######## design 1 ########
**Design 1: met3 routing**

Scale: 3 px per um.
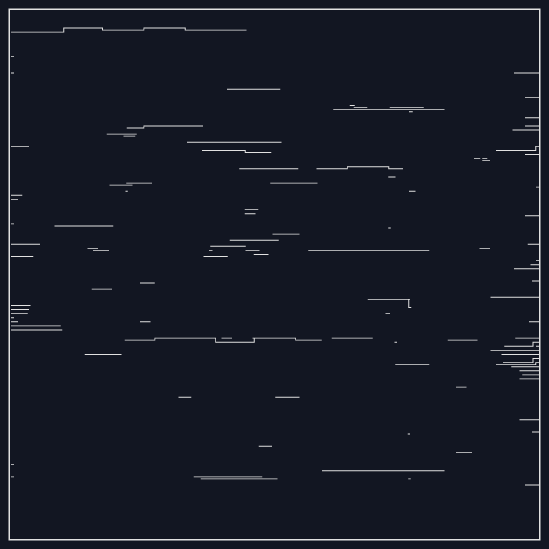

--- src/rtl/color_window_buffer_pkg.sv ---
// Shared constants, byte type and leading-valid counter for the colour window buffer.
package color_buf_pkg;

   localparam int unsigned DEF_NUM_CH       = 3;
   localparam int unsigned DEF_WORDS_PER_CH = 2;
   localparam int unsigned DEF_WORD_BYTES   = 2;
   localparam int unsigned DEF_WIN_BYTES    = 3;
   localparam int unsigned DEF_LOW_WM       = 3;
   localparam int unsigned DEF_DATA_W       = 32;
   localparam int unsigned MAX_D            = 64;

   typedef logic [7:0] byte_t;

   // Number of contiguous set bits starting at bit 0, limited to the first n bits.
   function automatic int unsigned lead_count(input logic [MAX_D-1:0] mask, input int unsigned n);
      int unsigned cnt;
      logic        run;
      cnt = 0;
      run = 1'b1;
      for (int unsigned i = 0; i < MAX_D; i++) begin
         if (run && (i < n) && mask[i]) cnt = cnt + 1;
         else                           run = 1'b0;
      end
      return cnt;
   endfunction

endpackage

--- src/rtl/color_window_buffer_if.sv ---
// Store/shift/window bundle between the colour producer-consumer and the buffer.
interface color_window_buffer_if
   import color_buf_pkg::*;
#(
   parameter int unsigned NUM_CH       = DEF_NUM_CH,
   parameter int unsigned WORDS_PER_CH = DEF_WORDS_PER_CH,
   parameter int unsigned WORD_BYTES   = DEF_WORD_BYTES,
   parameter int unsigned WIN_BYTES    = DEF_WIN_BYTES,
   parameter int unsigned DATA_W       = DEF_DATA_W
);
   localparam int unsigned AW = $clog2(NUM_CH*WORDS_PER_CH);
   localparam int unsigned SW = $clog2(WIN_BYTES+1);

   logic                                 we;
   logic [AW-1:0]                        address;
   logic [DATA_W-1:0]                    di;
   logic                                 sh_req;
   logic [SW-1:0]                        sh_amt;
   logic                                 clr;
   logic                                 sh_ack;
   logic                                 wr_drop;
   logic                                 addr_err;
   logic [NUM_CH-1:0][8*WIN_BYTES-1:0]   win_out;
   logic [NUM_CH-1:0]                    win_valid;
   logic [NUM_CH-1:0]                    fill_req;

   modport master (
      output we, address, di, sh_req, sh_amt, clr,
      input  sh_ack, wr_drop, addr_err, win_out, win_valid, fill_req
   );

   modport slave (
      input  we, address, di, sh_req, sh_amt, clr,
      output sh_ack, wr_drop, addr_err, win_out, win_valid, fill_req
   );

endinterface

--- src/rtl/color_window_buffer_chan_queue.sv ---
// One colour channel: byte storage with valid mask, shift-by-n, word write, level flags.
module color_chan_queue
   import color_buf_pkg::*;
#(
   parameter int unsigned WORDS_PER_CH = DEF_WORDS_PER_CH,
   parameter int unsigned WORD_BYTES   = DEF_WORD_BYTES,
   parameter int unsigned WIN_BYTES    = DEF_WIN_BYTES,
   parameter int unsigned LOW_WM       = DEF_LOW_WM,
   parameter int unsigned D            = WORDS_PER_CH*WORD_BYTES,
   parameter int unsigned SW           = $clog2(WIN_BYTES+1),
   parameter int unsigned WIW          = 1,
   parameter int unsigned LW           = $clog2(D+1)
) (
   input  logic                     clk,
   input  logic                     rst,
   input  logic                     clr_i,
   input  logic                     sh_i,
   input  logic [SW-1:0]            sh_amt_i,
   input  logic                     wr_i,
   input  logic [WIW-1:0]           word_i,
   input  logic [8*WORD_BYTES-1:0]  wdata_i,
   output logic [8*WIN_BYTES-1:0]   win_o,
   output logic [LW-1:0]            lvl_o,
   output logic                     win_valid_o,
   output logic                     fill_req_o
);
   byte_t [D-1:0] data_q, data_d;
   logic  [D-1:0] mask_q, mask_d;
   logic  [LW-1:0] lvl_q;
   logic          win_valid_q, fill_req_q;
   int unsigned   shamt, base, lcnt;

   assign shamt = 32'(sh_amt_i);
   assign base  = 32'(word_i) * WORD_BYTES;

   // Priority clr > shift > write; the top only asserts sh_i/wr_i when allowed.
   always_comb begin
      data_d = data_q;
      mask_d = mask_q;
      if (clr_i) begin
         mask_d = '0;
      end else if (sh_i) begin
         for (int unsigned i = 0; i < D; i++) begin
            if (i + shamt < D) begin
               data_d[i] = data_q[i + shamt];
               mask_d[i] = mask_q[i + shamt];
            end else begin
               data_d[i] = '0;
               mask_d[i] = 1'b0;
            end
         end
      end else if (wr_i) begin
         for (int unsigned b = 0; b < WORD_BYTES; b++) begin
            data_d[base + b] = wdata_i[8*(WORD_BYTES-1-b) +: 8];
            mask_d[base + b] = 1'b1;
         end
      end
   end

   assign lcnt = lead_count(MAX_D'(mask_d), D);

   always_ff @(posedge clk) begin
      if (rst) begin
         data_q      <= '0;
         mask_q      <= '0;
         lvl_q       <= '0;
         win_valid_q <= 1'b0;
         fill_req_q  <= 1'b1;
      end else begin
         data_q      <= data_d;
         mask_q      <= mask_d;
         lvl_q       <= LW'(lcnt);
         win_valid_q <= (lcnt >= WIN_BYTES);
         fill_req_q  <= (lcnt <= LOW_WM);
      end
   end

   // Head byte lands in the window MSBs.
   always_comb begin
      win_o = '0;
      for (int unsigned k = 0; k < WIN_BYTES; k++) win_o[8*(WIN_BYTES-1-k) +: 8] = data_q[k];
   end

   assign lvl_o       = lvl_q;
   assign win_valid_o = win_valid_q;
   assign fill_req_o  = fill_req_q;

endmodule

--- src/rtl/color_window_buffer.sv ---
// Multi-channel sliding colour window: address decode, all-channel shift gating, status pulses.
module color_window_buffer
   import color_buf_pkg::*;
#(
   parameter int unsigned NUM_CH       = DEF_NUM_CH,
   parameter int unsigned WORDS_PER_CH = DEF_WORDS_PER_CH,
   parameter int unsigned WORD_BYTES   = DEF_WORD_BYTES,
   parameter int unsigned WIN_BYTES    = DEF_WIN_BYTES,
   parameter int unsigned LOW_WM       = DEF_LOW_WM,
   parameter int unsigned DATA_W       = DEF_DATA_W
) (
   input  logic                  clk,
   input  logic                  rst,
   color_window_buffer_if.slave  bus
);
   localparam int unsigned D   = WORDS_PER_CH*WORD_BYTES;
   localparam int unsigned NW  = NUM_CH*WORDS_PER_CH;
   localparam int unsigned SW  = $clog2(WIN_BYTES+1);
   localparam int unsigned WW  = 8*WORD_BYTES;
   localparam int unsigned LW  = $clog2(D+1);
   localparam int unsigned WIW = (WORDS_PER_CH > 1) ? $clog2(WORDS_PER_CH) : 1;

   logic [NUM_CH-1:0][LW-1:0] lvl;
   logic [NUM_CH-1:0]         wr_en;
   logic                      amt_ok, all_ok, fire, in_range, wr_go;
   logic                      sh_ack_q, wr_drop_q, addr_err_q;
   logic                      sh_ack_d, wr_drop_d, addr_err_d;
   int unsigned               addr_u, ch_idx, word_idx;

   assign addr_u   = 32'(bus.address);
   assign ch_idx   = addr_u / WORDS_PER_CH;
   assign word_idx = addr_u % WORDS_PER_CH;
   assign in_range = (addr_u < NW);

   // A shift fires only when every channel holds at least sh_amt leading valid bytes.
   always_comb begin
      amt_ok = bus.sh_req && (bus.sh_amt != '0) && (32'(bus.sh_amt) <= WIN_BYTES);
      all_ok = 1'b1;
      for (int unsigned c = 0; c < NUM_CH; c++) begin
         if (32'(lvl[c]) < 32'(bus.sh_amt)) all_ok = 1'b0;
      end
      fire       = amt_ok && all_ok && !bus.clr;
      wr_go      = bus.we && !bus.clr && !fire && in_range;
      sh_ack_d   = fire;
      wr_drop_d  = bus.we && (bus.clr || fire);
      addr_err_d = bus.we && !bus.clr && !fire && !in_range;
      wr_en      = '0;
      for (int unsigned c = 0; c < NUM_CH; c++) begin
         if (wr_go && (ch_idx == c)) wr_en[c] = 1'b1;
      end
   end

   for (genvar g = 0; g < NUM_CH; g++) begin : g_chan
      color_chan_queue #(
         .WORDS_PER_CH (WORDS_PER_CH),
         .WORD_BYTES   (WORD_BYTES),
         .WIN_BYTES    (WIN_BYTES),
         .LOW_WM       (LOW_WM),
         .D            (D),
         .SW           (SW),
         .WIW          (WIW),
         .LW           (LW)
      ) u_chan (
         .clk         (clk),
         .rst         (rst),
         .clr_i       (bus.clr),
         .sh_i        (fire),
         .sh_amt_i    (bus.sh_amt),
         .wr_i        (wr_en[g]),
         .word_i      (WIW'(word_idx)),
         .wdata_i     (bus.di[WW-1:0]),
         .win_o       (bus.win_out[g]),
         .lvl_o       (lvl[g]),
         .win_valid_o (bus.win_valid[g]),
         .fill_req_o  (bus.fill_req[g])
      );
   end

   always_ff @(posedge clk) begin
      if (rst) begin
         sh_ack_q   <= 1'b0;
         wr_drop_q  <= 1'b0;
         addr_err_q <= 1'b0;
      end else begin
         sh_ack_q   <= sh_ack_d;
         wr_drop_q  <= wr_drop_d;
         addr_err_q <= addr_err_d;
      end
   end

   assign bus.sh_ack   = sh_ack_q;
   assign bus.wr_drop  = wr_drop_q;
   assign bus.addr_err = addr_err_q;

endmodule

--- src/flat_wrapper.sv ---
// flat-port wrapper written by rule: the top's interface ports become plain ports
module color_window_buffer_flat import color_buf_pkg::*;
#(
   parameter int unsigned NUM_CH       = DEF_NUM_CH,
   parameter int unsigned WORDS_PER_CH = DEF_WORDS_PER_CH,
   parameter int unsigned WORD_BYTES   = DEF_WORD_BYTES,
   parameter int unsigned WIN_BYTES    = DEF_WIN_BYTES,
   parameter int unsigned LOW_WM       = DEF_LOW_WM,
   parameter int unsigned DATA_W       = DEF_DATA_W
)
  (clk, rst, bus_we, bus_address, bus_di, bus_sh_req, bus_sh_amt, bus_clr, bus_sh_ack, bus_wr_drop, bus_addr_err, bus_win_out, bus_win_valid, bus_fill_req);
  color_window_buffer_if #(.NUM_CH(NUM_CH), .WORDS_PER_CH(WORDS_PER_CH), .WORD_BYTES(WORD_BYTES), .WIN_BYTES(WIN_BYTES), .DATA_W(DATA_W)) bus_i ();
  input  logic clk;
  input  logic rst;
  input wire logic [$bits(bus_i.we)-1:0] bus_we;
  input wire logic [$bits(bus_i.address)-1:0] bus_address;
  input wire logic [$bits(bus_i.di)-1:0] bus_di;
  input wire logic [$bits(bus_i.sh_req)-1:0] bus_sh_req;
  input wire logic [$bits(bus_i.sh_amt)-1:0] bus_sh_amt;
  input wire logic [$bits(bus_i.clr)-1:0] bus_clr;
  output wire logic [$bits(bus_i.sh_ack)-1:0] bus_sh_ack;
  output wire logic [$bits(bus_i.wr_drop)-1:0] bus_wr_drop;
  output wire logic [$bits(bus_i.addr_err)-1:0] bus_addr_err;
  output wire logic [$bits(bus_i.win_out)-1:0] bus_win_out;
  output wire logic [$bits(bus_i.win_valid)-1:0] bus_win_valid;
  output wire logic [$bits(bus_i.fill_req)-1:0] bus_fill_req;
  assign bus_i.we = bus_we;
  assign bus_i.address = bus_address;
  assign bus_i.di = bus_di;
  assign bus_i.sh_req = bus_sh_req;
  assign bus_i.sh_amt = bus_sh_amt;
  assign bus_i.clr = bus_clr;
  assign bus_sh_ack = bus_i.sh_ack;
  assign bus_wr_drop = bus_i.wr_drop;
  assign bus_addr_err = bus_i.addr_err;
  assign bus_win_out = bus_i.win_out;
  assign bus_win_valid = bus_i.win_valid;
  assign bus_fill_req = bus_i.fill_req;
  color_window_buffer #(.NUM_CH(NUM_CH), .WORDS_PER_CH(WORDS_PER_CH), .WORD_BYTES(WORD_BYTES), .WIN_BYTES(WIN_BYTES), .LOW_WM(LOW_WM), .DATA_W(DATA_W)) u_core (.clk(clk), .rst(rst), .bus(bus_i));
endmodule
--- config.mk ---
export PLATFORM = sky130hd
export DESIGN_NAME = color_window_buffer_flat
export DESIGN_NICKNAME = d
export VERILOG_FILES = /design/src/rtl/color_window_buffer_pkg.sv /design/src/rtl/color_window_buffer_if.sv /design/src/rtl/color_window_buffer_chan_queue.sv /design/src/rtl/color_window_buffer.sv /design/src/flat_wrapper.sv
export SDC_FILE = /design/constraint.sdc
export NUM_CORES = 1
export LEC_CHECK = 0
export ABC_AREA = 1
export ABC_CLOCK_PERIOD_IN_PS = 3400
export CAP_MARGIN = 20
export CELL_PAD_IN_SITES_DETAIL_PLACEMENT = 0
export CELL_PAD_IN_SITES_GLOBAL_PLACEMENT = 2
export CORE_MARGIN = 2
export CORE_UTILIZATION = 28
export CTS_BUF_LIST = sky130_fd_sc_hd__clkbuf_4 sky130_fd_sc_hd__clkbuf_8
export CTS_CLUSTER_DIAMETER = 60
export DETAILED_ROUTE_END_ITERATION = 10
export HOLD_SLACK_MARGIN = 0.06
export PLACE_DENSITY_LB_ADDON = 0.1
export SLEW_MARGIN = 20
export SYNTH_ARGS = -nofsm -noshare
export SYNTH_HDL_FRONTEND = slang
export SYNTH_SLANG_ARGS = --single-unit
--- constraint.sdc ---
create_clock -name clk -period 3.4 [get_ports clk]
set_input_delay 0.85 -clock clk [delete_from_list [all_inputs] [get_ports clk]]
set_output_delay 0.85 -clock clk [all_outputs]
set_load 0.03 [all_outputs]
######## design 2 ########
## src/rtl/iterlm_pkg.sv

```systemverilog
// rtl/iterlm_pkg.sv - shared types and constants for the IterLM sequential datapaths
package iterlm_pkg;

   localparam int DIV_W    = 16;
   localparam int DIV_ITER = 16;

   typedef enum logic [1:0] {
      IDLE = 2'd0,
      RUN  = 2'd1,
      DONE = 2'd2
   } div_state_t;

endpackage

```

## src/rtl/cla_sub_17.sv

```systemverilog
// rtl/cla_sub_17.sv - 17-bit subtractor a - b from 4-bit lookahead groups plus a top bit
module cla_sub_17 (
   input  logic [16:0] a,
   input  logic [16:0] b,
   output logic [16:0] diff
);

   logic [16:0] bn;
   logic [16:0] p;
   logic [15:0] g;
   logic [15:0] c;
   logic [4:0]  gc;
   logic [3:0]  grp_g;
   logic [3:0]  grp_p;

   assign bn = ~b;
   assign p  = a ^ bn;
   assign g  = a[15:0] & bn[15:0];

   // Carry-in of 1 on the inverted operand completes the two's complement.
   always_comb begin
      gc    = '0;
      c     = '0;
      grp_g = '0;
      grp_p = '0;
      gc[0] = 1'b1;
      for (int k = 0; k < 4; k++) begin
         c[4*k]   = gc[k];
         c[4*k+1] = g[4*k] | (p[4*k] & gc[k]);
         c[4*k+2] = g[4*k+1] | (p[4*k+1] & g[4*k])
                  | (p[4*k+1] & p[4*k] & gc[k]);
         c[4*k+3] = g[4*k+2] | (p[4*k+2] & g[4*k+1])
                  | (p[4*k+2] & p[4*k+1] & g[4*k])
                  | (p[4*k+2] & p[4*k+1] & p[4*k] & gc[k]);
         grp_g[k] = g[4*k+3] | (p[4*k+3] & g[4*k+2])
                  | (p[4*k+3] & p[4*k+2] & g[4*k+1])
                  | (p[4*k+3] & p[4*k+2] & p[4*k+1] & g[4*k]);
         grp_p[k] = p[4*k+3] & p[4*k+2] & p[4*k+1] & p[4*k];
         gc[k+1]  = grp_g[k] | (grp_p[k] & gc[k]);
      end
   end

   assign diff[15:0] = p[15:0] ^ c;
   assign diff[16]   = p[16] ^ gc[4];

endmodule

```

## src/rtl/iterlm_div_16.sv

```systemverilog
// rtl/iterlm_div_16.sv - sequential 16-bit unsigned restoring divider, one quotient bit per cycle
import iterlm_pkg::*;

module iterlm_div_16 #(
   parameter int WIDTH = 16
) (
   input  logic             clk,
   input  logic             rst_n,
   input  logic             start,
   input  logic [WIDTH-1:0] dividend,
   input  logic [WIDTH-1:0] divisor,
   output logic             busy,
   output logic             done,
   output logic [WIDTH-1:0] quotient,
   output logic [WIDTH-1:0] remainder,
   output logic             div_by_zero
);

   localparam int CNT_W = $clog2(DIV_ITER);

   div_state_t       state;
   div_state_t       state_nxt;
   logic [DIV_W-1:0] d;
   logic [DIV_W-1:0] q;
   // The partial remainder's top bit is always zero after a step, so only 16 bits are kept.
   logic [DIV_W-1:0] r;
   logic [CNT_W-1:0] cnt;
   logic             dbz;
   logic [DIV_W:0]   s;
   logic [DIV_W:0]   t;
   logic             cnt_last;
   logic             zero_div;

   assign s        = {r, q[DIV_W-1]};
   assign cnt_last = (cnt == CNT_W'(DIV_ITER - 1));
   assign zero_div = (divisor == '0);

   cla_sub_17 u_sub (
      .a    (s),
      .b    ({1'b0, d}),
      .diff (t)
   );

   always_comb begin
      state_nxt = state;
      case (state)
         IDLE: if (start) state_nxt = zero_div ? DONE : RUN;
         RUN:  if (cnt_last) state_nxt = DONE;
         DONE: state_nxt = IDLE;
         default: state_nxt = IDLE;
      endcase
   end

   always_ff @(posedge clk or negedge rst_n) begin
      if (!rst_n) begin
         state <= IDLE;
         d     <= '0;
         q     <= '0;
         r     <= '0;
         cnt   <= '0;
         dbz   <= 1'b0;
      end else begin
         state <= state_nxt;
         case (state)
            IDLE: begin
               if (start) begin
                  d   <= divisor;
                  cnt <= '0;
                  dbz <= zero_div;
                  if (zero_div) begin
                     q <= '1;
                     r <= dividend;
                  end else begin
                     q <= dividend;
                     r <= '0;
                  end
               end
            end
            RUN: begin
               // t[16] set means S < D: restore by keeping S.
               r   <= t[DIV_W] ? s[DIV_W-1:0] : t[DIV_W-1:0];
               q   <= {q[DIV_W-2:0], ~t[DIV_W]};
               cnt <= cnt + 1'b1;
            end
            default: ;
         endcase
      end
   end

   assign busy        = (state != IDLE);
   assign done        = (state == DONE);
   assign quotient    = q;
   assign remainder   = r;
   assign div_by_zero = dbz;

endmodule
```

## config.mk

```make
export PLATFORM = sky130hd
export DESIGN_NAME = iterlm_div_16
export DESIGN_NICKNAME = d
export VERILOG_FILES = /design/src/rtl/iterlm_pkg.sv /design/src/rtl/cla_sub_17.sv /design/src/rtl/iterlm_div_16.sv
export SDC_FILE = /design/constraint.sdc
export NUM_CORES = 1
export LEC_CHECK = 0
export CAP_MARGIN = 20
export CORE_ASPECT_RATIO = 0.8
export CORE_MARGIN = 3
export CORE_UTILIZATION = 44
export CTS_CLUSTER_DIAMETER = 30
export DETAILED_ROUTE_END_ITERATION = 12
export DONT_BUFFER_PORTS = 1
export PLACE_DENSITY = 0.68
export SLEW_MARGIN = 20
export SYNTH_ARGS = -nofsm -noshare
export SYNTH_HDL_FRONTEND = slang
export SYNTH_SLANG_ARGS = --single-unit
```

## constraint.sdc

```tcl
create_clock -name clk -period 3.4 [get_ports clk]
set_input_delay 0.51 -clock clk [delete_from_list [all_inputs] [get_ports clk]]
set_output_delay 0.51 -clock clk [all_outputs]
set_load 0.05 [all_outputs]
```

**Design 1: routed metal, one color a layer**

Scale: 1.5 px per um.
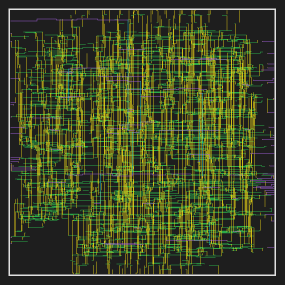
color	layer	wire length
purple	metal 3	1020 um
cyan	metal 4	276 um
yellow	metal 2	16600 um
green	metal 1	13800 um

**Design 1: clock network drawn from the DEF**

Scale: 3 px per um.
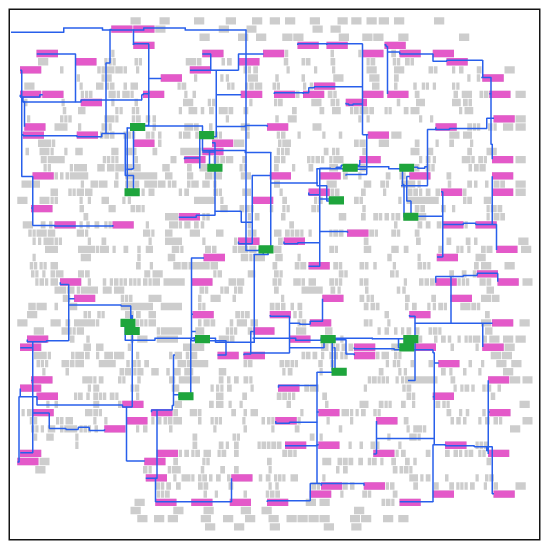
[magenta] flip-flops | count: 126
[blue] clock wires | length: 2450 um
[green] clock drivers | count: 17
flops lie	all over the die
routed clock nets	18

Notes on 'met3 routing' of design 1 above:
nets with wire on the layer	88
share of all routed wire	3.2%
main direction	horizontal
wire length on this layer	1020 um
longest straight run	40.5 um

==> qor.txt, design 1 <==
Post-cts sizing count -> 0
Number of buffers other than clock buffers in the final layout -> 204
Met1 routed wirelength after detailed routing -> 13.8 mm
Post-detailed-route count of antenna-violating nets -> 0
Synth area leaders -> sky130_fd_sc_hd__dfxtp_1 30%, sky130_fd_sc_hd__nand2_1 14%, sky130_fd_sc_hd__o21ai_0 12%
M2 GR Usage -> 38.5%
Buffers from clock root to sink, at most -> 2
Cells in synth_stat.txt -> 1283
Final standard cell utilization of the core -> 34.6%
Wire length of the first global-routing pass -> 48.2 mm
GRT Resource Usage Total -> 20.7%
Number of stages on the worst setup path -> 16
Total of fill cells in the finished design -> 3297
Initial cell density of the core -> 28.2%
Share of synthesized cell area in and-or and or-and compound cells -> 25.0%
Critical path fanouts, max -> 19
Count of library flops with an enable pin -> 0
Flops & latches, synth -> 126
Total Wirelength -> 31.8 mm
Dpl cells -> 1717
Slew at the pin closest to its max-slew limit -> 0.564 ns
Combined area of all synthesized cells -> 0.00832 mm2
Setup slack of the worst register-to-register path -> 1.17 ns
Number of sinks handled by clock tree synthesis -> 126
Net Count, Synth -> 1334
Status -> completed
Number of flip-flops and latches -> 126
Fa+ha+maj area frac -> 1.35%
Reg2Reg Depth -> 13
Diodes inserted -> 0
Cell family contributing the most delay on the critical path -> buffers and inverters
Clock root buffer -> sky130_fd_sc_hd__clkbuf_8
Clock network share of area -> 4.35%
Crit path DAT -> 3.49 ns
Placed wire-length estimate after detailed placement -> 23.1 mm
Metal3 WL -> 1.02 mm
Vias -> 8282
**Design 2: gate families picked out**

Scale: 3 px per um.
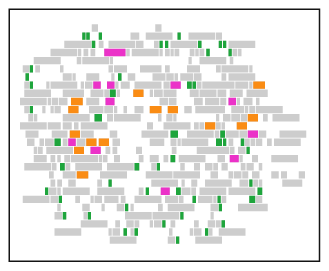
color	family	cells
green	nand cells	53
magenta	non-inverting ao/oa cells	11
orange	mux cells	14
combinational share of cell area: 48.8%
commonest non-fill, non-tap cell in the layout: sky130_fd_sc_hd__dfrtp_1
post-route non-filler standard cell count: 453

**Design 2: routed metal, one color a layer**

Scale: 3 px per um.
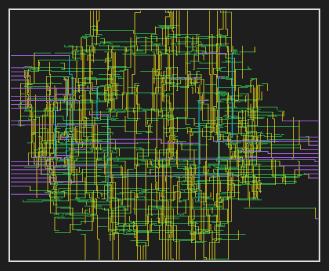
color	layer	wire length
purple	metal 3	652 um
cyan	metal 4	210 um
green	metal 1	3600 um
yellow	metal 2	3800 um
vias: 2657
GRT Resource Usage Total: 20.4%

==> qor.txt, design 2 <==
Final standard cell utilization of the core -> 50.8%
XOR/XNOR share of the synthesized area -> 3.75%
Number of nets in the finished design -> 421
Placed wire-length estimate after detailed placement -> 6.08 mm
Met1 Use GR -> 26.5%
Kind of capture point of the worst setup path -> flip-flop
Residual DRC -> 0
Fa+ha+maj area frac -> 8.63%
Cells in synth_stat.txt -> 364
Total cell area at the placement stage -> 0.00344 mm2
Row count -> 27
Number of stages on the worst setup path -> 8
Reg-to-reg critical path endpoint -> remainder[4]
Fmax achieved -> 0.320 GHz
Ys Warns -> 0
Gpl congestion -> 0.894
Status -> completed
IO Pins -> 70
Cell family contributing the most delay on the critical path -> AND-OR/OR-AND gates
Number of hold violations in the final report -> 0
Final number of setup-violating endpoints -> 0
Die outline area -> 0.00860 mm2
Clock transition at the register clock pins on the worst setup and hold paths after CTS -> 0.11 ns
Share of synthesized cell area in and, or, nand and nor gates -> 16.0%
Slew at the pin closest to its max-slew limit -> 0.924 ns
Detailed router's first-iteration violation count -> 166
Least setup slack across all paths after layout -> 0.279 ns
Minimum setup slack after placement -> 0.307 ns
Antenna violations before repair -> 0
Number of multi-input combinational cells in the layout -> 263
Final design instance area without fill -> 0.00360 mm2
Buffers from clock root to sink, at most -> 2

######## design 3 ########
**Design 3: clock network drawn from the DEF**

Scale: 3 px per um.
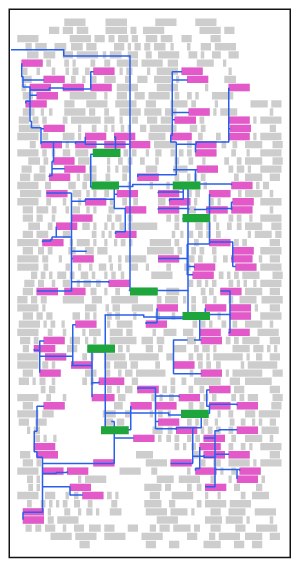

--- src/rtl/mem_boot_arbiter_if.sv ---
// Bus bundle for mem_boot_arbiter.
//   Loader side : I_BYTE_VALID, I_BYTE in; O_BYTE_READY out.
//   Core side   : C_ADDR, C_WDATA, C_WE, C_HALT in; C_RDATA, O_CORE_RST out.
//   Memory side : M_EN, M_WE, M_ADDR, M_WDATA out; M_RDATA in (one-cycle registered read).
// The master modport is the arbiter's view; slave is the view of whatever surrounds it.
interface mem_boot_arbiter_if #(
  parameter int unsigned ADDR_W = 6
) ();
  logic              I_BYTE_VALID;
  logic [7:0]        I_BYTE;
  logic              O_BYTE_READY;
  logic [31:0]       C_ADDR;
  logic [31:0]       C_WDATA;
  logic [3:0]        C_WE;
  logic              C_HALT;
  logic [31:0]       C_RDATA;
  logic              O_CORE_RST;
  logic              M_EN;
  logic [3:0]        M_WE;
  logic [ADDR_W-1:0] M_ADDR;
  logic [31:0]       M_WDATA;
  logic [31:0]       M_RDATA;

  modport master (
    input  I_BYTE_VALID, I_BYTE, C_ADDR, C_WDATA, C_WE, C_HALT, M_RDATA,
    output O_BYTE_READY, C_RDATA, O_CORE_RST, M_EN, M_WE, M_ADDR, M_WDATA
  );

  modport slave (
    output I_BYTE_VALID, I_BYTE, C_ADDR, C_WDATA, C_WE, C_HALT, M_RDATA,
    input  O_BYTE_READY, C_RDATA, O_CORE_RST, M_EN, M_WE, M_ADDR, M_WDATA
  );
endinterface

--- src/rtl/mem_boot_arbiter.sv ---
// Data-memory port owner shared between a byte-stream program loader and the core.
// After reset the core is held in reset while loader bytes are packed little-endian into
// 32-bit words and written to consecutive memory words. Once LOAD_WORDS words are written
// the core is released and its data-memory traffic passes straight through. A core halt
// freezes the memory port and re-asserts core reset until the next RST.
// Ports:
//   CLK      clock, rising edge
//   RST      synchronous active-high reset
//   bus      mem_boot_arbiter_if.master (loader, core and memory signals)
//   O_STATE  0=LOAD, 1=WRITE, 2=RUN, 3=HALT
//   O_WCNT   words written so far
module mem_boot_arbiter #(
  parameter int unsigned ADDR_W     = 6,
  parameter int unsigned LOAD_WORDS = 64
) (
  input  logic              CLK,
  input  logic              RST,
  mem_boot_arbiter_if.master bus,
  output logic [1:0]        O_STATE,
  output logic [ADDR_W:0]   O_WCNT
);

  typedef enum logic [1:0] {
    StLoad  = 2'd0,
    StWrite = 2'd1,
    StRun   = 2'd2,
    StHalt  = 2'd3
  } state_e;

  localparam logic [ADDR_W:0] LoadCnt = (ADDR_W + 1)'(LOAD_WORDS);

  state_e            state_q;
  logic [1:0]        byte_cnt_q;
  logic [ADDR_W:0]   word_cnt_q;
  logic [23:0]       asm_q;       // bytes 0..2 of the word; byte 3 goes straight to M_WDATA
  logic              core_rst_q;
  logic              m_en_q;
  logic [3:0]        m_we_q;
  logic [ADDR_W-1:0] m_addr_q;
  logic [31:0]       m_wdata_q;
  logic [31:0]       c_rdata_q;   // last read data seen in RUN, held through HALT
  logic [ADDR_W:0]   word_cnt_inc;
  logic              run;

  assign word_cnt_inc = word_cnt_q + (ADDR_W + 1)'(1);
  assign run          = (state_q == StRun);

  always_ff @(posedge CLK) begin
    if (RST) begin
      state_q    <= StLoad;
      byte_cnt_q <= 2'd0;
      word_cnt_q <= '0;
      asm_q      <= '0;
      core_rst_q <= 1'b1;
      m_en_q     <= 1'b0;
      m_we_q     <= 4'h0;
      m_addr_q   <= '0;
      m_wdata_q  <= '0;
      c_rdata_q  <= '0;
    end else begin
      case (state_q)
        StLoad: begin
          if (bus.I_BYTE_VALID) begin
            byte_cnt_q <= byte_cnt_q + 2'd1;
            case (byte_cnt_q)
              2'd0: asm_q[7:0]   <= bus.I_BYTE;
              2'd1: asm_q[15:8]  <= bus.I_BYTE;
              2'd2: asm_q[23:16] <= bus.I_BYTE;
              default: begin
                state_q   <= StWrite;
                m_en_q    <= 1'b1;
                m_we_q    <= 4'hF;
                m_addr_q  <= word_cnt_q[ADDR_W-1:0];
                m_wdata_q <= {bus.I_BYTE, asm_q};
              end
            endcase
          end
        end
        StWrite: begin
          word_cnt_q <= word_cnt_inc;
          m_en_q     <= 1'b0;
          m_we_q     <= 4'h0;
          if (word_cnt_inc == LoadCnt) begin
            state_q    <= StRun;
            core_rst_q <= 1'b0;
          end else begin
            state_q <= StLoad;
          end
        end
        StRun: begin
          c_rdata_q <= bus.M_RDATA;
          if (bus.C_HALT) begin
            state_q    <= StHalt;
            core_rst_q <= 1'b1;
          end
        end
        StHalt: begin
          // Only RST leaves HALT.
        end
        default: state_q <= StLoad;
      endcase
    end
  end

  // RUN is a combinational pass-through; every other state drives the registered port.
  assign bus.O_BYTE_READY = (state_q == StLoad);
  assign bus.O_CORE_RST   = core_rst_q;
  assign bus.M_EN         = run ? 1'b1 : m_en_q;
  assign bus.M_WE         = run ? bus.C_WE : m_we_q;
  assign bus.M_ADDR       = run ? bus.C_ADDR[ADDR_W+1:2] : m_addr_q;
  assign bus.M_WDATA      = run ? bus.C_WDATA : m_wdata_q;
  assign bus.C_RDATA      = run ? bus.M_RDATA : c_rdata_q;

  assign O_STATE = state_q;
  assign O_WCNT  = word_cnt_q;

  // Byte-lane and out-of-range address bits are deliberately ignored.
  logic unused_addr_bits;
  assign unused_addr_bits = ^{bus.C_ADDR[31:ADDR_W+2], bus.C_ADDR[1:0]};

endmodule

--- src/flat_wrapper.sv ---
// flat-port wrapper written by rule: the top's interface ports become plain ports
module mem_boot_arbiter_flat 
#(
  parameter int unsigned ADDR_W     = 6,
  parameter int unsigned LOAD_WORDS = 64
)
  (CLK, RST, O_STATE, O_WCNT, bus_I_BYTE_VALID, bus_I_BYTE, bus_C_ADDR, bus_C_WDATA, bus_C_WE, bus_C_HALT, bus_M_RDATA, bus_O_BYTE_READY, bus_C_RDATA, bus_O_CORE_RST, bus_M_EN, bus_M_WE, bus_M_ADDR, bus_M_WDATA);
  mem_boot_arbiter_if #(.ADDR_W(ADDR_W)) bus_i ();
  input  logic CLK;
  input  logic RST;
  output logic [1:0] O_STATE;
  output logic [ADDR_W:0] O_WCNT;
  input wire logic [$bits(bus_i.I_BYTE_VALID)-1:0] bus_I_BYTE_VALID;
  input wire logic [$bits(bus_i.I_BYTE)-1:0] bus_I_BYTE;
  input wire logic [$bits(bus_i.C_ADDR)-1:0] bus_C_ADDR;
  input wire logic [$bits(bus_i.C_WDATA)-1:0] bus_C_WDATA;
  input wire logic [$bits(bus_i.C_WE)-1:0] bus_C_WE;
  input wire logic [$bits(bus_i.C_HALT)-1:0] bus_C_HALT;
  input wire logic [$bits(bus_i.M_RDATA)-1:0] bus_M_RDATA;
  output wire logic [$bits(bus_i.O_BYTE_READY)-1:0] bus_O_BYTE_READY;
  output wire logic [$bits(bus_i.C_RDATA)-1:0] bus_C_RDATA;
  output wire logic [$bits(bus_i.O_CORE_RST)-1:0] bus_O_CORE_RST;
  output wire logic [$bits(bus_i.M_EN)-1:0] bus_M_EN;
  output wire logic [$bits(bus_i.M_WE)-1:0] bus_M_WE;
  output wire logic [$bits(bus_i.M_ADDR)-1:0] bus_M_ADDR;
  output wire logic [$bits(bus_i.M_WDATA)-1:0] bus_M_WDATA;
  assign bus_i.I_BYTE_VALID = bus_I_BYTE_VALID;
  assign bus_i.I_BYTE = bus_I_BYTE;
  assign bus_i.C_ADDR = bus_C_ADDR;
  assign bus_i.C_WDATA = bus_C_WDATA;
  assign bus_i.C_WE = bus_C_WE;
  assign bus_i.C_HALT = bus_C_HALT;
  assign bus_i.M_RDATA = bus_M_RDATA;
  assign bus_O_BYTE_READY = bus_i.O_BYTE_READY;
  assign bus_C_RDATA = bus_i.C_RDATA;
  assign bus_O_CORE_RST = bus_i.O_CORE_RST;
  assign bus_M_EN = bus_i.M_EN;
  assign bus_M_WE = bus_i.M_WE;
  assign bus_M_ADDR = bus_i.M_ADDR;
  assign bus_M_WDATA = bus_i.M_WDATA;
  mem_boot_arbiter #(.ADDR_W(ADDR_W), .LOAD_WORDS(LOAD_WORDS)) u_core (.CLK(CLK), .RST(RST), .bus(bus_i), .O_STATE(O_STATE), .O_WCNT(O_WCNT));
endmodule
--- config.mk ---
export PLATFORM = sky130hd
export DESIGN_NAME = mem_boot_arbiter_flat
export DESIGN_NICKNAME = d
export VERILOG_FILES = /design/src/rtl/mem_boot_arbiter_if.sv /design/src/rtl/mem_boot_arbiter.sv /design/src/flat_wrapper.sv
export SDC_FILE = /design/constraint.sdc
export NUM_CORES = 1
export LEC_CHECK = 0
export ABC_AREA = 1
export CAP_MARGIN = 10
export CELL_PAD_IN_SITES_DETAIL_PLACEMENT = 1
export CELL_PAD_IN_SITES_GLOBAL_PLACEMENT = 1
export CORE_ASPECT_RATIO = 2
export CORE_MARGIN = 2
export CORE_UTILIZATION = 29
export CTS_CLUSTER_DIAMETER = 100
export DETAILED_ROUTE_END_ITERATION = 8
export PLACE_DENSITY_LB_ADDON = 0.25
export SLEW_MARGIN = 10
export SYNTH_ARGS = -nofsm -noshare
export SYNTH_HDL_FRONTEND = slang
export SYNTH_SLANG_ARGS = --single-unit
--- constraint.sdc ---
create_clock -name CLK -period 1.9 [get_ports CLK]
set_input_delay 0.285 -clock CLK [delete_from_list [all_inputs] [get_ports CLK]]
set_output_delay 0.285 -clock CLK [all_outputs]
set_load 0.05 [all_outputs]
######## design 4 ########
`src/rtl/lc3b_types.sv`:
```
// Shared LC-3b types: the 16-bit machine word and the memory responder states.
package lc3b_types;

  typedef logic [15:0] lc3b_word;

  // Memory responder FSM states
  typedef enum logic [1:0] {
    IDLE = 2'd0,
    WAIT = 2'd1,
    RESP = 2'd2
  } lc3b_mem_state;

  // Wide enough for the largest wait-cycle count (15)
  localparam int LC3B_MEM_CNT_W = 4;

  // Word index width for a power-of-two word count (at least one bit)
  function automatic int lc3b_idx_w(input int depth_words);
    return (depth_words > 1) ? $clog2(depth_words) : 1;
  endfunction

endpackage

```
`src/rtl/lc3b_byte_ram.sv`:
```
// Byte-lane writable word array: synchronous write per lane, combinational read.
// No reset on the storage, so contents survive a reset of the responder.
module lc3b_byte_ram
  import lc3b_types::*;
#(
  parameter int DEPTH_WORDS = 256,
  parameter int IDX_W       = lc3b_idx_w(DEPTH_WORDS)
) (
  input  logic             clk,
  input  logic [1:0]       i_we,
  input  logic [IDX_W-1:0] i_idx,
  input  lc3b_word         i_wdata,
  output lc3b_word         o_rdata
);

  logic [7:0] r_lo [DEPTH_WORDS];
  logic [7:0] r_hi [DEPTH_WORDS];

  // Update only the byte lanes that are enabled
  always_ff @(posedge clk) begin
    if (i_we[0]) r_lo[i_idx] <= i_wdata[7:0];
    if (i_we[1]) r_hi[i_idx] <= i_wdata[15:8];
  end

  assign o_rdata = {r_hi[i_idx], r_lo[i_idx]};

endmodule

```
`src/rtl/lc3b_mem_responder.sv`:
```
// Memory-side responder for the LC-3b memory interface: one request at a time,
// fixed LATENCY wait cycles, one-cycle mem_resp, byte-writable word array.
// Optional macro LC3B_MEM_RANGE_CHECK_EN adds mem_err for addresses beyond the
// array; without it, upper address bits are ignored and addresses wrap.
//
// state | meaning
// IDLE  | waiting for mem_read/mem_write; captures the request when seen
// WAIT  | counting down the access latency; request inputs ignored
// RESP  | mem_resp high for one cycle; write lanes commit at the closing edge
module lc3b_mem_responder
  import lc3b_types::*;
#(
  parameter int DEPTH_WORDS = 256,
  parameter int LATENCY     = 2
) (
  input  logic       clk,
  input  logic       rst_n,
  input  logic       mem_read,
  input  logic       mem_write,
  input  logic [1:0] mem_byte_enable,
  input  lc3b_word   mem_address,
  input  lc3b_word   mem_wdata,
  output lc3b_word   mem_rdata,
  output logic       mem_resp
`ifdef LC3B_MEM_RANGE_CHECK_EN
  ,
  output logic       mem_err
`endif
);

  localparam int IDX_W = lc3b_idx_w(DEPTH_WORDS);

  lc3b_mem_state             r_state;
  lc3b_mem_state             w_state_nxt;
  logic [LC3B_MEM_CNT_W-1:0] r_cnt;
  logic [IDX_W-1:0]          r_idx;
  lc3b_word                  r_wdata;
  logic [1:0]                r_be;
  logic                      r_is_write;
  logic                      r_oor;
  lc3b_word                  r_rdata;

  logic                      w_req;
  logic                      w_req_write;
  logic                      w_req_oor;
  logic [IDX_W-1:0]          w_req_idx;
  logic [IDX_W-1:0]          w_ram_idx;
  logic                      w_op_write;
  logic                      w_op_oor;
  logic [1:0]                w_ram_we;
  lc3b_word                  w_ram_rdata;
  logic                      w_unused_addr;

  assign w_req       = mem_read | mem_write;
  // A simultaneous read and write is serviced as a read
  assign w_req_write = mem_write & ~mem_read;
  assign w_req_idx   = mem_address[IDX_W:1];
  // Bit 0 and (without range check) the bits above the index do not address the array
  assign w_unused_addr = ^mem_address;

`ifdef LC3B_MEM_RANGE_CHECK_EN
  assign w_req_oor = (mem_address >> (IDX_W + 1)) != '0;
  assign mem_err   = (r_state == RESP) && r_oor;
`else
  assign w_req_oor = 1'b0;
`endif

  // In IDLE the live request drives the array so LATENCY=0 can read on the capture edge
  assign w_ram_idx  = (r_state == IDLE) ? w_req_idx   : r_idx;
  assign w_op_write = (r_state == IDLE) ? w_req_write : r_is_write;
  assign w_op_oor   = (r_state == IDLE) ? w_req_oor   : r_oor;

  assign w_ram_we = ((r_state == RESP) && r_is_write && !r_oor) ? r_be : 2'b00;

  assign mem_resp  = (r_state == RESP);
  assign mem_rdata = r_rdata;

  lc3b_byte_ram #(
    .DEPTH_WORDS(DEPTH_WORDS),
    .IDX_W      (IDX_W)
  ) u_ram (
    .clk    (clk),
    .i_we   (w_ram_we),
    .i_idx  (w_ram_idx),
    .i_wdata(r_wdata),
    .o_rdata(w_ram_rdata)
  );

  // Next-state decode
  always_comb begin
    w_state_nxt = r_state;
    case (r_state)
      IDLE: if (w_req) w_state_nxt = (LATENCY == 0) ? RESP : WAIT;
      WAIT: if (r_cnt == LC3B_MEM_CNT_W'(1)) w_state_nxt = RESP;
      RESP: w_state_nxt = IDLE;
      default: w_state_nxt = IDLE;
    endcase
  end

  // State register; reset abandons any transaction in flight
  always_ff @(posedge clk or negedge rst_n) begin
    if (!rst_n) r_state <= IDLE;
    else        r_state <= w_state_nxt;
  end

  // Request capture and latency down-counter
  always_ff @(posedge clk or negedge rst_n) begin
    if (!rst_n) begin
      r_cnt      <= '0;
      r_idx      <= '0;
      r_wdata    <= '0;
      r_be       <= 2'b00;
      r_is_write <= 1'b0;
      r_oor      <= 1'b0;
    end else if ((r_state == IDLE) && w_req) begin
      r_cnt      <= LC3B_MEM_CNT_W'(LATENCY);
      r_idx      <= w_req_idx;
      r_wdata    <= mem_wdata;
      r_be       <= mem_byte_enable;
      r_is_write <= w_req_write;
      r_oor      <= w_req_oor;
    end else if (r_state == WAIT) begin
      r_cnt <= r_cnt - LC3B_MEM_CNT_W'(1);
    end
  end

  // Read data is loaded on the edge entering RESP and held until the next read
  always_ff @(posedge clk or negedge rst_n) begin
    if (!rst_n) begin
      r_rdata <= '0;
    end else if ((w_state_nxt == RESP) && !w_op_write) begin
      r_rdata <= w_op_oor ? '0 : w_ram_rdata;
    end
  end

endmodule

```
`config.mk`:
```
export PLATFORM = sky130hd
export DESIGN_NAME = lc3b_mem_responder
export DESIGN_NICKNAME = d
export VERILOG_FILES = /design/src/rtl/lc3b_types.sv /design/src/rtl/lc3b_byte_ram.sv /design/src/rtl/lc3b_mem_responder.sv
export SDC_FILE = /design/constraint.sdc
export NUM_CORES = 2
export LEC_CHECK = 0
export ABC_AREA = 0
export CORE_ASPECT_RATIO = 2
export CORE_MARGIN = 1
export CORE_UTILIZATION = 50
export DETAILED_ROUTE_END_ITERATION = 12
export PLACE_DENSITY_LB_ADDON = 0.3
export SLEW_MARGIN = 30
export SYNTH_ARGS = -nofsm -noshare
export SYNTH_HDL_FRONTEND = slang
export SYNTH_HIERARCHICAL = 1
export SYNTH_SLANG_ARGS = --single-unit
```
`constraint.sdc`:
```
create_clock -name clk -period 6.6 [get_ports clk]
set_input_delay 0.99 -clock clk [delete_from_list [all_inputs] [get_ports clk]]
set_output_delay 0.99 -clock clk [all_outputs]
set_load 0.02 [all_outputs]
```
######## design 5 ########
### src/rtl/frame_deserializer_if.sv
// Consumer-side byte handshake of the serial receiver: data/valid forward, ack back.
interface frame_deserializer_if #(
    parameter int unsigned DATA_W = 8
);
    logic [DATA_W-1:0] rx_data;
    logic              rx_valid;
    logic              rx_ack;

    modport master (
        output rx_data,
        output rx_valid,
        input  rx_ack
    );

    modport slave (
        input  rx_data,
        input  rx_valid,
        output rx_ack
    );
endinterface

### src/rtl/frame_deserializer.sv
// Serial byte link receiver: hunts for the start marker, shifts in DATA_W bits
// LSB first, checks the end marker and hands the byte out on a valid/ack handshake.
module frame_deserializer #(
    parameter int unsigned DATA_W = 8,
    parameter logic [4:0]  SOF    = 5'b10001,
    parameter logic [4:0]  EOF    = 5'b01110
) (
    input  logic                 clock,
    input  logic                 reset,
    input  logic                 serin,
    frame_deserializer_if.master rx,
    output logic                 frame_err,
    output logic                 overrun,
    output logic                 busy
);
    // Counter must reach DATA_W-1 in DATA and 4 in TRAILER.
    localparam int unsigned CNT_W = (DATA_W > 5) ? $clog2(DATA_W) : 3;
    localparam int unsigned MRK_W = 5;

    localparam logic [1:0] HUNT    = 2'd0;
    localparam logic [1:0] DATA    = 2'd1;
    localparam logic [1:0] TRAILER = 2'd2;

    logic [1:0]        state,     state_n;
    logic [MRK_W-1:0]  win,       win_n;
    logic [CNT_W-1:0]  cnt,       cnt_n;
    logic [DATA_W-1:0] shreg,     shreg_n;
    logic [DATA_W-1:0] data_q,    data_n;
    logic              valid_q,   valid_n;
    logic              err_n;
    logic              ovr_n;
    logic              busy_n;
    logic [MRK_W-1:0]  win_shift;

    assign rx.rx_data  = data_q;
    assign rx.rx_valid = valid_q;

    // State and output registers; reset discards any partial frame and pending byte.
    always_ff @(posedge clock) begin
        if (reset) begin
            state     <= HUNT;
            win       <= '0;
            cnt       <= '0;
            shreg     <= '0;
            data_q    <= '0;
            valid_q   <= 1'b0;
            frame_err <= 1'b0;
            overrun   <= 1'b0;
            busy      <= 1'b0;
        end else begin
            state     <= state_n;
            win       <= win_n;
            cnt       <= cnt_n;
            shreg     <= shreg_n;
            data_q    <= data_n;
            valid_q   <= valid_n;
            frame_err <= err_n;
            overrun   <= ovr_n;
            busy      <= busy_n;
        end
    end

    // Next-state, framing and handshake logic.
    always_comb begin
        state_n   = state;
        win_n     = win;
        cnt_n     = cnt;
        shreg_n   = shreg;
        data_n    = data_q;
        valid_n   = valid_q;
        err_n     = 1'b0;
        ovr_n     = 1'b0;
        win_shift = {win[MRK_W-2:0], serin};

        if (valid_q && rx.rx_ack) begin
            valid_n = 1'b0;
        end

        case (state)
            HUNT: begin
                if (win_shift == SOF) begin
                    state_n = DATA;
                    cnt_n   = '0;
                    win_n   = '0;
                end else begin
                    win_n   = win_shift;
                end
            end
            DATA: begin
                shreg_n[cnt] = serin;
                if (cnt == CNT_W'(DATA_W - 1)) begin
                    state_n = TRAILER;
                    cnt_n   = '0;
                    win_n   = '0;
                end else begin
                    cnt_n   = cnt + CNT_W'(1);
                end
            end
            TRAILER: begin
                if (cnt == CNT_W'(MRK_W - 1)) begin
                    // Window is cleared on exit so trailer bits can't seed a false start.
                    state_n = HUNT;
                    cnt_n   = '0;
                    win_n   = '0;
                    if (win_shift == EOF) begin
                        data_n  = shreg;
                        valid_n = 1'b1;
                        ovr_n   = valid_q && !rx.rx_ack;
                    end else begin
                        err_n   = 1'b1;
                    end
                end else begin
                    win_n   = win_shift;
                    cnt_n   = cnt + CNT_W'(1);
                end
            end
            default: begin
                state_n = HUNT;
                cnt_n   = '0;
                win_n   = '0;
            end
        endcase

        busy_n = (state_n == DATA) || (state_n == TRAILER);
    end
endmodule
### src/flat_wrapper.sv
// flat-port wrapper written by rule: the top's interface ports become plain ports
module frame_deserializer_flat 
#(
    parameter int unsigned DATA_W = 8,
    parameter logic [4:0]  SOF    = 5'b10001,
    parameter logic [4:0]  EOF    = 5'b01110
)
  (clock, reset, serin, frame_err, overrun, busy, rx_rx_data, rx_rx_valid, rx_rx_ack);
  frame_deserializer_if #(.DATA_W(DATA_W)) rx_i ();
  input  logic clock;
  input  logic reset;
  input  logic serin;
  output logic frame_err;
  output logic overrun;
  output logic busy;
  output wire logic [$bits(rx_i.rx_data)-1:0] rx_rx_data;
  output wire logic [$bits(rx_i.rx_valid)-1:0] rx_rx_valid;
  input wire logic [$bits(rx_i.rx_ack)-1:0] rx_rx_ack;
  assign rx_rx_data = rx_i.rx_data;
  assign rx_rx_valid = rx_i.rx_valid;
  assign rx_i.rx_ack = rx_rx_ack;
  frame_deserializer #(.DATA_W(DATA_W), .SOF(SOF), .EOF(EOF)) u_core (.clock(clock), .reset(reset), .serin(serin), .rx(rx_i), .frame_err(frame_err), .overrun(overrun), .busy(busy));
endmodule
### config.mk
export PLATFORM = sky130hd
export DESIGN_NAME = frame_deserializer_flat
export DESIGN_NICKNAME = d
export VERILOG_FILES = /design/src/rtl/frame_deserializer_if.sv /design/src/rtl/frame_deserializer.sv /design/src/flat_wrapper.sv
export SDC_FILE = /design/constraint.sdc
export NUM_CORES = 1
export LEC_CHECK = 0
export ABC_AREA = 1
export CAP_MARGIN = 0
export CORE_ASPECT_RATIO = 0.5
export CORE_MARGIN = 1
export CORE_UTILIZATION = 48
export CTS_CLUSTER_SIZE = 8
export DETAILED_ROUTE_END_ITERATION = 10
export GPL_TIMING_DRIVEN = 0
export PLACE_DENSITY = 0.75
export SYNTH_ARGS = -nofsm -noshare
export SYNTH_HDL_FRONTEND = slang
export SYNTH_SLANG_ARGS = --single-unit
### constraint.sdc
create_clock -name clock -period 1.6 [get_ports clock]
set_clock_uncertainty 0.15 [all_clocks]
set_input_delay 0.48 -clock clock [delete_from_list [all_inputs] [get_ports clock]]
set_output_delay 0.48 -clock clock [all_outputs]
set_load 0.005 [all_outputs]
**Design 4: clock network drawn from the DEF**

Scale: 1 px per um.
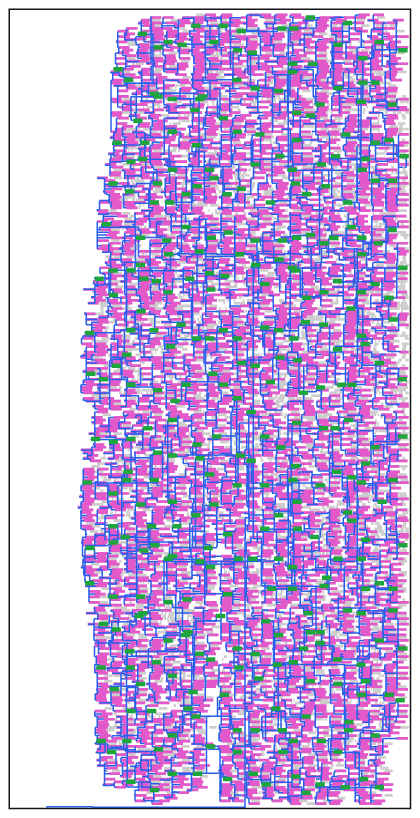
[blue] clock wires | length: 42.4 mm
[green] clock drivers | count: 332
[magenta] flip-flops | count: 4145
routed clock nets	333

==> qor.txt, design 4 <==
Combined area of all synthesized cells -> 0.158 mm2
Clock root buffer -> sky130_fd_sc_hd__clkbuf_16
Status -> completed
Switching power summed over all nets -> 27800 uW
Total core area -> 0.315 mm2
Initial cell density of the core -> 50.3%
WL per Instance -> 33.9 um
Gpl congestion -> 0.927
Placed wire-length estimate after detailed placement -> 241 mm
Global-route layer with the greatest usage -> met2
Die outline area -> 0.319 mm2
Worst path max stage delay -> 0.74 ns
Post-synth top cells -> 4096 x sky130_fd_sc_hd__edfxtp_1, 1024 x sky130_fd_sc_hd__mux4_2, 520 x sky130_fd_sc_hd__nor2_1
Number of global-route vias before repair -> 78200
Number of hold violations in the final report -> 0
Setup crit start -> r_state[0]
Primary FF master, synth -> sky130_fd_sc_hd__edfxtp_1
Area growth from synthesis to layout -> 10.8%
Highest metal layer with signal wires -> met5
Metal3 WL -> 24.6 mm
Area share of the largest cell type after synthesis -> 77.7%
Clock transition at the register clock pins on the worst setup and hold paths after CTS -> 0.07 ns
Number of multi-input combinational cells in the layout -> 2531
Fmax achieved -> 0.190 GHz
Cells in synth_stat.txt -> 7150
Logic area -> 0.0323 mm2
Most repeated cell in the gate-level netlist after synthesis -> sky130_fd_sc_hd__edfxtp_1
Count of library flops with an enable pin -> 4096
Clock network share of area -> 6.02%
Cell family contributing the most delay on the critical path -> multiplexers
Synthesized area per cell -> 22.1 um2
Share of synthesized cell area in and, or, nand and nor gates -> 1.55%
Dpl cells -> 11000
Worst r2r src -> r_state[0]
**Design 3: gate families picked out**

Scale: 2 px per um.
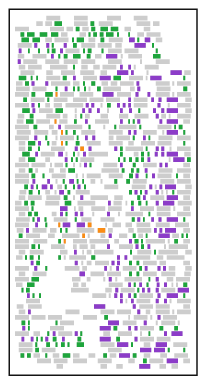
color	family	cells
orange	nor cells	10
green	nand cells	228
purple	aoi and oai cells	190

**Design 3: met3 routing**

Scale: 3 px per um.
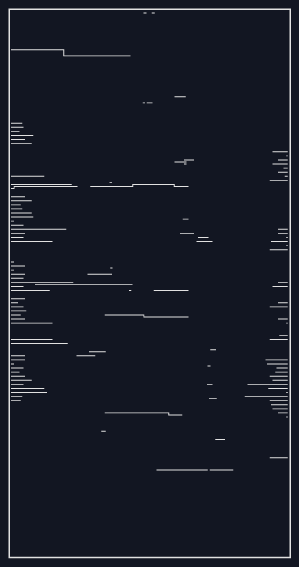
nets with wire on the layer	104
longest straight run	32.2 um
wire length on this layer	751 um
main direction	horizontal
share of all routed wire	4.1%

About 'clock network drawn from the DEF' of design 3:
[blue] clock wires | length: 1260 um
[magenta] flip-flops | count: 107
[green] clock drivers | count: 9
flops lie	all over the die
Clock power frac: 35.9%
clock insertion delay at the later pin of the skew report: 0.35 ns
total clock network power: 1810 uW
Worst Skew: 0.0123 ns

==> qor.txt, design 3 <==
Final number of setup-violating endpoints -> 11
Reg-to-reg critical path endpoint -> u_core.asm_q[10]
Min-Delay Path Depth -> 4
Area growth from synthesis to layout -> 90.4%
Status -> complete, but fails checks
Met1 routed wirelength after detailed routing -> 5.72 mm
Violations in the final reports -> negative setup slack
Final standard cell utilization of the core -> 55.9%
Number of buffers inserted during clock tree synthesis -> 9
Placed wire-length estimate after detailed placement -> 12.0 mm
Pwr dens -> 574 mW/mm2
Instance count of the mapped netlist -> 647
Proportion of power drawn by flip-flops and latches -> 46.7%
Clock Buffer Count -> 10
Synthesized area per cell -> 7.12 um2
Vias -> 5048
GRT Resource Usage Total -> 20.1%
Reg2Reg Depth -> 8
Die Height -> 182 um
Slew at the pin closest to its max-slew limit -> 0.669 ns
Non-CTS inverters -> 61
Number of hold violations in the final report -> 0
Post-synthesis cell type with the largest combined area -> sky130_fd_sc_hd__dfxtp_1
Post-route non-filler standard cell count -> 1031
Least setup slack across all paths after layout -> -0.0219 ns
Commonest non-fill, non-tap cell in the layout -> sky130_fd_sc_hd__nand2_1
Tightest slew margin relative to the limit -> 55.4%
Total overflow reported by the global router -> 0
Post-detailed-route count of antenna-violating nets -> 0
WL per Instance -> 17.8 um
Crit path DAT -> 1.64 ns
Combinational-cell power consumption -> 879 uW
Dominant kind of cell -> buffers
**Design 5: clock network drawn from the DEF**

Scale: 8 px per um.
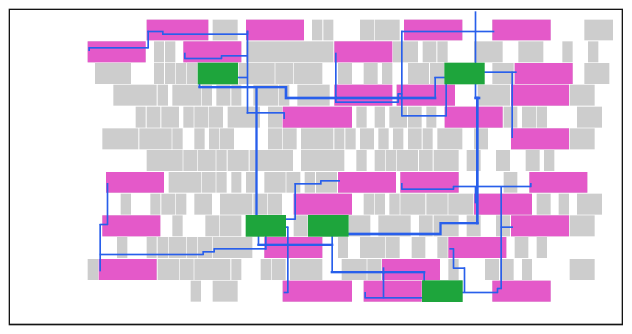
[magenta] flip-flops | count: 29
[green] clock drivers | count: 5
[blue] clock wires | length: 374 um
routed clock nets	6
flops lie	all over the die
total clock network power: 781 uW
clock insertion delay at the later pin of the skew report: 0.28 ns
Clock power frac: 49.3%

==> qor.txt, design 5 <==
Least setup slack across all paths after layout -> 0.0757 ns
Relative contribution of combinational cells to total power -> 4.2%
Share of the final layout cell area in sequential cells -> 34.0%
Fmax achieved -> 0.656 GHz
Switching power summed over all nets -> 326 uW
Post-synth ARST share -> 0%
Switching Share -> 20.6%
Gpl congestion -> 0.783
Share of synthesized cell area in and, or, nand and nor gates -> 25.0%
Metal3 WL -> 118 um
XOR/XNOR share of the synthesized area -> 0%
Final design instance area without fill -> 0.00174 mm2
Worst r2r src -> u_core.state[1]
Worst setup path end -> u_core.state[1]
Non-CTS inverters -> 23
Met1 routed wirelength after detailed routing -> 1.44 mm
Dominant kind of cell -> combinational gates
Total overflow reported by the global router -> 0
Status -> completed
Flip-flop and latch power -> 738 uW
Antenna violations before repair -> 0
Net Count, Synth -> 178
Total of fill cells in the finished design -> 228
Reg-to-reg critical path endpoint -> u_core.shreg[0]
Kind of capture point of the worst setup path -> flip-flop
Slew at the pin closest to its max-slew limit -> 0.506 ns
Final min period -> 1.52 ns
Total cell area at the placement stage -> 0.00153 mm2
Post-CTS setup buffer count -> 4
Min Hold Slack -> 0.308 ns
Number of sinks handled by clock tree synthesis -> 29
Netlist cell types -> 23
Flops & latches, synth -> 29
Global-route layer with the greatest usage -> met2
Synth area leaders -> sky130_fd_sc_hd__dfxtp_1 44%, sky130_fd_sc_hd__a21oi_1 8.3%, sky130_fd_sc_hd__nand2_1 7.3%
Peak VDD IR -> 479 uV
Sequential standard cell area -> 589 um2
Pwr dens -> 914 mW/mm2

######## design 6 ########
$ cat config.mk
export PLATFORM = sky130hd
export DESIGN_NAME = status_flag_unit
export DESIGN_NICKNAME = d
export VERILOG_FILES = /design/src/rtl/arm_pkg.sv /design/src/rtl/status_flag_unit.sv
export SDC_FILE = /design/constraint.sdc
export NUM_CORES = 1
export LEC_CHECK = 0
export CAP_MARGIN = 20
export CORE_AREA = 8 8 45 47
export CTS_CLUSTER_SIZE = 30
export DETAILED_ROUTE_END_ITERATION = 8
export DIE_AREA = 0 0 53 55
export PLACE_DENSITY = 0.72
export SKIP_CTS_REPAIR_TIMING = 1
export SLEW_MARGIN = 30
export SYNTH_ARGS = -nofsm -noshare
export SYNTH_HDL_FRONTEND = slang
export SYNTH_SLANG_ARGS = --single-unit
$ cat constraint.sdc
create_clock -name clk -period 1.2 [get_ports clk]
set_clock_uncertainty 0.2 [all_clocks]
set_input_delay 0.12 -clock clk [delete_from_list [all_inputs] [get_ports clk]]
set_output_delay 0.12 -clock clk [all_outputs]
set_load 0.05 [all_outputs]
$ cat src/rtl/arm_pkg.sv
// Shared architectural constants for the NZCV status flags and condition codes.
// Flag order everywhere is {N,Z,C,V}.
package arm_pkg;

  localparam int NZCV_W = 4;

  localparam int FLAG_N = 3;
  localparam int FLAG_Z = 2;
  localparam int FLAG_C = 1;
  localparam int FLAG_V = 0;

  localparam logic [3:0] COND_AL = 4'b1110;
  localparam logic [3:0] COND_NV = 4'b1111;

  // AL and the 1111 encoding never look at the flags, so they can never stall on them.
  function automatic logic cond_uses_flags(input logic [3:0] cond);
    return (cond != COND_AL) && (cond != COND_NV);
  endfunction

endpackage

$ cat src/rtl/status_flag_unit.sv
// Architectural NZCV register with write-once commit under EXE stall,
// same-cycle forwarding to ID (BYPASS=1) or a flag hazard (BYPASS=0).
module status_flag_unit
  import arm_pkg::*;
#(
  parameter int                 BYPASS      = 1,
  parameter logic [NZCV_W-1:0]  RESET_FLAGS = 4'b0000
) (
  input  logic              clk,
  input  logic              rst,
  input  logic              exe_valid,
  input  logic              exe_s,
  input  logic [NZCV_W-1:0] exe_alu_flags,
  input  logic              exe_hold,
  input  logic [3:0]        id_cond,
  output logic [NZCV_W-1:0] status_out,
  output logic [NZCV_W-1:0] status_reg,
  output logic              flag_hazard,
  output logic              flags_written
);

  localparam bit BYPASS_EN = (BYPASS != 0);

  logic done_reg;
  logic commit;

  // A held instruction commits only on its first cycle; done_reg blocks replays.
  assign commit = exe_valid & exe_s & ~done_reg;

  always_ff @(posedge clk) begin
    if (rst) begin
      status_reg    <= RESET_FLAGS;
      done_reg      <= 1'b0;
      flags_written <= 1'b0;
    end else begin
      if (commit) begin
        status_reg <= exe_alu_flags;
      end
      done_reg      <= exe_hold & (done_reg | commit);
      flags_written <= commit;
    end
  end

  always_comb begin
    status_out  = status_reg;
    flag_hazard = 1'b0;
    if (BYPASS_EN) begin
      if (commit) begin
        status_out = exe_alu_flags;
      end
    end else begin
      flag_hazard = commit & cond_uses_flags(id_cond);
    end
  end

endmodule

######## design 7 ########
## src/rtl/dac_pkg.sv

```systemverilog
// Shared types and constants for the sample_dac back end.
// Holds the output-mode codes, FSM state type and default widths.
package dac_pkg;

  localparam int DW_DEF    = 8;
  localparam int DIV_W_DEF = 8;

  localparam logic MODE_PWM = 1'b0;
  localparam logic MODE_SD  = 1'b1;

  typedef enum logic [1:0] {
    IDLE,
    LOAD,
    RUN
  } state_t;

endpackage

```

## src/rtl/tick_div.sv

```systemverilog
// Tick divider: one tick every div+1 clocks while en is high.
// Ports: clk, reset (async, active-low), en, div -> tick.
module tick_div
  import dac_pkg::*;
#(
  parameter int DIV_W = DIV_W_DEF
) (
  input  logic             clk,
  input  logic             reset,
  input  logic             en,
  input  logic [DIV_W-1:0] div,
  output logic             tick
);

  logic [DIV_W-1:0] cnt;

  // >= so a live shrink of div wraps a count already past it
  assign tick = en && (cnt >= div);

  always_ff @(posedge clk or negedge reset) begin
    if (!reset) begin
      cnt <= '0;
    end else if (!en || tick) begin
      cnt <= '0;
    end else begin
      cnt <= cnt + 1'b1;
    end
  end

endmodule

```

## src/rtl/sample_dac.sv

```systemverilog
// Single-bit DAC: PWM or first-order sigma-delta from NCO samples.
// Ports: clk, reset, enable, mode, div, sample/valid/ready, clr_ovr,
//        dac_out, frame_start, overrun.
module sample_dac
  import dac_pkg::*;
#(
  parameter int DW    = DW_DEF,
  parameter int DIV_W = DIV_W_DEF
) (
  input  logic             clk,
  input  logic             reset,
  input  logic             enable,
  input  logic             mode,
  input  logic [DIV_W-1:0] div,
  input  logic [DW-1:0]    sample,
  input  logic             sample_valid,
  output logic             sample_ready,
  input  logic             clr_ovr,
  output logic             dac_out,
  output logic             frame_start,
  output logic             overrun
);

  localparam logic [DW-1:0] PMAX = '1;
  localparam logic [DW-1:0] MID  = {1'b1, {(DW-1){1'b0}}};

  state_t        state;
  state_t        nxt;
  logic          load;
  logic          run;
  logic          tick;
  logic          reload;
  logic [DW-1:0] shadow;
  logic          full;
  logic [DW-1:0] active;
  logic [DW-1:0] act_nxt;
  logic [DW-1:0] p;
  logic [DW-1:0] p_inc;
  logic [DW-1:0] acc;
  logic [DW:0]   sum;

  assign sample_ready = !full;

  tick_div #(
    .DIV_W(DIV_W)
  ) u_div (
    .clk  (clk),
    .reset(reset),
    .en   (run),
    .div  (div),
    .tick (tick)
  );

  always_comb begin
    nxt  = state;
    load = 1'b0;
    run  = 1'b0;
    unique case (state)
      IDLE: if (enable) nxt = LOAD;
      LOAD: begin
        load = 1'b1;
        nxt  = RUN;
      end
      RUN: begin
        if (enable) run = 1'b1;
        else        nxt = IDLE;
      end
      default: nxt = IDLE;
    endcase
  end

  assign reload  = load || (run && tick && (p == PMAX));
  assign act_nxt = (reload && full) ? shadow : active;
  assign p_inc   = p + 1'b1;
  assign sum     = {1'b0, acc} + {1'b0, active};

  always_ff @(posedge clk or negedge reset) begin
    if (!reset) state <= IDLE;
    else        state <= nxt;
  end

  always_ff @(posedge clk or negedge reset) begin
    if (!reset) begin
      shadow      <= '0;
      full        <= 1'b0;
      active      <= MID;
      overrun     <= 1'b0;
      frame_start <= 1'b0;
      p           <= '0;
      acc         <= '0;
      dac_out     <= 1'b0;
    end else begin
      if (sample_valid && full) overrun <= 1'b1;
      else if (clr_ovr)         overrun <= 1'b0;

      // a full shadow is never overwritten, so reload sees old content
      if (reload && full) begin
        active <= shadow;
        full   <= 1'b0;
      end else if (sample_valid && !full) begin
        shadow <= sample ^ MID;
        full   <= 1'b1;
      end

      frame_start <= reload;

      if (load) begin
        p       <= '0;
        acc     <= '0;
        dac_out <= (mode == MODE_PWM) && (act_nxt != '0);
      end else if (run) begin
        if (tick) begin
          p <= p_inc;
          // output tracks the p/active that will hold next cycle
          if (mode == MODE_SD) {dac_out, acc} <= sum;
          else                 dac_out <= (p_inc < act_nxt);
        end
      end else begin
        p       <= '0;
        acc     <= '0;
        dac_out <= 1'b0;
      end
    end
  end

endmodule

```

## config.mk

```make
export PLATFORM = sky130hd
export DESIGN_NAME = sample_dac
export DESIGN_NICKNAME = d
export VERILOG_FILES = /design/src/rtl/dac_pkg.sv /design/src/rtl/tick_div.sv /design/src/rtl/sample_dac.sv
export SDC_FILE = /design/constraint.sdc
export NUM_CORES = 1
export LEC_CHECK = 0
export CORE_MARGIN = 2
export CORE_UTILIZATION = 55
export DETAILED_ROUTE_END_ITERATION = 8
export GPL_ROUTABILITY_DRIVEN = 0
export HOLD_SLACK_MARGIN = 0.02
export PLACE_DENSITY = 0.77
export RECOVER_POWER = 50
export REMOVE_ABC_BUFFERS = 1
export SYNTH_ARGS = -nofsm -noshare
export SYNTH_HDL_FRONTEND = slang
export SYNTH_SLANG_ARGS = --single-unit
```

## constraint.sdc

```tcl
create_clock -name clk -period 5.2 [get_ports clk]
set_input_delay 1.56 -clock clk [delete_from_list [all_inputs] [get_ports clk]]
set_output_delay 1.56 -clock clk [all_outputs]
set_load 0.01 [all_outputs]
```

######## design 8 ########
**src/rtl/alu_wb_arbiter8.sv**
```systemverilog
// alu_wb_arbiter8
// Round-robin arbiter that shares the ALU's 8:1 32-bit result mux among eight
// requesters. Each cycle it picks one requesting source, drives the mux select,
// and captures the selected word into a single-entry output stage. The output
// stage hands words to writeback with a valid/ready handshake.
//
// Ports:
//   clk        single clock, rising edge
//   rst        asynchronous active-high reset
//   req[7:0]   per-requester request, bit i selects mux input i
//   d0..d7     32-bit requester data
//   gnt[7:0]   one-hot combinational grant (capture happens at this edge)
//   sel[2:0]   combinational mux select (winning index, 0 when idle)
//   out[31:0]  registered result word
//   out_valid  out holds an undelivered word
//   out_ready  writeback accepts out when out_valid & out_ready

// Mux8to1x32
// Plain 8:1 32-bit result mux shared by the ALU functional units.
// Ports: sel_i (select), d0_i..d7_i (inputs), y_o (selected word).
module Mux8to1x32 (
  input  logic [2:0]  sel_i,
  input  logic [31:0] d0_i,
  input  logic [31:0] d1_i,
  input  logic [31:0] d2_i,
  input  logic [31:0] d3_i,
  input  logic [31:0] d4_i,
  input  logic [31:0] d5_i,
  input  logic [31:0] d6_i,
  input  logic [31:0] d7_i,
  output logic [31:0] y_o
);

  // Straight decode of the select onto the eight data inputs.
  always_comb begin
    y_o = d0_i;
    case (sel_i)
      3'd0: y_o = d0_i;
      3'd1: y_o = d1_i;
      3'd2: y_o = d2_i;
      3'd3: y_o = d3_i;
      3'd4: y_o = d4_i;
      3'd5: y_o = d5_i;
      3'd6: y_o = d6_i;
      3'd7: y_o = d7_i;
      default: y_o = d0_i;
    endcase
  end

endmodule

module alu_wb_arbiter8 #(
  parameter logic [2:0] RESET_PTR = 3'd7
) (
  input  logic        clk,
  input  logic        rst,
  input  logic [7:0]  req,
  input  logic [31:0] d0,
  input  logic [31:0] d1,
  input  logic [31:0] d2,
  input  logic [31:0] d3,
  input  logic [31:0] d4,
  input  logic [31:0] d5,
  input  logic [31:0] d6,
  input  logic [31:0] d7,
  output logic [7:0]  gnt,
  output logic [2:0]  sel,
  output logic [31:0] out,
  output logic        out_valid,
  input  logic        out_ready
);

  logic [2:0]  ptr_q, ptr_d;
  logic [31:0] outData_q, outData_d;
  logic        outValid_q, outValid_d;

  logic [2:0]  winner;
  logic [2:0]  scanIdx;
  logic        found;
  logic        loadEn;
  logic        grantEn;
  logic [31:0] muxOut;

  // Round-robin scan: start one past the last granted index and take the
  // first requester found. The 3-bit add wraps, so ptr = 7 scans 0 first.
  // The winner defaults to 0, which is also the select value when idle.
  always_comb begin
    winner  = 3'd0;
    scanIdx = 3'd0;
    found   = 1'b0;
    for (int k = 1; k <= 8; k++) begin
      scanIdx = ptr_q + 3'(k);
      if (!found && req[scanIdx]) begin
        winner = scanIdx;
        found  = 1'b1;
      end
    end
  end

  // A new word may enter whenever the stage is empty or being drained on the
  // same edge; this lets a load and a drain overlap with no bubble.
  assign loadEn  = !outValid_q | out_ready;
  assign grantEn = loadEn & (req != 8'd0);
  assign sel     = winner;
  assign gnt     = grantEn ? (8'b1 << winner) : 8'd0;

  Mux8to1x32 uResultMux (
    .sel_i (sel),
    .d0_i  (d0),
    .d1_i  (d1),
    .d2_i  (d2),
    .d3_i  (d3),
    .d4_i  (d4),
    .d5_i  (d5),
    .d6_i  (d6),
    .d7_i  (d7),
    .y_o   (muxOut)
  );

  // Next-state for the output stage and priority pointer. The pointer only
  // moves on a grant, so stalled cycles do not rotate priority.
  always_comb begin
    ptr_d      = ptr_q;
    outData_d  = outData_q;
    outValid_d = outValid_q;
    if (grantEn) begin
      outData_d  = muxOut;
      outValid_d = 1'b1;
      ptr_d      = winner;
    end else if (outValid_q && out_ready) begin
      outValid_d = 1'b0;
    end
  end

  // State registers; reset discards any pending word and restores priority.
  always_ff @(posedge clk or posedge rst) begin
    if (rst) begin
      ptr_q      <= RESET_PTR;
      outData_q  <= 32'h0;
      outValid_q <= 1'b0;
    end else begin
      ptr_q      <= ptr_d;
      outData_q  <= outData_d;
      outValid_q <= outValid_d;
    end
  end

  assign out       = outData_q;
  assign out_valid = outValid_q;

endmodule

```
**config.mk**
```make
export PLATFORM = sky130hd
export DESIGN_NAME = alu_wb_arbiter8
export DESIGN_NICKNAME = d
export VERILOG_FILES = /design/src/rtl/alu_wb_arbiter8.sv
export SDC_FILE = /design/constraint.sdc
export NUM_CORES = 1
export LEC_CHECK = 0
export CORE_ASPECT_RATIO = 1.2
export CORE_MARGIN = 3
export CORE_UTILIZATION = 30
export DETAILED_ROUTE_END_ITERATION = 16
export GPL_ROUTABILITY_DRIVEN = 0
export PLACE_DENSITY = 0.81
export SKIP_CTS_REPAIR_TIMING = 1
export SLEW_MARGIN = 40
export SYNTH_ARGS = -nofsm -noshare
export SYNTH_HDL_FRONTEND = slang
export SYNTH_SLANG_ARGS = --single-unit
```
**constraint.sdc**
```tcl
create_clock -name clk -period 7 [get_ports clk]
set_input_delay 2.1 -clock clk [delete_from_list [all_inputs] [get_ports clk]]
set_output_delay 2.1 -clock clk [all_outputs]
set_load 0.02 [all_outputs]
```
######## design 9 ########
[config.mk]
export PLATFORM = sky130hd
export DESIGN_NAME = adder_result_stage_flat
export DESIGN_NICKNAME = d
export VERILOG_FILES = /design/src/rtl/adder_result_stage_if.sv /design/src/rtl/adder_result_stage.sv /design/src/flat_wrapper.sv
export SDC_FILE = /design/constraint.sdc
export NUM_CORES = 1
export LEC_CHECK = 0
export CORE_MARGIN = 2
export CORE_UTILIZATION = 30
export CTS_CLUSTER_DIAMETER = 30
export DETAILED_ROUTE_END_ITERATION = 7
export PLACE_DENSITY = 0.61
export SYNTH_ARGS = -nofsm -noshare
export SYNTH_HDL_FRONTEND = slang
export SYNTH_SLANG_ARGS = --single-unit
[constraint.sdc]
create_clock -name clk -period 3.8 [get_ports clk]
set_clock_uncertainty 0.05 [all_clocks]
set_input_delay 0.57 -clock clk [delete_from_list [all_inputs] [get_ports clk]]
set_output_delay 0.57 -clock clk [all_outputs]
set_load 0.01 [all_outputs]
[src/rtl/adder_result_stage_if.sv]
// Stream bundle for adder_result_stage: adder beat in, registered beat out, carry counter.
// ADDER_RESULT_OVF_EN adds operand sign bits on the input side and out_ovf on the output side.
// Signals only; no state. Master is the driving source/sink, slave is the stage.
interface adder_result_stage_if #(
  parameter int DATA_WIDTH = 4,
  parameter int CNT_WIDTH  = 8
);
  logic [DATA_WIDTH-1:0] sum_i;
  logic                  co_i;
  logic                  in_vld;
  logic                  in_rd;
  logic [DATA_WIDTH-1:0] out_sum;
  logic                  out_co;
  logic                  out_vld;
  logic                  out_rd;
  logic                  cnt_clr;
  logic [CNT_WIDTH-1:0]  carry_cnt;
`ifdef ADDER_RESULT_OVF_EN
  logic                  a_msb_i;
  logic                  b_msb_i;
  logic                  out_ovf;

  modport master (
    output sum_i, co_i, in_vld, out_rd, cnt_clr, a_msb_i, b_msb_i,
    input  in_rd, out_sum, out_co, out_vld, carry_cnt, out_ovf
  );
  modport slave (
    input  sum_i, co_i, in_vld, out_rd, cnt_clr, a_msb_i, b_msb_i,
    output in_rd, out_sum, out_co, out_vld, carry_cnt, out_ovf
  );
`else
  modport master (
    output sum_i, co_i, in_vld, out_rd, cnt_clr,
    input  in_rd, out_sum, out_co, out_vld, carry_cnt
  );
  modport slave (
    input  sum_i, co_i, in_vld, out_rd, cnt_clr,
    output in_rd, out_sum, out_co, out_vld, carry_cnt
  );
`endif
endinterface

[src/rtl/adder_result_stage.sv]
// Registered 2-entry skid stage behind the ripple adder, plus saturating carry-out counter (opt. ADDER_RESULT_OVF_EN).
// Latency: 1 cycle when main is empty or drained the same cycle, otherwise queued behind the older beat.
// Backpressure: in_rd = !skid_vld from a register, so out_rd never reaches the adder side combinationally.
module adder_result_stage #(
  parameter int DATA_WIDTH = 4,
  parameter int CNT_WIDTH  = 8
) (
  input logic                 clk,
  input logic                 rst_n,
  adder_result_stage_if.slave bus
);

  typedef struct packed {
    logic [DATA_WIDTH-1:0] sum;
    logic                  co;
`ifdef ADDER_RESULT_OVF_EN
    logic                  ovf;
`endif
  } beat_t;

  typedef enum logic [1:0] {
    EMPTY = 2'b00,
    ONE   = 2'b01,
    FULL  = 2'b11
  } state_t;

  state_t               state;
  beat_t                main_q;
  beat_t                skid_q;
  beat_t                in_beat;
  logic                 in_rd_q;
  logic                 out_vld_q;
  logic [CNT_WIDTH-1:0] cnt_q;
  logic                 accept;
  logic                 consume;

  always_comb begin
    in_beat     = '0;
    in_beat.sum = bus.sum_i;
    in_beat.co  = bus.co_i;
`ifdef ADDER_RESULT_OVF_EN
    // Signed overflow: same operand signs, result sign differs.
    in_beat.ovf = (bus.a_msb_i == bus.b_msb_i) && (bus.sum_i[DATA_WIDTH-1] != bus.a_msb_i);
`endif
  end

  assign accept  = bus.in_vld & in_rd_q;
  assign consume = out_vld_q & bus.out_rd;

  always_ff @(posedge clk or negedge rst_n) begin
    if (!rst_n) begin
      state     <= EMPTY;
      main_q    <= '0;
      skid_q    <= '0;
      in_rd_q   <= 1'b1;
      out_vld_q <= 1'b0;
    end else begin
      case (state)
        EMPTY: begin
          if (accept) begin
            main_q    <= in_beat;
            out_vld_q <= 1'b1;
            state     <= ONE;
          end
        end
        ONE: begin
          if (accept && consume) begin
            main_q <= in_beat;
          end else if (accept) begin
            skid_q  <= in_beat;
            in_rd_q <= 1'b0;
            state   <= FULL;
          end else if (consume) begin
            out_vld_q <= 1'b0;
            state     <= EMPTY;
          end
        end
        FULL: begin
          if (consume) begin
            main_q  <= skid_q;
            skid_q  <= '0;
            in_rd_q <= 1'b1;
            state   <= ONE;
          end
        end
        default: begin
          out_vld_q <= 1'b0;
          in_rd_q   <= 1'b1;
          state     <= EMPTY;
        end
      endcase
    end
  end

  // Clear wins over a same-cycle increment; saturates at all-ones.
  always_ff @(posedge clk or negedge rst_n) begin
    if (!rst_n) begin
      cnt_q <= '0;
    end else if (bus.cnt_clr) begin
      cnt_q <= '0;
    end else if (accept && bus.co_i && (cnt_q != {CNT_WIDTH{1'b1}})) begin
      cnt_q <= cnt_q + CNT_WIDTH'(1);
    end
  end

  assign bus.in_rd     = in_rd_q;
  assign bus.out_vld   = out_vld_q;
  assign bus.out_sum   = main_q.sum;
  assign bus.out_co    = main_q.co;
  assign bus.carry_cnt = cnt_q;
`ifdef ADDER_RESULT_OVF_EN
  assign bus.out_ovf   = main_q.ovf;
`endif

endmodule
[src/flat_wrapper.sv]
// flat-port wrapper written by rule: the top's interface ports become plain ports
module adder_result_stage_flat 
#(
  parameter int DATA_WIDTH = 4,
  parameter int CNT_WIDTH  = 8
)
  (clk, rst_n, bus_sum_i, bus_co_i, bus_in_vld, bus_out_rd, bus_cnt_clr, bus_in_rd, bus_out_sum, bus_out_co, bus_out_vld, bus_carry_cnt);
  adder_result_stage_if #(.DATA_WIDTH(DATA_WIDTH), .CNT_WIDTH(CNT_WIDTH)) bus_i ();
  input logic clk;
  input logic rst_n;
  input wire logic [$bits(bus_i.sum_i)-1:0] bus_sum_i;
  input wire logic [$bits(bus_i.co_i)-1:0] bus_co_i;
  input wire logic [$bits(bus_i.in_vld)-1:0] bus_in_vld;
  input wire logic [$bits(bus_i.out_rd)-1:0] bus_out_rd;
  input wire logic [$bits(bus_i.cnt_clr)-1:0] bus_cnt_clr;
  output wire logic [$bits(bus_i.in_rd)-1:0] bus_in_rd;
  output wire logic [$bits(bus_i.out_sum)-1:0] bus_out_sum;
  output wire logic [$bits(bus_i.out_co)-1:0] bus_out_co;
  output wire logic [$bits(bus_i.out_vld)-1:0] bus_out_vld;
  output wire logic [$bits(bus_i.carry_cnt)-1:0] bus_carry_cnt;
  assign bus_i.sum_i = bus_sum_i;
  assign bus_i.co_i = bus_co_i;
  assign bus_i.in_vld = bus_in_vld;
  assign bus_i.out_rd = bus_out_rd;
  assign bus_i.cnt_clr = bus_cnt_clr;
  assign bus_in_rd = bus_i.in_rd;
  assign bus_out_sum = bus_i.out_sum;
  assign bus_out_co = bus_i.out_co;
  assign bus_out_vld = bus_i.out_vld;
  assign bus_carry_cnt = bus_i.carry_cnt;
  adder_result_stage #(.DATA_WIDTH(DATA_WIDTH), .CNT_WIDTH(CNT_WIDTH)) u_core (.clk(clk), .rst_n(rst_n), .bus(bus_i));
endmodule
######## design 10 ########
File: config.mk
export PLATFORM = sky130hd
export DESIGN_NAME = data_mem_handler
export DESIGN_NICKNAME = d
export VERILOG_FILES = /design/src/rtl/data_mem_handler_pkg.sv /design/src/rtl/mem_lane_align.sv /design/src/rtl/data_mem_handler.sv
export SDC_FILE = /design/constraint.sdc
export NUM_CORES = 1
export LEC_CHECK = 0
export ABC_AREA = 0
export ABC_CLOCK_PERIOD_IN_PS = 3900
export CORE_MARGIN = 5
export CORE_UTILIZATION = 30
export CTS_CLUSTER_SIZE = 40
export DETAILED_ROUTE_END_ITERATION = 16
export HOLD_SLACK_MARGIN = 0.12
export PLACE_DENSITY = 0.65
export SLEW_MARGIN = 20
export SYNTH_ARGS = -nofsm -noshare
export SYNTH_HDL_FRONTEND = slang
export SYNTH_SLANG_ARGS = --single-unit
File: constraint.sdc
create_clock -name clk -period 3.9 [get_ports clk]
set_clock_uncertainty 0.2 [all_clocks]
set_input_delay 0.78 -clock clk [delete_from_list [all_inputs] [get_ports clk]]
set_output_delay 0.78 -clock clk [all_outputs]
set_load 0.05 [all_outputs]
File: src/rtl/data_mem_handler_pkg.sv
`default_nettype none
// ============================================================================
// Module   : data_mem_handler_pkg
// Purpose  : Shared state encoding and constants for the data-memory handler.
// Revision : 1.0
// ============================================================================
package data_mem_handler_pkg;

  typedef enum logic [1:0] {
    IDLE  = 2'd0,
    READ  = 2'd1,
    WRITE = 2'd2,
    DONE  = 2'd3
  } mem_state_t;

  localparam int unsigned TIMEOUT_CYCLES_DEFAULT = 255;
  localparam int unsigned WAIT_CNT_W             = 8;

endpackage
`default_nettype wire

File: src/rtl/mem_lane_align.sv
`default_nettype none
// ============================================================================
// Module   : mem_lane_align
// Purpose  : Byte-lane enables, store-data replication and load extension.
// Revision : 1.0
// ============================================================================
module mem_lane_align (
  input  logic        is_byte,
  input  logic [1:0]  lane,
  input  logic [31:0] wdata_in,
  input  logic [31:0] rdata_in,
  output logic [3:0]  sel,
  output logic [31:0] wdata_out,
  output logic [31:0] rdata_out
);

  logic [7:0] lane_byte;

  always_comb begin
    lane_byte = rdata_in[{lane, 3'b000} +: 8];
    if (is_byte) begin
      sel       = 4'b0001 << lane;
      wdata_out = {4{wdata_in[7:0]}};
      rdata_out = {{24{lane_byte[7]}}, lane_byte};
    end else begin
      sel       = 4'b1111;
      wdata_out = wdata_in;
      rdata_out = rdata_in;
    end
  end

endmodule
`default_nettype wire

File: src/rtl/data_mem_handler.sv
`default_nettype none
// ============================================================================
// Module   : data_mem_handler
// Purpose  : Core load/store port to a request/ack bus with timeout abort.
// Revision : 1.0
// ============================================================================
module data_mem_handler
  import data_mem_handler_pkg::*;
#(
  parameter int unsigned TIMEOUT_CYCLES = TIMEOUT_CYCLES_DEFAULT
) (
  input  logic        clk,
  input  logic        nrst,
  input  logic        read_mem,
  input  logic        write_mem,
  input  logic        load_byte,
  input  logic        store_byte,
  input  logic [31:0] address,
  input  logic [31:0] write_data,
  output logic [31:0] read_data,
  output logic        stall,
  output logic        misaligned,
  output logic        bus_error,
  output logic [31:0] bus_addr,
  output logic [31:0] bus_wdata,
  output logic [3:0]  bus_sel,
  output logic        bus_read,
  output logic        bus_write,
  input  logic [31:0] bus_rdata,
  input  logic        bus_ack
);

  // Timeout fires on the last waiting cycle, so the strobe is held exactly
  // TIMEOUT_CYCLES cycles when no ack ever arrives.
  localparam logic [WAIT_CNT_W-1:0] LAST_WAIT = WAIT_CNT_W'(TIMEOUT_CYCLES - 1);

  mem_state_t            state_q,     state_d;
  logic [WAIT_CNT_W-1:0] wait_cnt_q,  wait_cnt_d;
  logic                  is_byte_q,   is_byte_d;
  logic [1:0]            lane_q,      lane_d;
  logic [31:0]           read_data_q, read_data_d;
  logic [31:0]           bus_addr_q,  bus_addr_d;
  logic [31:0]           bus_wdata_q, bus_wdata_d;
  logic [3:0]            bus_sel_q,   bus_sel_d;
  logic                  bus_read_q,  bus_read_d;
  logic                  bus_write_q, bus_write_d;
  logic                  bus_error_q, bus_error_d;

  logic        accepting;
  logic        req;
  logic        req_is_byte;
  logic        req_misaligned;
  logic        busy;
  logic        align_byte;
  logic [1:0]  align_lane;
  logic [3:0]  align_sel;
  logic [31:0] align_wdata;
  logic [31:0] align_rdata;

  assign accepting      = (state_q == IDLE) || (state_q == DONE);
  assign busy           = (state_q == READ) || (state_q == WRITE);
  assign req            = write_mem | read_mem;
  assign req_is_byte    = write_mem ? store_byte : load_byte;
  assign req_misaligned = accepting && req && !req_is_byte && (address[1:0] != 2'b00);

  // One aligner serves both directions: the incoming request while accepting,
  // the captured size/lane while a load is waiting for its data.
  assign align_byte = accepting ? req_is_byte  : is_byte_q;
  assign align_lane = accepting ? address[1:0] : lane_q;

  mem_lane_align u_lane_align (
    .is_byte   (align_byte),
    .lane      (align_lane),
    .wdata_in  (write_data),
    .rdata_in  (bus_rdata),
    .sel       (align_sel),
    .wdata_out (align_wdata),
    .rdata_out (align_rdata)
  );

  always_comb begin
    state_d     = state_q;
    wait_cnt_d  = wait_cnt_q;
    is_byte_d   = is_byte_q;
    lane_d      = lane_q;
    read_data_d = read_data_q;
    bus_addr_d  = bus_addr_q;
    bus_wdata_d = bus_wdata_q;
    bus_sel_d   = bus_sel_q;
    bus_read_d  = bus_read_q;
    bus_write_d = bus_write_q;
    bus_error_d = 1'b0;

    case (state_q)
      IDLE, DONE: begin
        state_d = IDLE;
        if (req_misaligned) begin
          if (!write_mem) begin
            read_data_d = '0;
          end
        end else if (req) begin
          state_d     = write_mem ? WRITE : READ;
          wait_cnt_d  = '0;
          is_byte_d   = req_is_byte;
          lane_d      = address[1:0];
          bus_addr_d  = {address[31:2], 2'b00};
          bus_wdata_d = align_wdata;
          bus_sel_d   = align_sel;
          bus_read_d  = !write_mem;
          bus_write_d = write_mem;
        end
      end

      READ, WRITE: begin
        wait_cnt_d = wait_cnt_q + 1'b1;
        if (bus_ack) begin
          if (state_q == READ) begin
            read_data_d = align_rdata;
          end
          state_d     = DONE;
          bus_read_d  = 1'b0;
          bus_write_d = 1'b0;
        end else if (wait_cnt_q == LAST_WAIT) begin
          if (state_q == READ) begin
            read_data_d = '0;
          end
          bus_error_d = 1'b1;
          state_d     = DONE;
          bus_read_d  = 1'b0;
          bus_write_d = 1'b0;
        end
      end

      default: state_d = IDLE;
    endcase
  end

  always_ff @(posedge clk or negedge nrst) begin
    if (!nrst) begin
      state_q     <= IDLE;
      wait_cnt_q  <= '0;
      is_byte_q   <= 1'b0;
      lane_q      <= 2'b00;
      read_data_q <= '0;
      bus_addr_q  <= '0;
      bus_wdata_q <= '0;
      bus_sel_q   <= '0;
      bus_read_q  <= 1'b0;
      bus_write_q <= 1'b0;
      bus_error_q <= 1'b0;
    end else begin
      state_q     <= state_d;
      wait_cnt_q  <= wait_cnt_d;
      is_byte_q   <= is_byte_d;
      lane_q      <= lane_d;
      read_data_q <= read_data_d;
      bus_addr_q  <= bus_addr_d;
      bus_wdata_q <= bus_wdata_d;
      bus_sel_q   <= bus_sel_d;
      bus_read_q  <= bus_read_d;
      bus_write_q <= bus_write_d;
      bus_error_q <= bus_error_d;
    end
  end

  // The combinational handshake outputs are gated by reset so that every
  // output is low while nrst is asserted, even with a request pending.
  assign stall      = nrst & (busy | (accepting & req & ~req_misaligned));
  assign misaligned = nrst & req_misaligned;

  assign read_data = read_data_q;
  assign bus_error = bus_error_q;
  assign bus_addr  = bus_addr_q;
  assign bus_wdata = bus_wdata_q;
  assign bus_sel   = bus_sel_q;
  assign bus_read  = bus_read_q;
  assign bus_write = bus_write_q;

endmodule
`default_nettype wire

**Design 6: clock network drawn from the DEF**

Scale: 8 px per um.
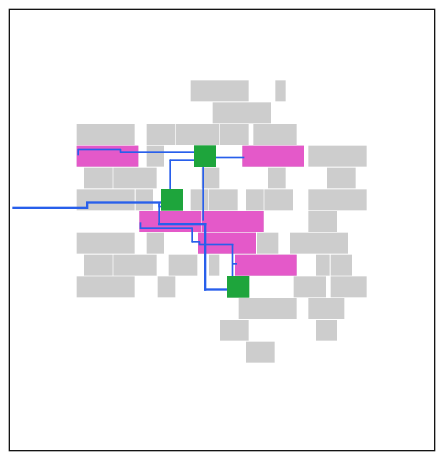
[green] clock drivers | count: 3
[blue] clock wires | length: 98.4 um
[magenta] flip-flops | count: 6
routed clock nets	4
clock insertion delay at the later pin of the skew report: 0.24 ns

==> qor.txt, design 6 <==
Least setup slack across all paths after layout -> -0.368 ns
Post-synth ARST share -> 0%
Setup slack of the worst register-to-register path -> -0.11 ns
Primary FF master, synth -> sky130_fd_sc_hd__dfxtp_1
Share of cells above drive strength 1 -> 51.0%
Number of global-route vias before repair -> 304
Instance count of the mapped netlist -> 31
Worst setup path end -> status_out[0]
Required time at the worst-slack endpoint -> 0.88 ns
Number of sinks handled by clock tree synthesis -> 6
Met2 routed wirelength -> 366 um
Number of nets in the finished design -> 66
Die outline area -> 0.00292 mm2
Minimum setup slack after placement -> -0.390 ns
Worst path max stage delay -> 0.34 ns
Via-per-instance ratio -> 4.25
TritonCTS clock tree -> yes
Cells in synth_stat.txt -> 31
Violations in the final reports -> negative setup slack
Status -> complete, but fails checks
Max-capacitance violation count -> 0
Total core area -> 0.00138 mm2
Share of synthesized cell area in and, or, nand and nor gates -> 27.6%
Clock Buffer Count -> 3
Crit Path Category -> flip-flop to output pin
Tool Warnings -> 32
Final standard cell utilization of the core -> 47.7%
Worst r2r src -> done_reg
Pin count of the biggest net entering global routing -> 11
Final number of setup-violating endpoints -> 8
WL per Instance -> 12.2 um
**Design 7: routed metal, one color a layer**

Scale: 4 px per um.
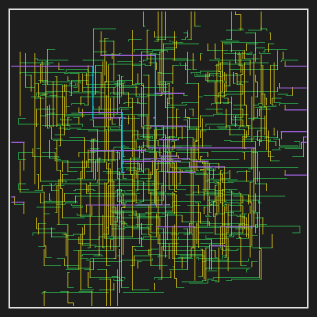
color	layer	wire length
green	metal 1	2400 um
yellow	metal 2	2520 um
purple	metal 3	242 um
cyan	metal 4	65.3 um
Total Wirelength: 5.23 mm
GRT Resource Usage Total: 22.1%
vias: 2004
WL per Instance: 14.4 um

**Design 7: met3 routing**

Scale: 6 px per um.
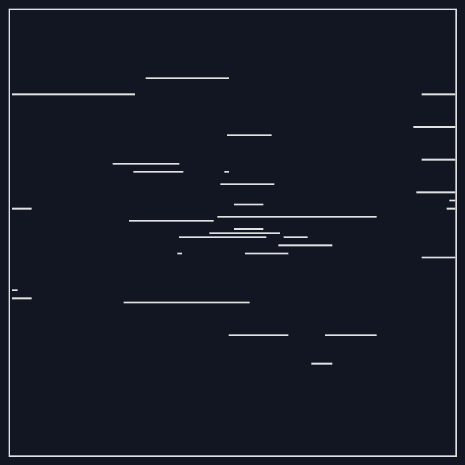
share of all routed wire	4.6%
wire length on this layer	242 um

==> qor.txt, design 7 <==
Status -> complete, but fails checks
Violations in the final reports -> max-capacitance violations, max-slew violations
TNS Setup -> 0 ns
Critical Path Source Type -> input port
RSZ-0062 raised after global routing -> false
Number of iterations in the first detailed-routing pass -> 4
Primary FF master, synth -> sky130_fd_sc_hd__dfrtp_1
Cells in synth_stat.txt -> 266
Max-slew violation total from the final report -> 47
Max-capacitance violation count -> 1
Antenna violations before repair -> 0
Clock network share of area -> 3.04%
Critical path fanouts, max -> 9
Post-synth ARST share -> 100%
Kind of capture point of the worst setup path -> flip-flop
TAP cells -> 67
Hold Path Origin -> state[1]
Flops & latches, synth -> 46
Post-synthesis cell type with the largest combined area -> sky130_fd_sc_hd__dfrtp_1
Initial cell density of the core -> 57.1%
Min Hold Slack -> 0.481 ns
Final min period -> 4.38 ns
Final number of setup-violating endpoints -> 0
Total cell area at the placement stage -> 0.00304 mm2
Instance count of the mapped netlist -> 266
Synth area leaders -> sky130_fd_sc_hd__dfrtp_1 41%, sky130_fd_sc_hd__ha_1 12%, sky130_fd_sc_hd__mux2i_1 5.5%
Total overflow reported by the global router -> 0
Tool Warnings -> 25
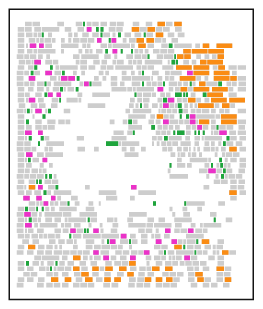
**Above:** design 8 (gate families picked out).
Scale: 2 px per um.
color	family	cells
orange	mux cells	69
green	nand cells	97
magenta	non-inverting ao/oa cells	51
post-route non-filler standard cell count: 1126
combinational share of cell area: 41.3%
commonest non-fill, non-tap cell in the layout: sky130_fd_sc_hd__clkdlybuf4s50_1

==> qor.txt, design 8 <==
TAP cells -> 204
CP max stage cell -> sky130_fd_sc_hd__mux4_2
Die Height -> 144 um
Instance count of the mapped netlist -> 577
Netlist cell types -> 59
Detailed router's first-iteration violation count -> 577
Pin count of the biggest net entering global routing -> 38
Tool Warnings -> 27
Worst Skew -> 0.00692 ns
Clock transition at the register clock pins on the worst setup and hold paths after CTS -> 0.06 ns
Ys Warns -> 0
Met1 routed wirelength after detailed routing -> 9.32 mm
Fa+ha+maj area frac -> 0.523%
Status -> completed
Fraction of synthesized area in multiplexers -> 19.4%
Buffer and inverter count on the worst path -> 6
Worst-case hold path end point -> out[26]
Required time at the worst-slack endpoint -> 4.90 ns
Layout non-clock buf frac -> 42.8%
Metal3 WL -> 1.98 mm
Worst r2r src -> ptr_q[0]
Clock root buffer -> sky130_fd_sc_hd__clkbuf_16
Number of hold violations in the final report -> 0
Met3 track utilization from global routing -> 6.10%
Number of multi-input combinational cells in the layout -> 458
Number of stages on the worst setup path -> 13
Net Count, Synth -> 846
XOR/XNOR share of the synthesized area -> 0.706%
Cells in synth_stat.txt -> 577
Post-detailed-route count of antenna-violating nets -> 0
Dominant kind of cell -> buffers
Worst path max stage delay -> 0.52 ns
Met1 Use GR -> 30.5%
Met2 routed wirelength -> 12.4 mm
Crit path DAT -> 4.86 ns
Setup slack of the worst register-to-register path -> 2.17 ns
Cell family contributing the most delay on the critical path -> buffers and inverters
Number of buffers inserted during clock tree synthesis -> 5
Total overflow reported by the global router -> 0
Die X -> 121 um
**Design 9: clock network drawn from the DEF**

Scale: 6 px per um.
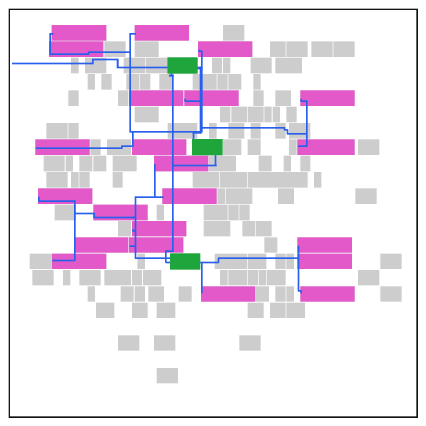
[blue] clock wires | length: 300 um
[magenta] flip-flops | count: 22
[green] clock drivers | count: 3
routed clock nets	4
clock insertion delay at the later pin of the skew report: 0.26 ns

**Design 9: the clock network**

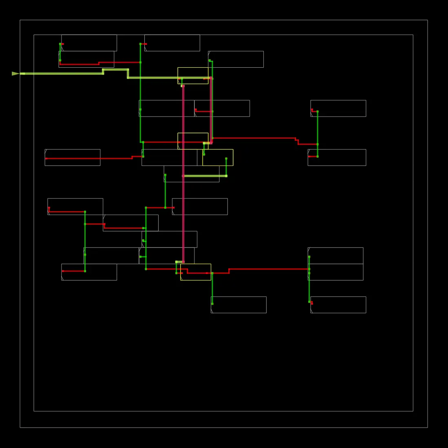
number of buffers inserted during clock tree synthesis: 3
number of sinks handled by clock tree synthesis: 22
number of flip-flops and latches: 22
Clock Buffer Count: 4

==> qor.txt, design 9 <==
Required time at the worst-slack endpoint -> 3.90 ns
Status -> completed
Slew at the pin closest to its max-slew limit -> 0.986 ns
Crit Path Category -> input port to flip-flop
Post-synth ARST share -> 100%
Total core area -> 0.00394 mm2
Wire length of the first global-routing pass -> 4.31 mm
Instance count of the mapped netlist -> 120
Combinational share of cell area -> 40.8%
Critical Path Source Type -> input port
Row count -> 23
Worst-case hold path end point -> u_core.skid_q[0]
Area share of the largest cell type after synthesis -> 43.1%
Count of input and output buffers -> 24
Ys Warns -> 0
Yosys-reported design area after synthesis -> 0.00122 mm2
Met3 track utilization from global routing -> 2.50%
Vias -> 993
Area growth from synthesis to layout -> 27.6%
Die X -> 67.7 um
Buffers from clock root to sink, at most -> 2
Die Height -> 67.7 um
Commonest non-fill, non-tap cell in the layout -> sky130_fd_sc_hd__clkdlybuf4s50_1
Setup crit start -> bus_out_rd
Total Wirelength -> 2.58 mm
Combined area of all synthesized cells -> 0.00122 mm2
RSZ-0062 raised after global routing -> false
Diodes inserted -> 0
**Design 10: the clock network**

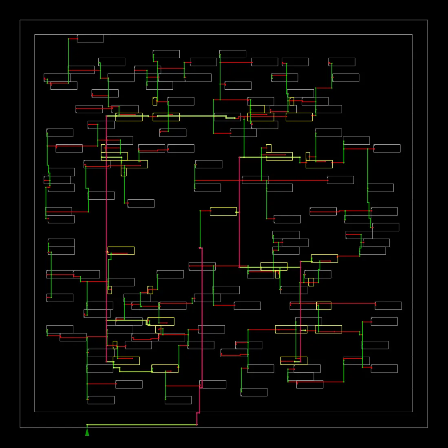
number of buffers inserted during clock tree synthesis: 17
clock insertion delay at the later pin of the skew report: 0.41 ns
number of flip-flops and latches: 114

==> qor.txt, design 10 <==
Global-route layer with the greatest usage -> met2
Status -> completed
Number of nets in the finished design -> 847
Tightest slew margin relative to the limit -> 34.7%
Via-per-instance ratio -> 4.82
Commonest non-fill, non-tap cell in the layout -> sky130_fd_sc_hd__clkdlybuf4s50_1
Number of stages on the worst setup path -> 5
CP max stage cell -> sky130_fd_sc_hd__clkdlybuf4s50_1
Number of iterations in the first detailed-routing pass -> 4
Dpl cells -> 946
Instance count of the mapped netlist -> 538
Netlist cell types -> 47
Min Hold Slack -> 0.269 ns
IO Pins -> 208
Hold/Removal Path Class -> flip-flop to flip-flop
Critical Path, Cell by Cell -> clkdlybuf4s50_1 -> mux2_2 -> nor2_1 -> and3_1 -> buf_12
Synthesized area per cell -> 9.57 um2
TNS Setup -> 0 ns
Total Wirelength -> 17.0 mm
Post-synth ARST share -> 100%
Sequential standard cell area -> 0.00285 mm2
Worst path max stage delay -> 0.49 ns
Met3 track utilization from global routing -> 5.97%

######## design 11 ########
**Design 11: clock network drawn from the DEF**

Scale: 6 px per um.
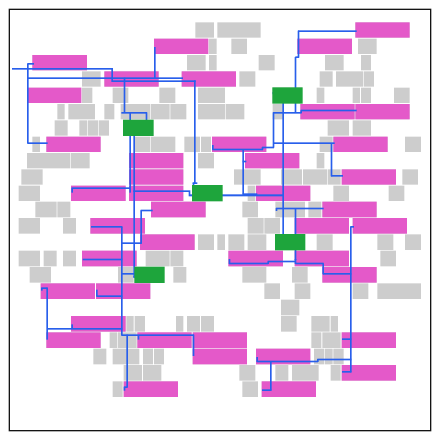

==> config.mk <==
export PLATFORM = sky130hd
export DESIGN_NAME = input_conditioner
export DESIGN_NICKNAME = d
export VERILOG_FILES = /design/src/rtl/input_conditioner.sv
export SDC_FILE = /design/constraint.sdc
export NUM_CORES = 1
export LEC_CHECK = 0
export ABC_CLOCK_PERIOD_IN_PS = 1800
export CAP_MARGIN = 0
export CORE_UTILIZATION = 35
export DETAILED_ROUTE_END_ITERATION = 7
export PLACE_DENSITY_LB_ADDON = 0.05
export SYNTH_ARGS = -nofsm -noshare
export SYNTH_HDL_FRONTEND = slang
export SYNTH_SLANG_ARGS = --single-unit
==> constraint.sdc <==
create_clock -name clk -period 1.8 [get_ports clk]
set_input_delay 0.45 -clock clk [delete_from_list [all_inputs] [get_ports clk]]
set_output_delay 0.45 -clock clk [all_outputs]
set_load 0.05 [all_outputs]
==> src/rtl/input_conditioner.sv <==
// input_conditioner
//   Multi-channel conditioner for asynchronous external inputs. Each channel
//   goes through an N-stage synchronizer, a consecutive-sample debounce
//   filter and a rise/fall edge detector. All outputs are registered.
//
// Ports
//   clk          : single clock, all state on the rising edge
//   rst          : asynchronous active-high reset
//   en           : 1 = chains sample in, 0 = chains sample DEFAULT_DISABLED
//   in           : raw asynchronous inputs, one bit per channel
//   edge_mode    : event select 00 rise, 01 fall, 10 both, 11 none
//   level        : debounced level per channel
//   rise_pulse   : one-cycle pulse when level goes 0->1
//   fall_pulse   : one-cycle pulse when level goes 1->0
//   event_pulse  : rise/fall pulse gated by edge_mode
//   any_event    : OR of event_pulse, registered in the same cycle
module input_conditioner #(
  parameter int unsigned          CHANNELS         = 4,
  parameter int unsigned          SYNC_STAGES      = 2,
  parameter int unsigned          DEBOUNCE_CYCLES  = 16,
  parameter logic [CHANNELS-1:0]  DEFAULT_DISABLED = '0
) (
  input  logic                clk,
  input  logic                rst,
  input  logic                en,
  input  logic [CHANNELS-1:0] in,
  input  logic [1:0]          edge_mode,
  output logic [CHANNELS-1:0] level,
  output logic [CHANNELS-1:0] rise_pulse,
  output logic [CHANNELS-1:0] fall_pulse,
  output logic [CHANNELS-1:0] event_pulse,
  output logic                any_event
);

  localparam int unsigned CW = (DEBOUNCE_CYCLES > 1) ? $clog2(DEBOUNCE_CYCLES) : 1;
  localparam logic [CW-1:0] CNT_MAX = CW'(DEBOUNCE_CYCLES - 1);

  typedef enum logic [1:0] {
    MODE_RISE = 2'b00,
    MODE_FALL = 2'b01,
    MODE_BOTH = 2'b10,
    MODE_NONE = 2'b11
  } mode_e;

  logic [CHANNELS-1:0] r_sync [SYNC_STAGES];
  logic [CW-1:0]       r_cnt  [CHANNELS];
  logic [CHANNELS-1:0] r_level;
  logic [CHANNELS-1:0] r_rise;
  logic [CHANNELS-1:0] r_fall;
  logic [CHANNELS-1:0] r_event;
  logic                r_any;

  logic [CHANNELS-1:0] w_din;
  logic [CHANNELS-1:0] w_s;
  logic [CW-1:0]       w_cnt_nxt [CHANNELS];
  logic [CHANNELS-1:0] w_level_nxt;
  logic [CHANNELS-1:0] w_rise_nxt;
  logic [CHANNELS-1:0] w_fall_nxt;
  logic [CHANNELS-1:0] w_event_nxt;
  logic                w_rise_en;
  logic                w_fall_en;

  assign w_din = en ? in : DEFAULT_DISABLED;
  assign w_s   = r_sync[SYNC_STAGES-1];

  assign w_rise_en = (edge_mode == MODE_RISE) || (edge_mode == MODE_BOTH);
  assign w_fall_en = (edge_mode == MODE_FALL) || (edge_mode == MODE_BOTH);

  // Synchronizer chains; stage 0 captures the enable-selected input.
  always_ff @(posedge clk or posedge rst) begin
    if (rst) begin
      for (int unsigned k = 0; k < SYNC_STAGES; k++) begin
        r_sync[k] <= DEFAULT_DISABLED;
      end
    end else begin
      r_sync[0] <= w_din;
      for (int unsigned k = 1; k < SYNC_STAGES; k++) begin
        r_sync[k] <= r_sync[k-1];
      end
    end
  end

  // Debounce: a matching sample discards the count; the level only flips
  // once the count has reached its maximum, so the counter never wraps.
  always_comb begin
    w_level_nxt = r_level;
    w_rise_nxt  = '0;
    w_fall_nxt  = '0;
    w_event_nxt = '0;
    for (int unsigned i = 0; i < CHANNELS; i++) begin
      w_cnt_nxt[i] = '0;
      if (w_s[i] != r_level[i]) begin
        if (r_cnt[i] == CNT_MAX) begin
          w_level_nxt[i] = w_s[i];
          w_rise_nxt[i]  = w_s[i];
          w_fall_nxt[i]  = ~w_s[i];
          w_event_nxt[i] = (w_s[i] & w_rise_en) | (~w_s[i] & w_fall_en);
        end else begin
          w_cnt_nxt[i] = r_cnt[i] + CW'(1);
        end
      end
    end
  end

  always_ff @(posedge clk or posedge rst) begin
    if (rst) begin
      for (int unsigned i = 0; i < CHANNELS; i++) begin
        r_cnt[i] <= '0;
      end
      r_level <= DEFAULT_DISABLED;
      r_rise  <= '0;
      r_fall  <= '0;
      r_event <= '0;
      r_any   <= 1'b0;
    end else begin
      for (int unsigned i = 0; i < CHANNELS; i++) begin
        r_cnt[i] <= w_cnt_nxt[i];
      end
      r_level <= w_level_nxt;
      r_rise  <= w_rise_nxt;
      r_fall  <= w_fall_nxt;
      r_event <= w_event_nxt;
      r_any   <= |w_event_nxt;
    end
  end

  assign level       = r_level;
  assign rise_pulse  = r_rise;
  assign fall_pulse  = r_fall;
  assign event_pulse = r_event;
  assign any_event   = r_any;

endmodule

######## design 12 ########
`src/rtl/mult_pkg.sv`:
```
// Shared types and helpers for the tile-based sequential multiplier.
package mult_pkg;

    typedef enum logic [1:0] {
        IDLE = 2'd0,
        RUN  = 2'd1,
        DONE = 2'd2
    } state_t;

    localparam int TILE_W = 2;

    // Bit offset of the partial product for digit pair (i, j).
    function automatic int unsigned tile_shift(input int unsigned i, input int unsigned j);
        return TILE_W * (i + j);
    endfunction

endpackage

```
`src/rtl/mult2x2_tile.sv`:
```
// Exact combinational 2x2 unsigned product tile, shared by the sequencer.
module mult2x2_tile (
    input  logic [1:0] a,
    input  logic [1:0] b,
    output logic [3:0] p
);

    assign p = {2'b00, a} * {2'b00, b};

endmodule

```
`src/rtl/mult_tile_sequencer.sv`:
```
// WIDTH x WIDTH unsigned multiplier: walks all D*D digit pairs through one
// 2x2 tile, one per cycle, accumulating shifted partials.
module mult_tile_sequencer
    import mult_pkg::*;
#(
    parameter int WIDTH = 8
) (
    input  logic               clk,
    input  logic               rst,
    input  logic               in_valid,
    output logic               in_ready,
    input  logic [WIDTH-1:0]   in_a,
    input  logic [WIDTH-1:0]   in_b,
    output logic               out_valid,
    input  logic               out_ready,
    output logic [2*WIDTH-1:0] out_p,
    output logic               busy
);

    localparam int D  = WIDTH / 2;
    localparam int IW = (D > 1) ? $clog2(D) : 1;
    localparam int PW = 2 * WIDTH;

    generate
        if (WIDTH < 2 || (WIDTH % 2) != 0) begin : g_bad_width
            $error("mult_tile_sequencer: WIDTH must be even and >= 2");
        end
    endgenerate

    state_t          state, state_nxt;
    logic [WIDTH-1:0] a_q, b_q;
    logic [IW-1:0]   i_q, j_q;
    logic [PW-1:0]   acc, acc_nxt, part;
    logic [1:0]      a_dig, b_dig;
    logic [3:0]      tile_p;
    logic            last;

    assign a_dig = a_q[TILE_W*int'(i_q) +: TILE_W];
    assign b_dig = b_q[TILE_W*int'(j_q) +: TILE_W];
    assign last  = (i_q == IW'(D-1)) && (j_q == IW'(D-1));

    mult2x2_tile u_tile (
        .a (a_dig),
        .b (b_dig),
        .p (tile_p)
    );

    assign part    = PW'(tile_p) << tile_shift(32'(i_q), 32'(j_q));
    assign acc_nxt = acc + part;

    always_ff @(posedge clk) begin
        if (rst) state <= IDLE;
        else     state <= state_nxt;
    end

    always_comb begin
        state_nxt = state;
        in_ready  = 1'b0;
        out_valid = 1'b0;
        busy      = 1'b0;
        case (state)
            IDLE: begin
                in_ready = 1'b1;
                if (in_valid) state_nxt = RUN;
            end
            RUN: begin
                busy = 1'b1;
                if (last) state_nxt = DONE;
            end
            DONE: begin
                busy      = 1'b1;
                out_valid = 1'b1;
                if (out_ready) state_nxt = IDLE;
            end
            default: state_nxt = IDLE;
        endcase
    end

    always_ff @(posedge clk) begin
        if (rst) begin
            a_q   <= '0;
            b_q   <= '0;
            i_q   <= '0;
            j_q   <= '0;
            acc   <= '0;
            out_p <= '0;
        end else begin
            case (state)
                IDLE: begin
                    if (in_valid) begin
                        a_q <= in_a;
                        b_q <= in_b;
                        acc <= '0;
                        i_q <= '0;
                        j_q <= '0;
                    end
                end
                RUN: begin
                    acc <= acc_nxt;
                    // i is the inner digit index; j advances when i wraps
                    if (last) begin
                        out_p <= acc_nxt;
                        i_q   <= '0;
                        j_q   <= '0;
                    end else if (i_q == IW'(D-1)) begin
                        i_q <= '0;
                        j_q <= j_q + 1'b1;
                    end else begin
                        i_q <= i_q + 1'b1;
                    end
                end
                default: ;
            endcase
        end
    end

endmodule

```
`config.mk`:
```
export PLATFORM = sky130hd
export DESIGN_NAME = mult_tile_sequencer
export DESIGN_NICKNAME = d
export VERILOG_FILES = /design/src/rtl/mult_pkg.sv /design/src/rtl/mult2x2_tile.sv /design/src/rtl/mult_tile_sequencer.sv
export SDC_FILE = /design/constraint.sdc
export NUM_CORES = 1
export LEC_CHECK = 0
export ABC_AREA = 1
export CORE_MARGIN = 3
export CORE_UTILIZATION = 35
export CTS_CLUSTER_SIZE = 16
export DETAILED_ROUTE_END_ITERATION = 10
export SYNTH_ARGS = -nofsm -noshare
export SYNTH_HDL_FRONTEND = slang
export SYNTH_SLANG_ARGS = --single-unit
```
`constraint.sdc`:
```
create_clock -name clk -period 2.67 [get_ports clk]
set_input_delay 0.267 -clock clk [delete_from_list [all_inputs] [get_ports clk]]
set_output_delay 0.267 -clock clk [all_outputs]
set_load 0.01 [all_outputs]
```
######## design 13 ########
**config.mk**
```make
export PLATFORM = sky130hd
export DESIGN_NAME = serial_tx_arbiter
export DESIGN_NICKNAME = d
export VERILOG_FILES = /design/src/rtl/serial_pkg.sv /design/src/rtl/serial_baud_tick.sv /design/src/rtl/serial_tx_arbiter.sv
export SDC_FILE = /design/constraint.sdc
export NUM_CORES = 1
export LEC_CHECK = 0
export CORE_MARGIN = 8
export CORE_UTILIZATION = 55
export CTS_CLUSTER_DIAMETER = 60
export DETAILED_ROUTE_END_ITERATION = 7
export PLACE_DENSITY = 0.82
export RECOVER_POWER = 50
export SLEW_MARGIN = 25
export SYNTH_ARGS = -nofsm -noshare
export SYNTH_HDL_FRONTEND = slang
export SYNTH_SLANG_ARGS = --single-unit
```
**constraint.sdc**
```tcl
create_clock -name clkin -period 2.7 [get_ports clkin]
set_input_delay 0.675 -clock clkin [delete_from_list [all_inputs] [get_ports clkin]]
set_output_delay 0.675 -clock clkin [all_outputs]
set_load 0.02 [all_outputs]
```
**src/rtl/serial_pkg.sv**
```systemverilog
// Shared types for the serial TX arbiter: frame state encoding and divider width helper.
package serial_pkg;

    typedef enum logic [2:0] {
        ST_IDLE,
        ST_START,
        ST_DATA,
        ST_PARITY,
        ST_STOP
    } tx_state_t;

    // Bits needed for a counter that runs 0..div-1 (never narrower than 1).
    function automatic int div_width(input int div);
        return (div <= 2) ? 1 : $clog2(div);
    endfunction

endpackage

```
**src/rtl/serial_baud_tick.sv**
```systemverilog
// Bit-period counter: runs 0..DIV-1 while enabled, pulses bit_tick on the last count.
module serial_baud_tick
    import serial_pkg::*;
#(
    parameter int DIV = 868
) (
    input  logic clkin,
    input  logic rst,
    input  logic clear,
    input  logic enable,
    output logic bit_tick
);
    localparam int CW = div_width(DIV);
    localparam logic [CW-1:0] LAST = CW'(DIV - 1);

    logic [CW-1:0] count;

    assign bit_tick = enable && !clear && (count == LAST);

    always_ff @(posedge clkin or negedge rst) begin
        if (!rst) begin
            count <= '0;
        end else if (clear || bit_tick) begin
            count <= '0;
        end else if (enable) begin
            count <= count + 1'b1;
        end
    end

endmodule

```
**src/rtl/serial_tx_arbiter.sv**
```systemverilog
// Two-requester round-robin 8N1 UART transmitter.
// Define SERIAL_TX_PARITY_EN to add an even-parity bit after the data bits.
module serial_tx_arbiter
    import serial_pkg::*;
#(
    parameter int CLK_FREQ = 100000000,
    parameter int BAUD     = 115200
) (
    input  logic       clkin,
    input  logic       rst,
    input  logic       req0_valid,
    input  logic [7:0] req0_data,
    output logic       req0_ready,
    input  logic       req1_valid,
    input  logic [7:0] req1_data,
    output logic       req1_ready,
    output logic       txd,
    output logic       busy,
    output logic       grant_id
);
    localparam int DIV = CLK_FREQ / BAUD;

    tx_state_t  state;
    logic       last_grant;
    logic [7:0] shift;
    logic [2:0] bit_idx;
    logic       bit_tick;
    logic       idle;
    logic       winner;

    assign idle = (state == ST_IDLE);

    always_comb begin
        winner = 1'b0;
        if (req0_valid && req1_valid) winner = ~last_grant;
        else if (req1_valid)          winner = 1'b1;
    end

    // Gated by rst so no handshake can complete while reset is held.
    assign req0_ready = rst && idle && req0_valid && !winner;
    assign req1_ready = rst && idle && req1_valid &&  winner;

    serial_baud_tick #(.DIV(DIV)) u_baud (
        .clkin    (clkin),
        .rst      (rst),
        .clear    (idle),
        .enable   (!idle),
        .bit_tick (bit_tick)
    );

    // shift rotates rather than zero-fills, so parity can be taken from it after the last data bit.
    always_ff @(posedge clkin or negedge rst) begin
        if (!rst) begin
            state      <= ST_IDLE;
            txd        <= 1'b1;
            busy       <= 1'b0;
            grant_id   <= 1'b0;
            last_grant <= 1'b1;
            shift      <= '0;
            bit_idx    <= '0;
        end else begin
            case (state)
                ST_IDLE: begin
                    if (req0_ready || req1_ready) begin
                        shift      <= winner ? req1_data : req0_data;
                        grant_id   <= winner;
                        last_grant <= winner;
                        bit_idx    <= '0;
                        txd        <= 1'b0;
                        busy       <= 1'b1;
                        state      <= ST_START;
                    end
                end
                ST_START: begin
                    if (bit_tick) begin
                        txd   <= shift[0];
                        state <= ST_DATA;
                    end
                end
                ST_DATA: begin
                    if (bit_tick) begin
                        shift <= {shift[0], shift[7:1]};
                        if (bit_idx == 3'd7) begin
`ifdef SERIAL_TX_PARITY_EN
                            txd   <= ^shift;
                            state <= ST_PARITY;
`else
                            txd   <= 1'b1;
                            state <= ST_STOP;
`endif
                        end else begin
                            bit_idx <= bit_idx + 3'd1;
                            txd     <= shift[1];
                        end
                    end
                end
                ST_PARITY: begin
                    if (bit_tick) begin
                        txd   <= 1'b1;
                        state <= ST_STOP;
                    end
                end
                ST_STOP: begin
                    if (bit_tick) begin
                        busy  <= 1'b0;
                        state <= ST_IDLE;
                    end
                end
                default: state <= ST_IDLE;
            endcase
        end
    end

endmodule

```
**Design 11: routed metal, one color a layer**

Scale: 4 px per um.
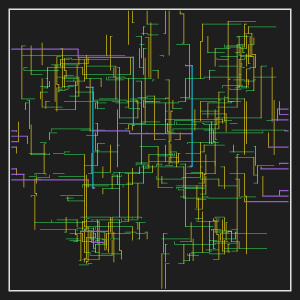
color	layer	wire length
green	metal 1	1170 um
cyan	metal 4	67.3 um
yellow	metal 2	1260 um
purple	metal 3	145 um
vias: 1046
Total Wirelength: 2.64 mm

Notes on 'clock network drawn from the DEF' of design 11 above:
[blue] clock wires | length: 489 um
[magenta] flip-flops | count: 41
[green] clock drivers | count: 5
flops lie	all over the die
Worst Skew: 0.00522 ns
Clock power frac: 38.5%
total clock network power: 647 uW

==> qor.txt, design 11 <==
Leakage -> 0.000955 uW
TNS Setup -> 0 ns
Number of nets in the finished design -> 178
Primary FF master, synth -> sky130_fd_sc_hd__dfrtp_1
Status -> completed
Row count -> 24
Netlist cell types -> 21
Layout non-clock buf frac -> 13.6%
Total cell area at the placement stage -> 0.00196 mm2
Number of stages on the worst setup path -> 7
Register share after synthesis -> 63.4%
Min Hold Slack -> 0.352 ns
Residual DRC -> 0
Post-synthesis cell type with the largest combined area -> sky130_fd_sc_hd__dfrtp_1
GRT Resource Usage Total -> 12.8%
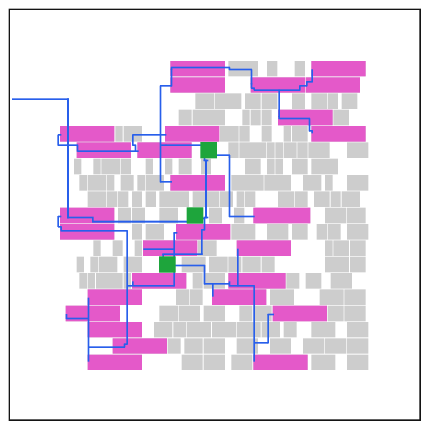
**Above:** design 13 (clock network drawn from the DEF).
Scale: 6 px per um.
[blue] clock wires | length: 321 um
[green] clock drivers | count: 3
[magenta] flip-flops | count: 28
routed clock nets	4
total clock network power: 201 uW
clock insertion delay at the later pin of the skew report: 0.32 ns
Worst Skew: 0.00461 ns

==> qor.txt, design 13 <==
Met3 track utilization from global routing -> 3.11%
Total overflow reported by the global router -> 0
Status -> completed
Number of nets in the finished design -> 202
Diodes inserted -> 0
Switching Share -> 21.1%
Logic area -> 761 um2
Post-detailed-route count of antenna-violating nets -> 0
IO Pins -> 25
Worst-case hold path end point -> u_baud.count[0]
Total of fill cells in the finished design -> 196
Row count -> 19
Tightest slew margin relative to the limit -> 58.7%
Total core area -> 0.00266 mm2
Post-cts sizing count -> 2
Flip-flop and latch power -> 432 uW
Largest combinational cell category by area -> simple AND/OR/NAND/NOR gates
Post-synth ARST share -> 100%
Internal power component -> 557 uW
TAP cells -> 31
Max-capacitance violation count -> 0
Fmax achieved -> 0.396 GHz
Highest metal layer with signal wires -> met4
Flops & latches, synth -> 28
Count of library flops with an enable pin -> 0
Number of buffers inserted during clock tree synthesis -> 3
Global-route layer with the greatest usage -> met2
Leakage -> 0.000822 uW
Metal3 WL -> 176 um
Cell family contributing the most delay on the critical path -> buffers and inverters
Buffers from clock root to sink, at most -> 2
Worst setup path end -> req1_ready
Min-Delay Path Depth -> 1
Net Count, Synth -> 165
Flip-flop count of the largest register after layout -> 10
Residual DRC -> 0
Number of buffers other than clock buffers in the final layout -> 37
Post-synthesis cell type with the largest combined area -> sky130_fd_sc_hd__dfrtp_1
Setup crit start -> req1_valid
Met1 Use GR -> 18.7%
**Design 12: clock network drawn from the DEF**

Scale: 4 px per um.
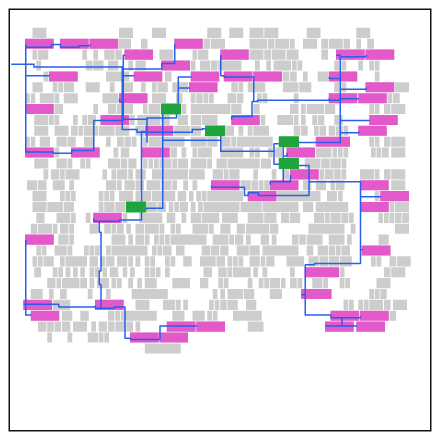
[green] clock drivers | count: 5
[blue] clock wires | length: 713 um
[magenta] flip-flops | count: 54
routed clock nets	6

==> qor.txt, design 12 <==
Global-route layer with the greatest usage -> met2
Vias -> 3524
Post-synth ARST share -> 0%
TNS Setup -> -6.22 ns
Pwr dens -> 551 mW/mm2
Cells in synth_stat.txt -> 521
Final min period -> 3.03 ns
Violations in the final reports -> negative setup slack
Total of fill cells in the finished design -> 900
Commonest non-fill, non-tap cell in the layout -> sky130_fd_sc_hd__nand2_1
Area growth from synthesis to layout -> 46.7%
Via-per-instance ratio -> 4.75
Largest registers -> acc: 16 flops, out_p: 16 flops
Post-cts sizing count -> 60
Detailed router's first-iteration violation count -> 147
Fa+ha+maj area frac -> 9.92%
Worst setup path end -> acc[7]
Diodes inserted -> 0
Switching power summed over all nets -> 1070 uW
Number of sinks handled by clock tree synthesis -> 54
Final number of setup-violating endpoints -> 27
Status -> complete, but fails checks
Number of hold violations in the final report -> 0
Yosys-reported design area after synthesis -> 0.00343 mm2
Combinational-cell power consumption -> 1200 uW
IO Pins -> 39
Peak VDD IR -> 276 uV
Fmax achieved -> 0.330 GHz
Least setup slack across all paths after layout -> -0.359 ns
Min Hold Slack -> 0.481 ns


==> notes/layouts.md <==
Pictures saved along the way, in no particular order.

The clock network.
picture 1
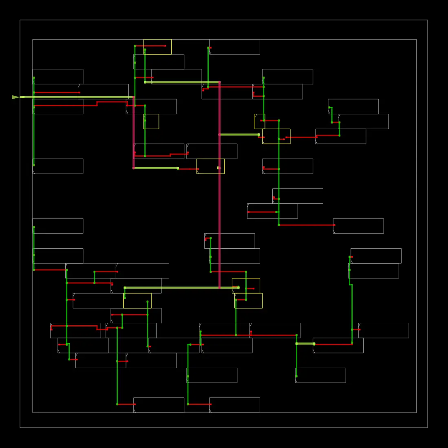
picture 2
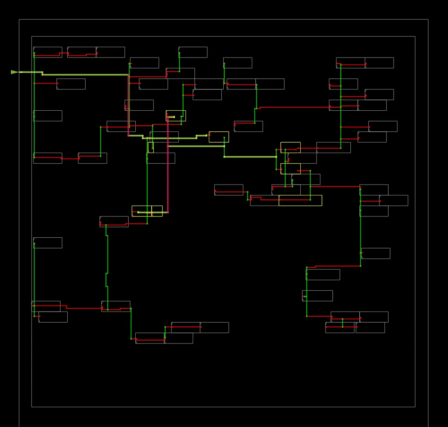
picture 3
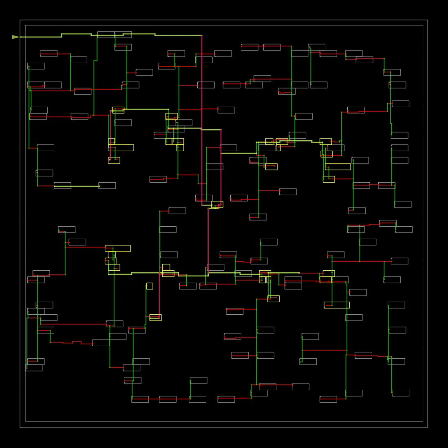
picture 4
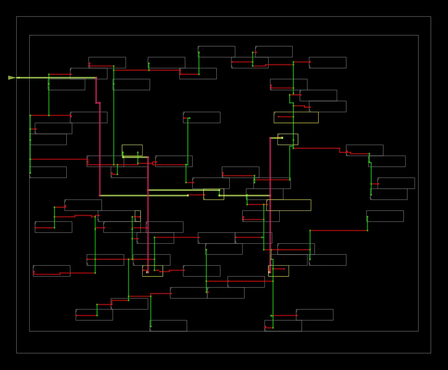
picture 5
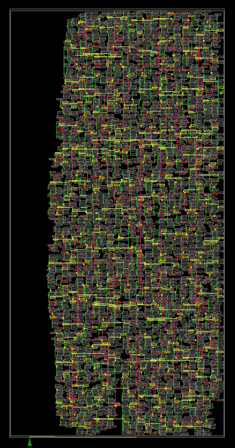
picture 6
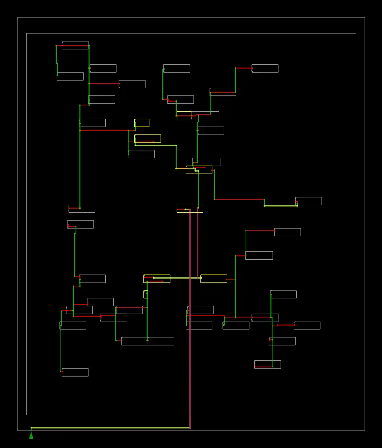
picture 4 -> design 2
picture 1 -> design 7
picture 3 -> design 1
picture 6 -> design 8
picture 2 -> design 12
picture 5 -> design 4


==> screenshots <==
Met3 routing.
image #1
Scale: 6 px per um.
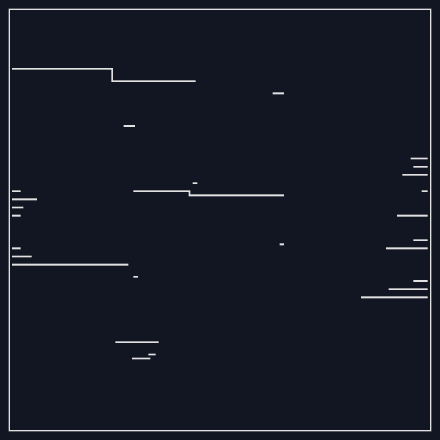
image #2
Scale: 3 px per um.
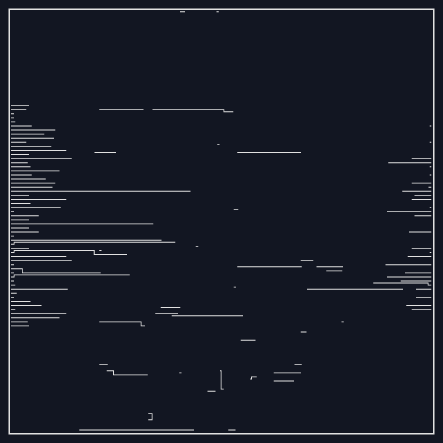
image #3
Scale: 8 px per um.
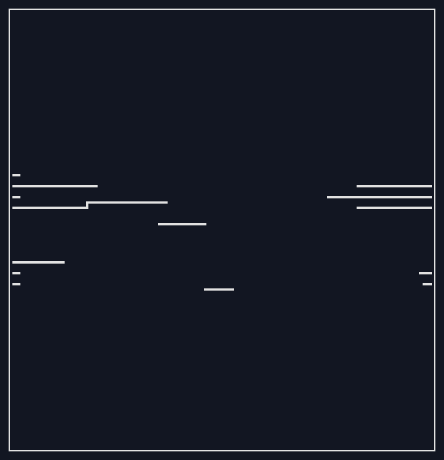
image #4
Scale: 6 px per um.
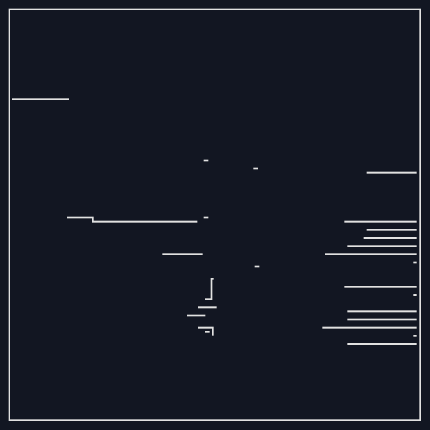
image #5
Scale: 4 px per um.
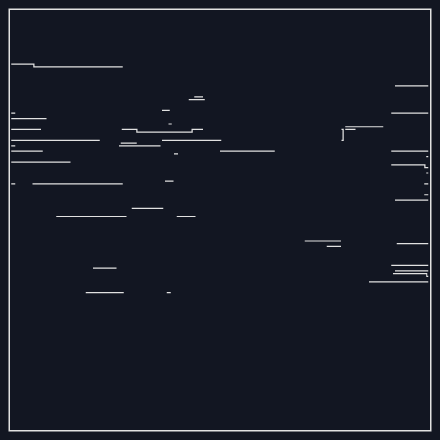
image #6
Scale: 1 px per um.
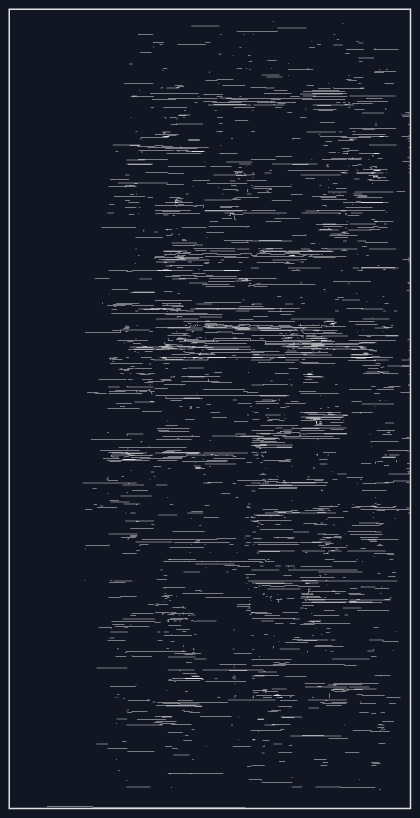
Image #4 comes from design 13.
Image #3 comes from design 6.
Image #5 comes from design 12.
Image #1 comes from design 11.
Image #2 comes from design 10.
Image #6 comes from design 4.
Of these, largest die: image #6
Of these, smallest die: image #3

Key to image #4:
share of all routed wire	5.2%
main direction	horizontal
nets with wire on the layer	21
longest straight run	17.2 um
wire length on this layer	177 um

Power is estimated from default activity; no workload was simulated.
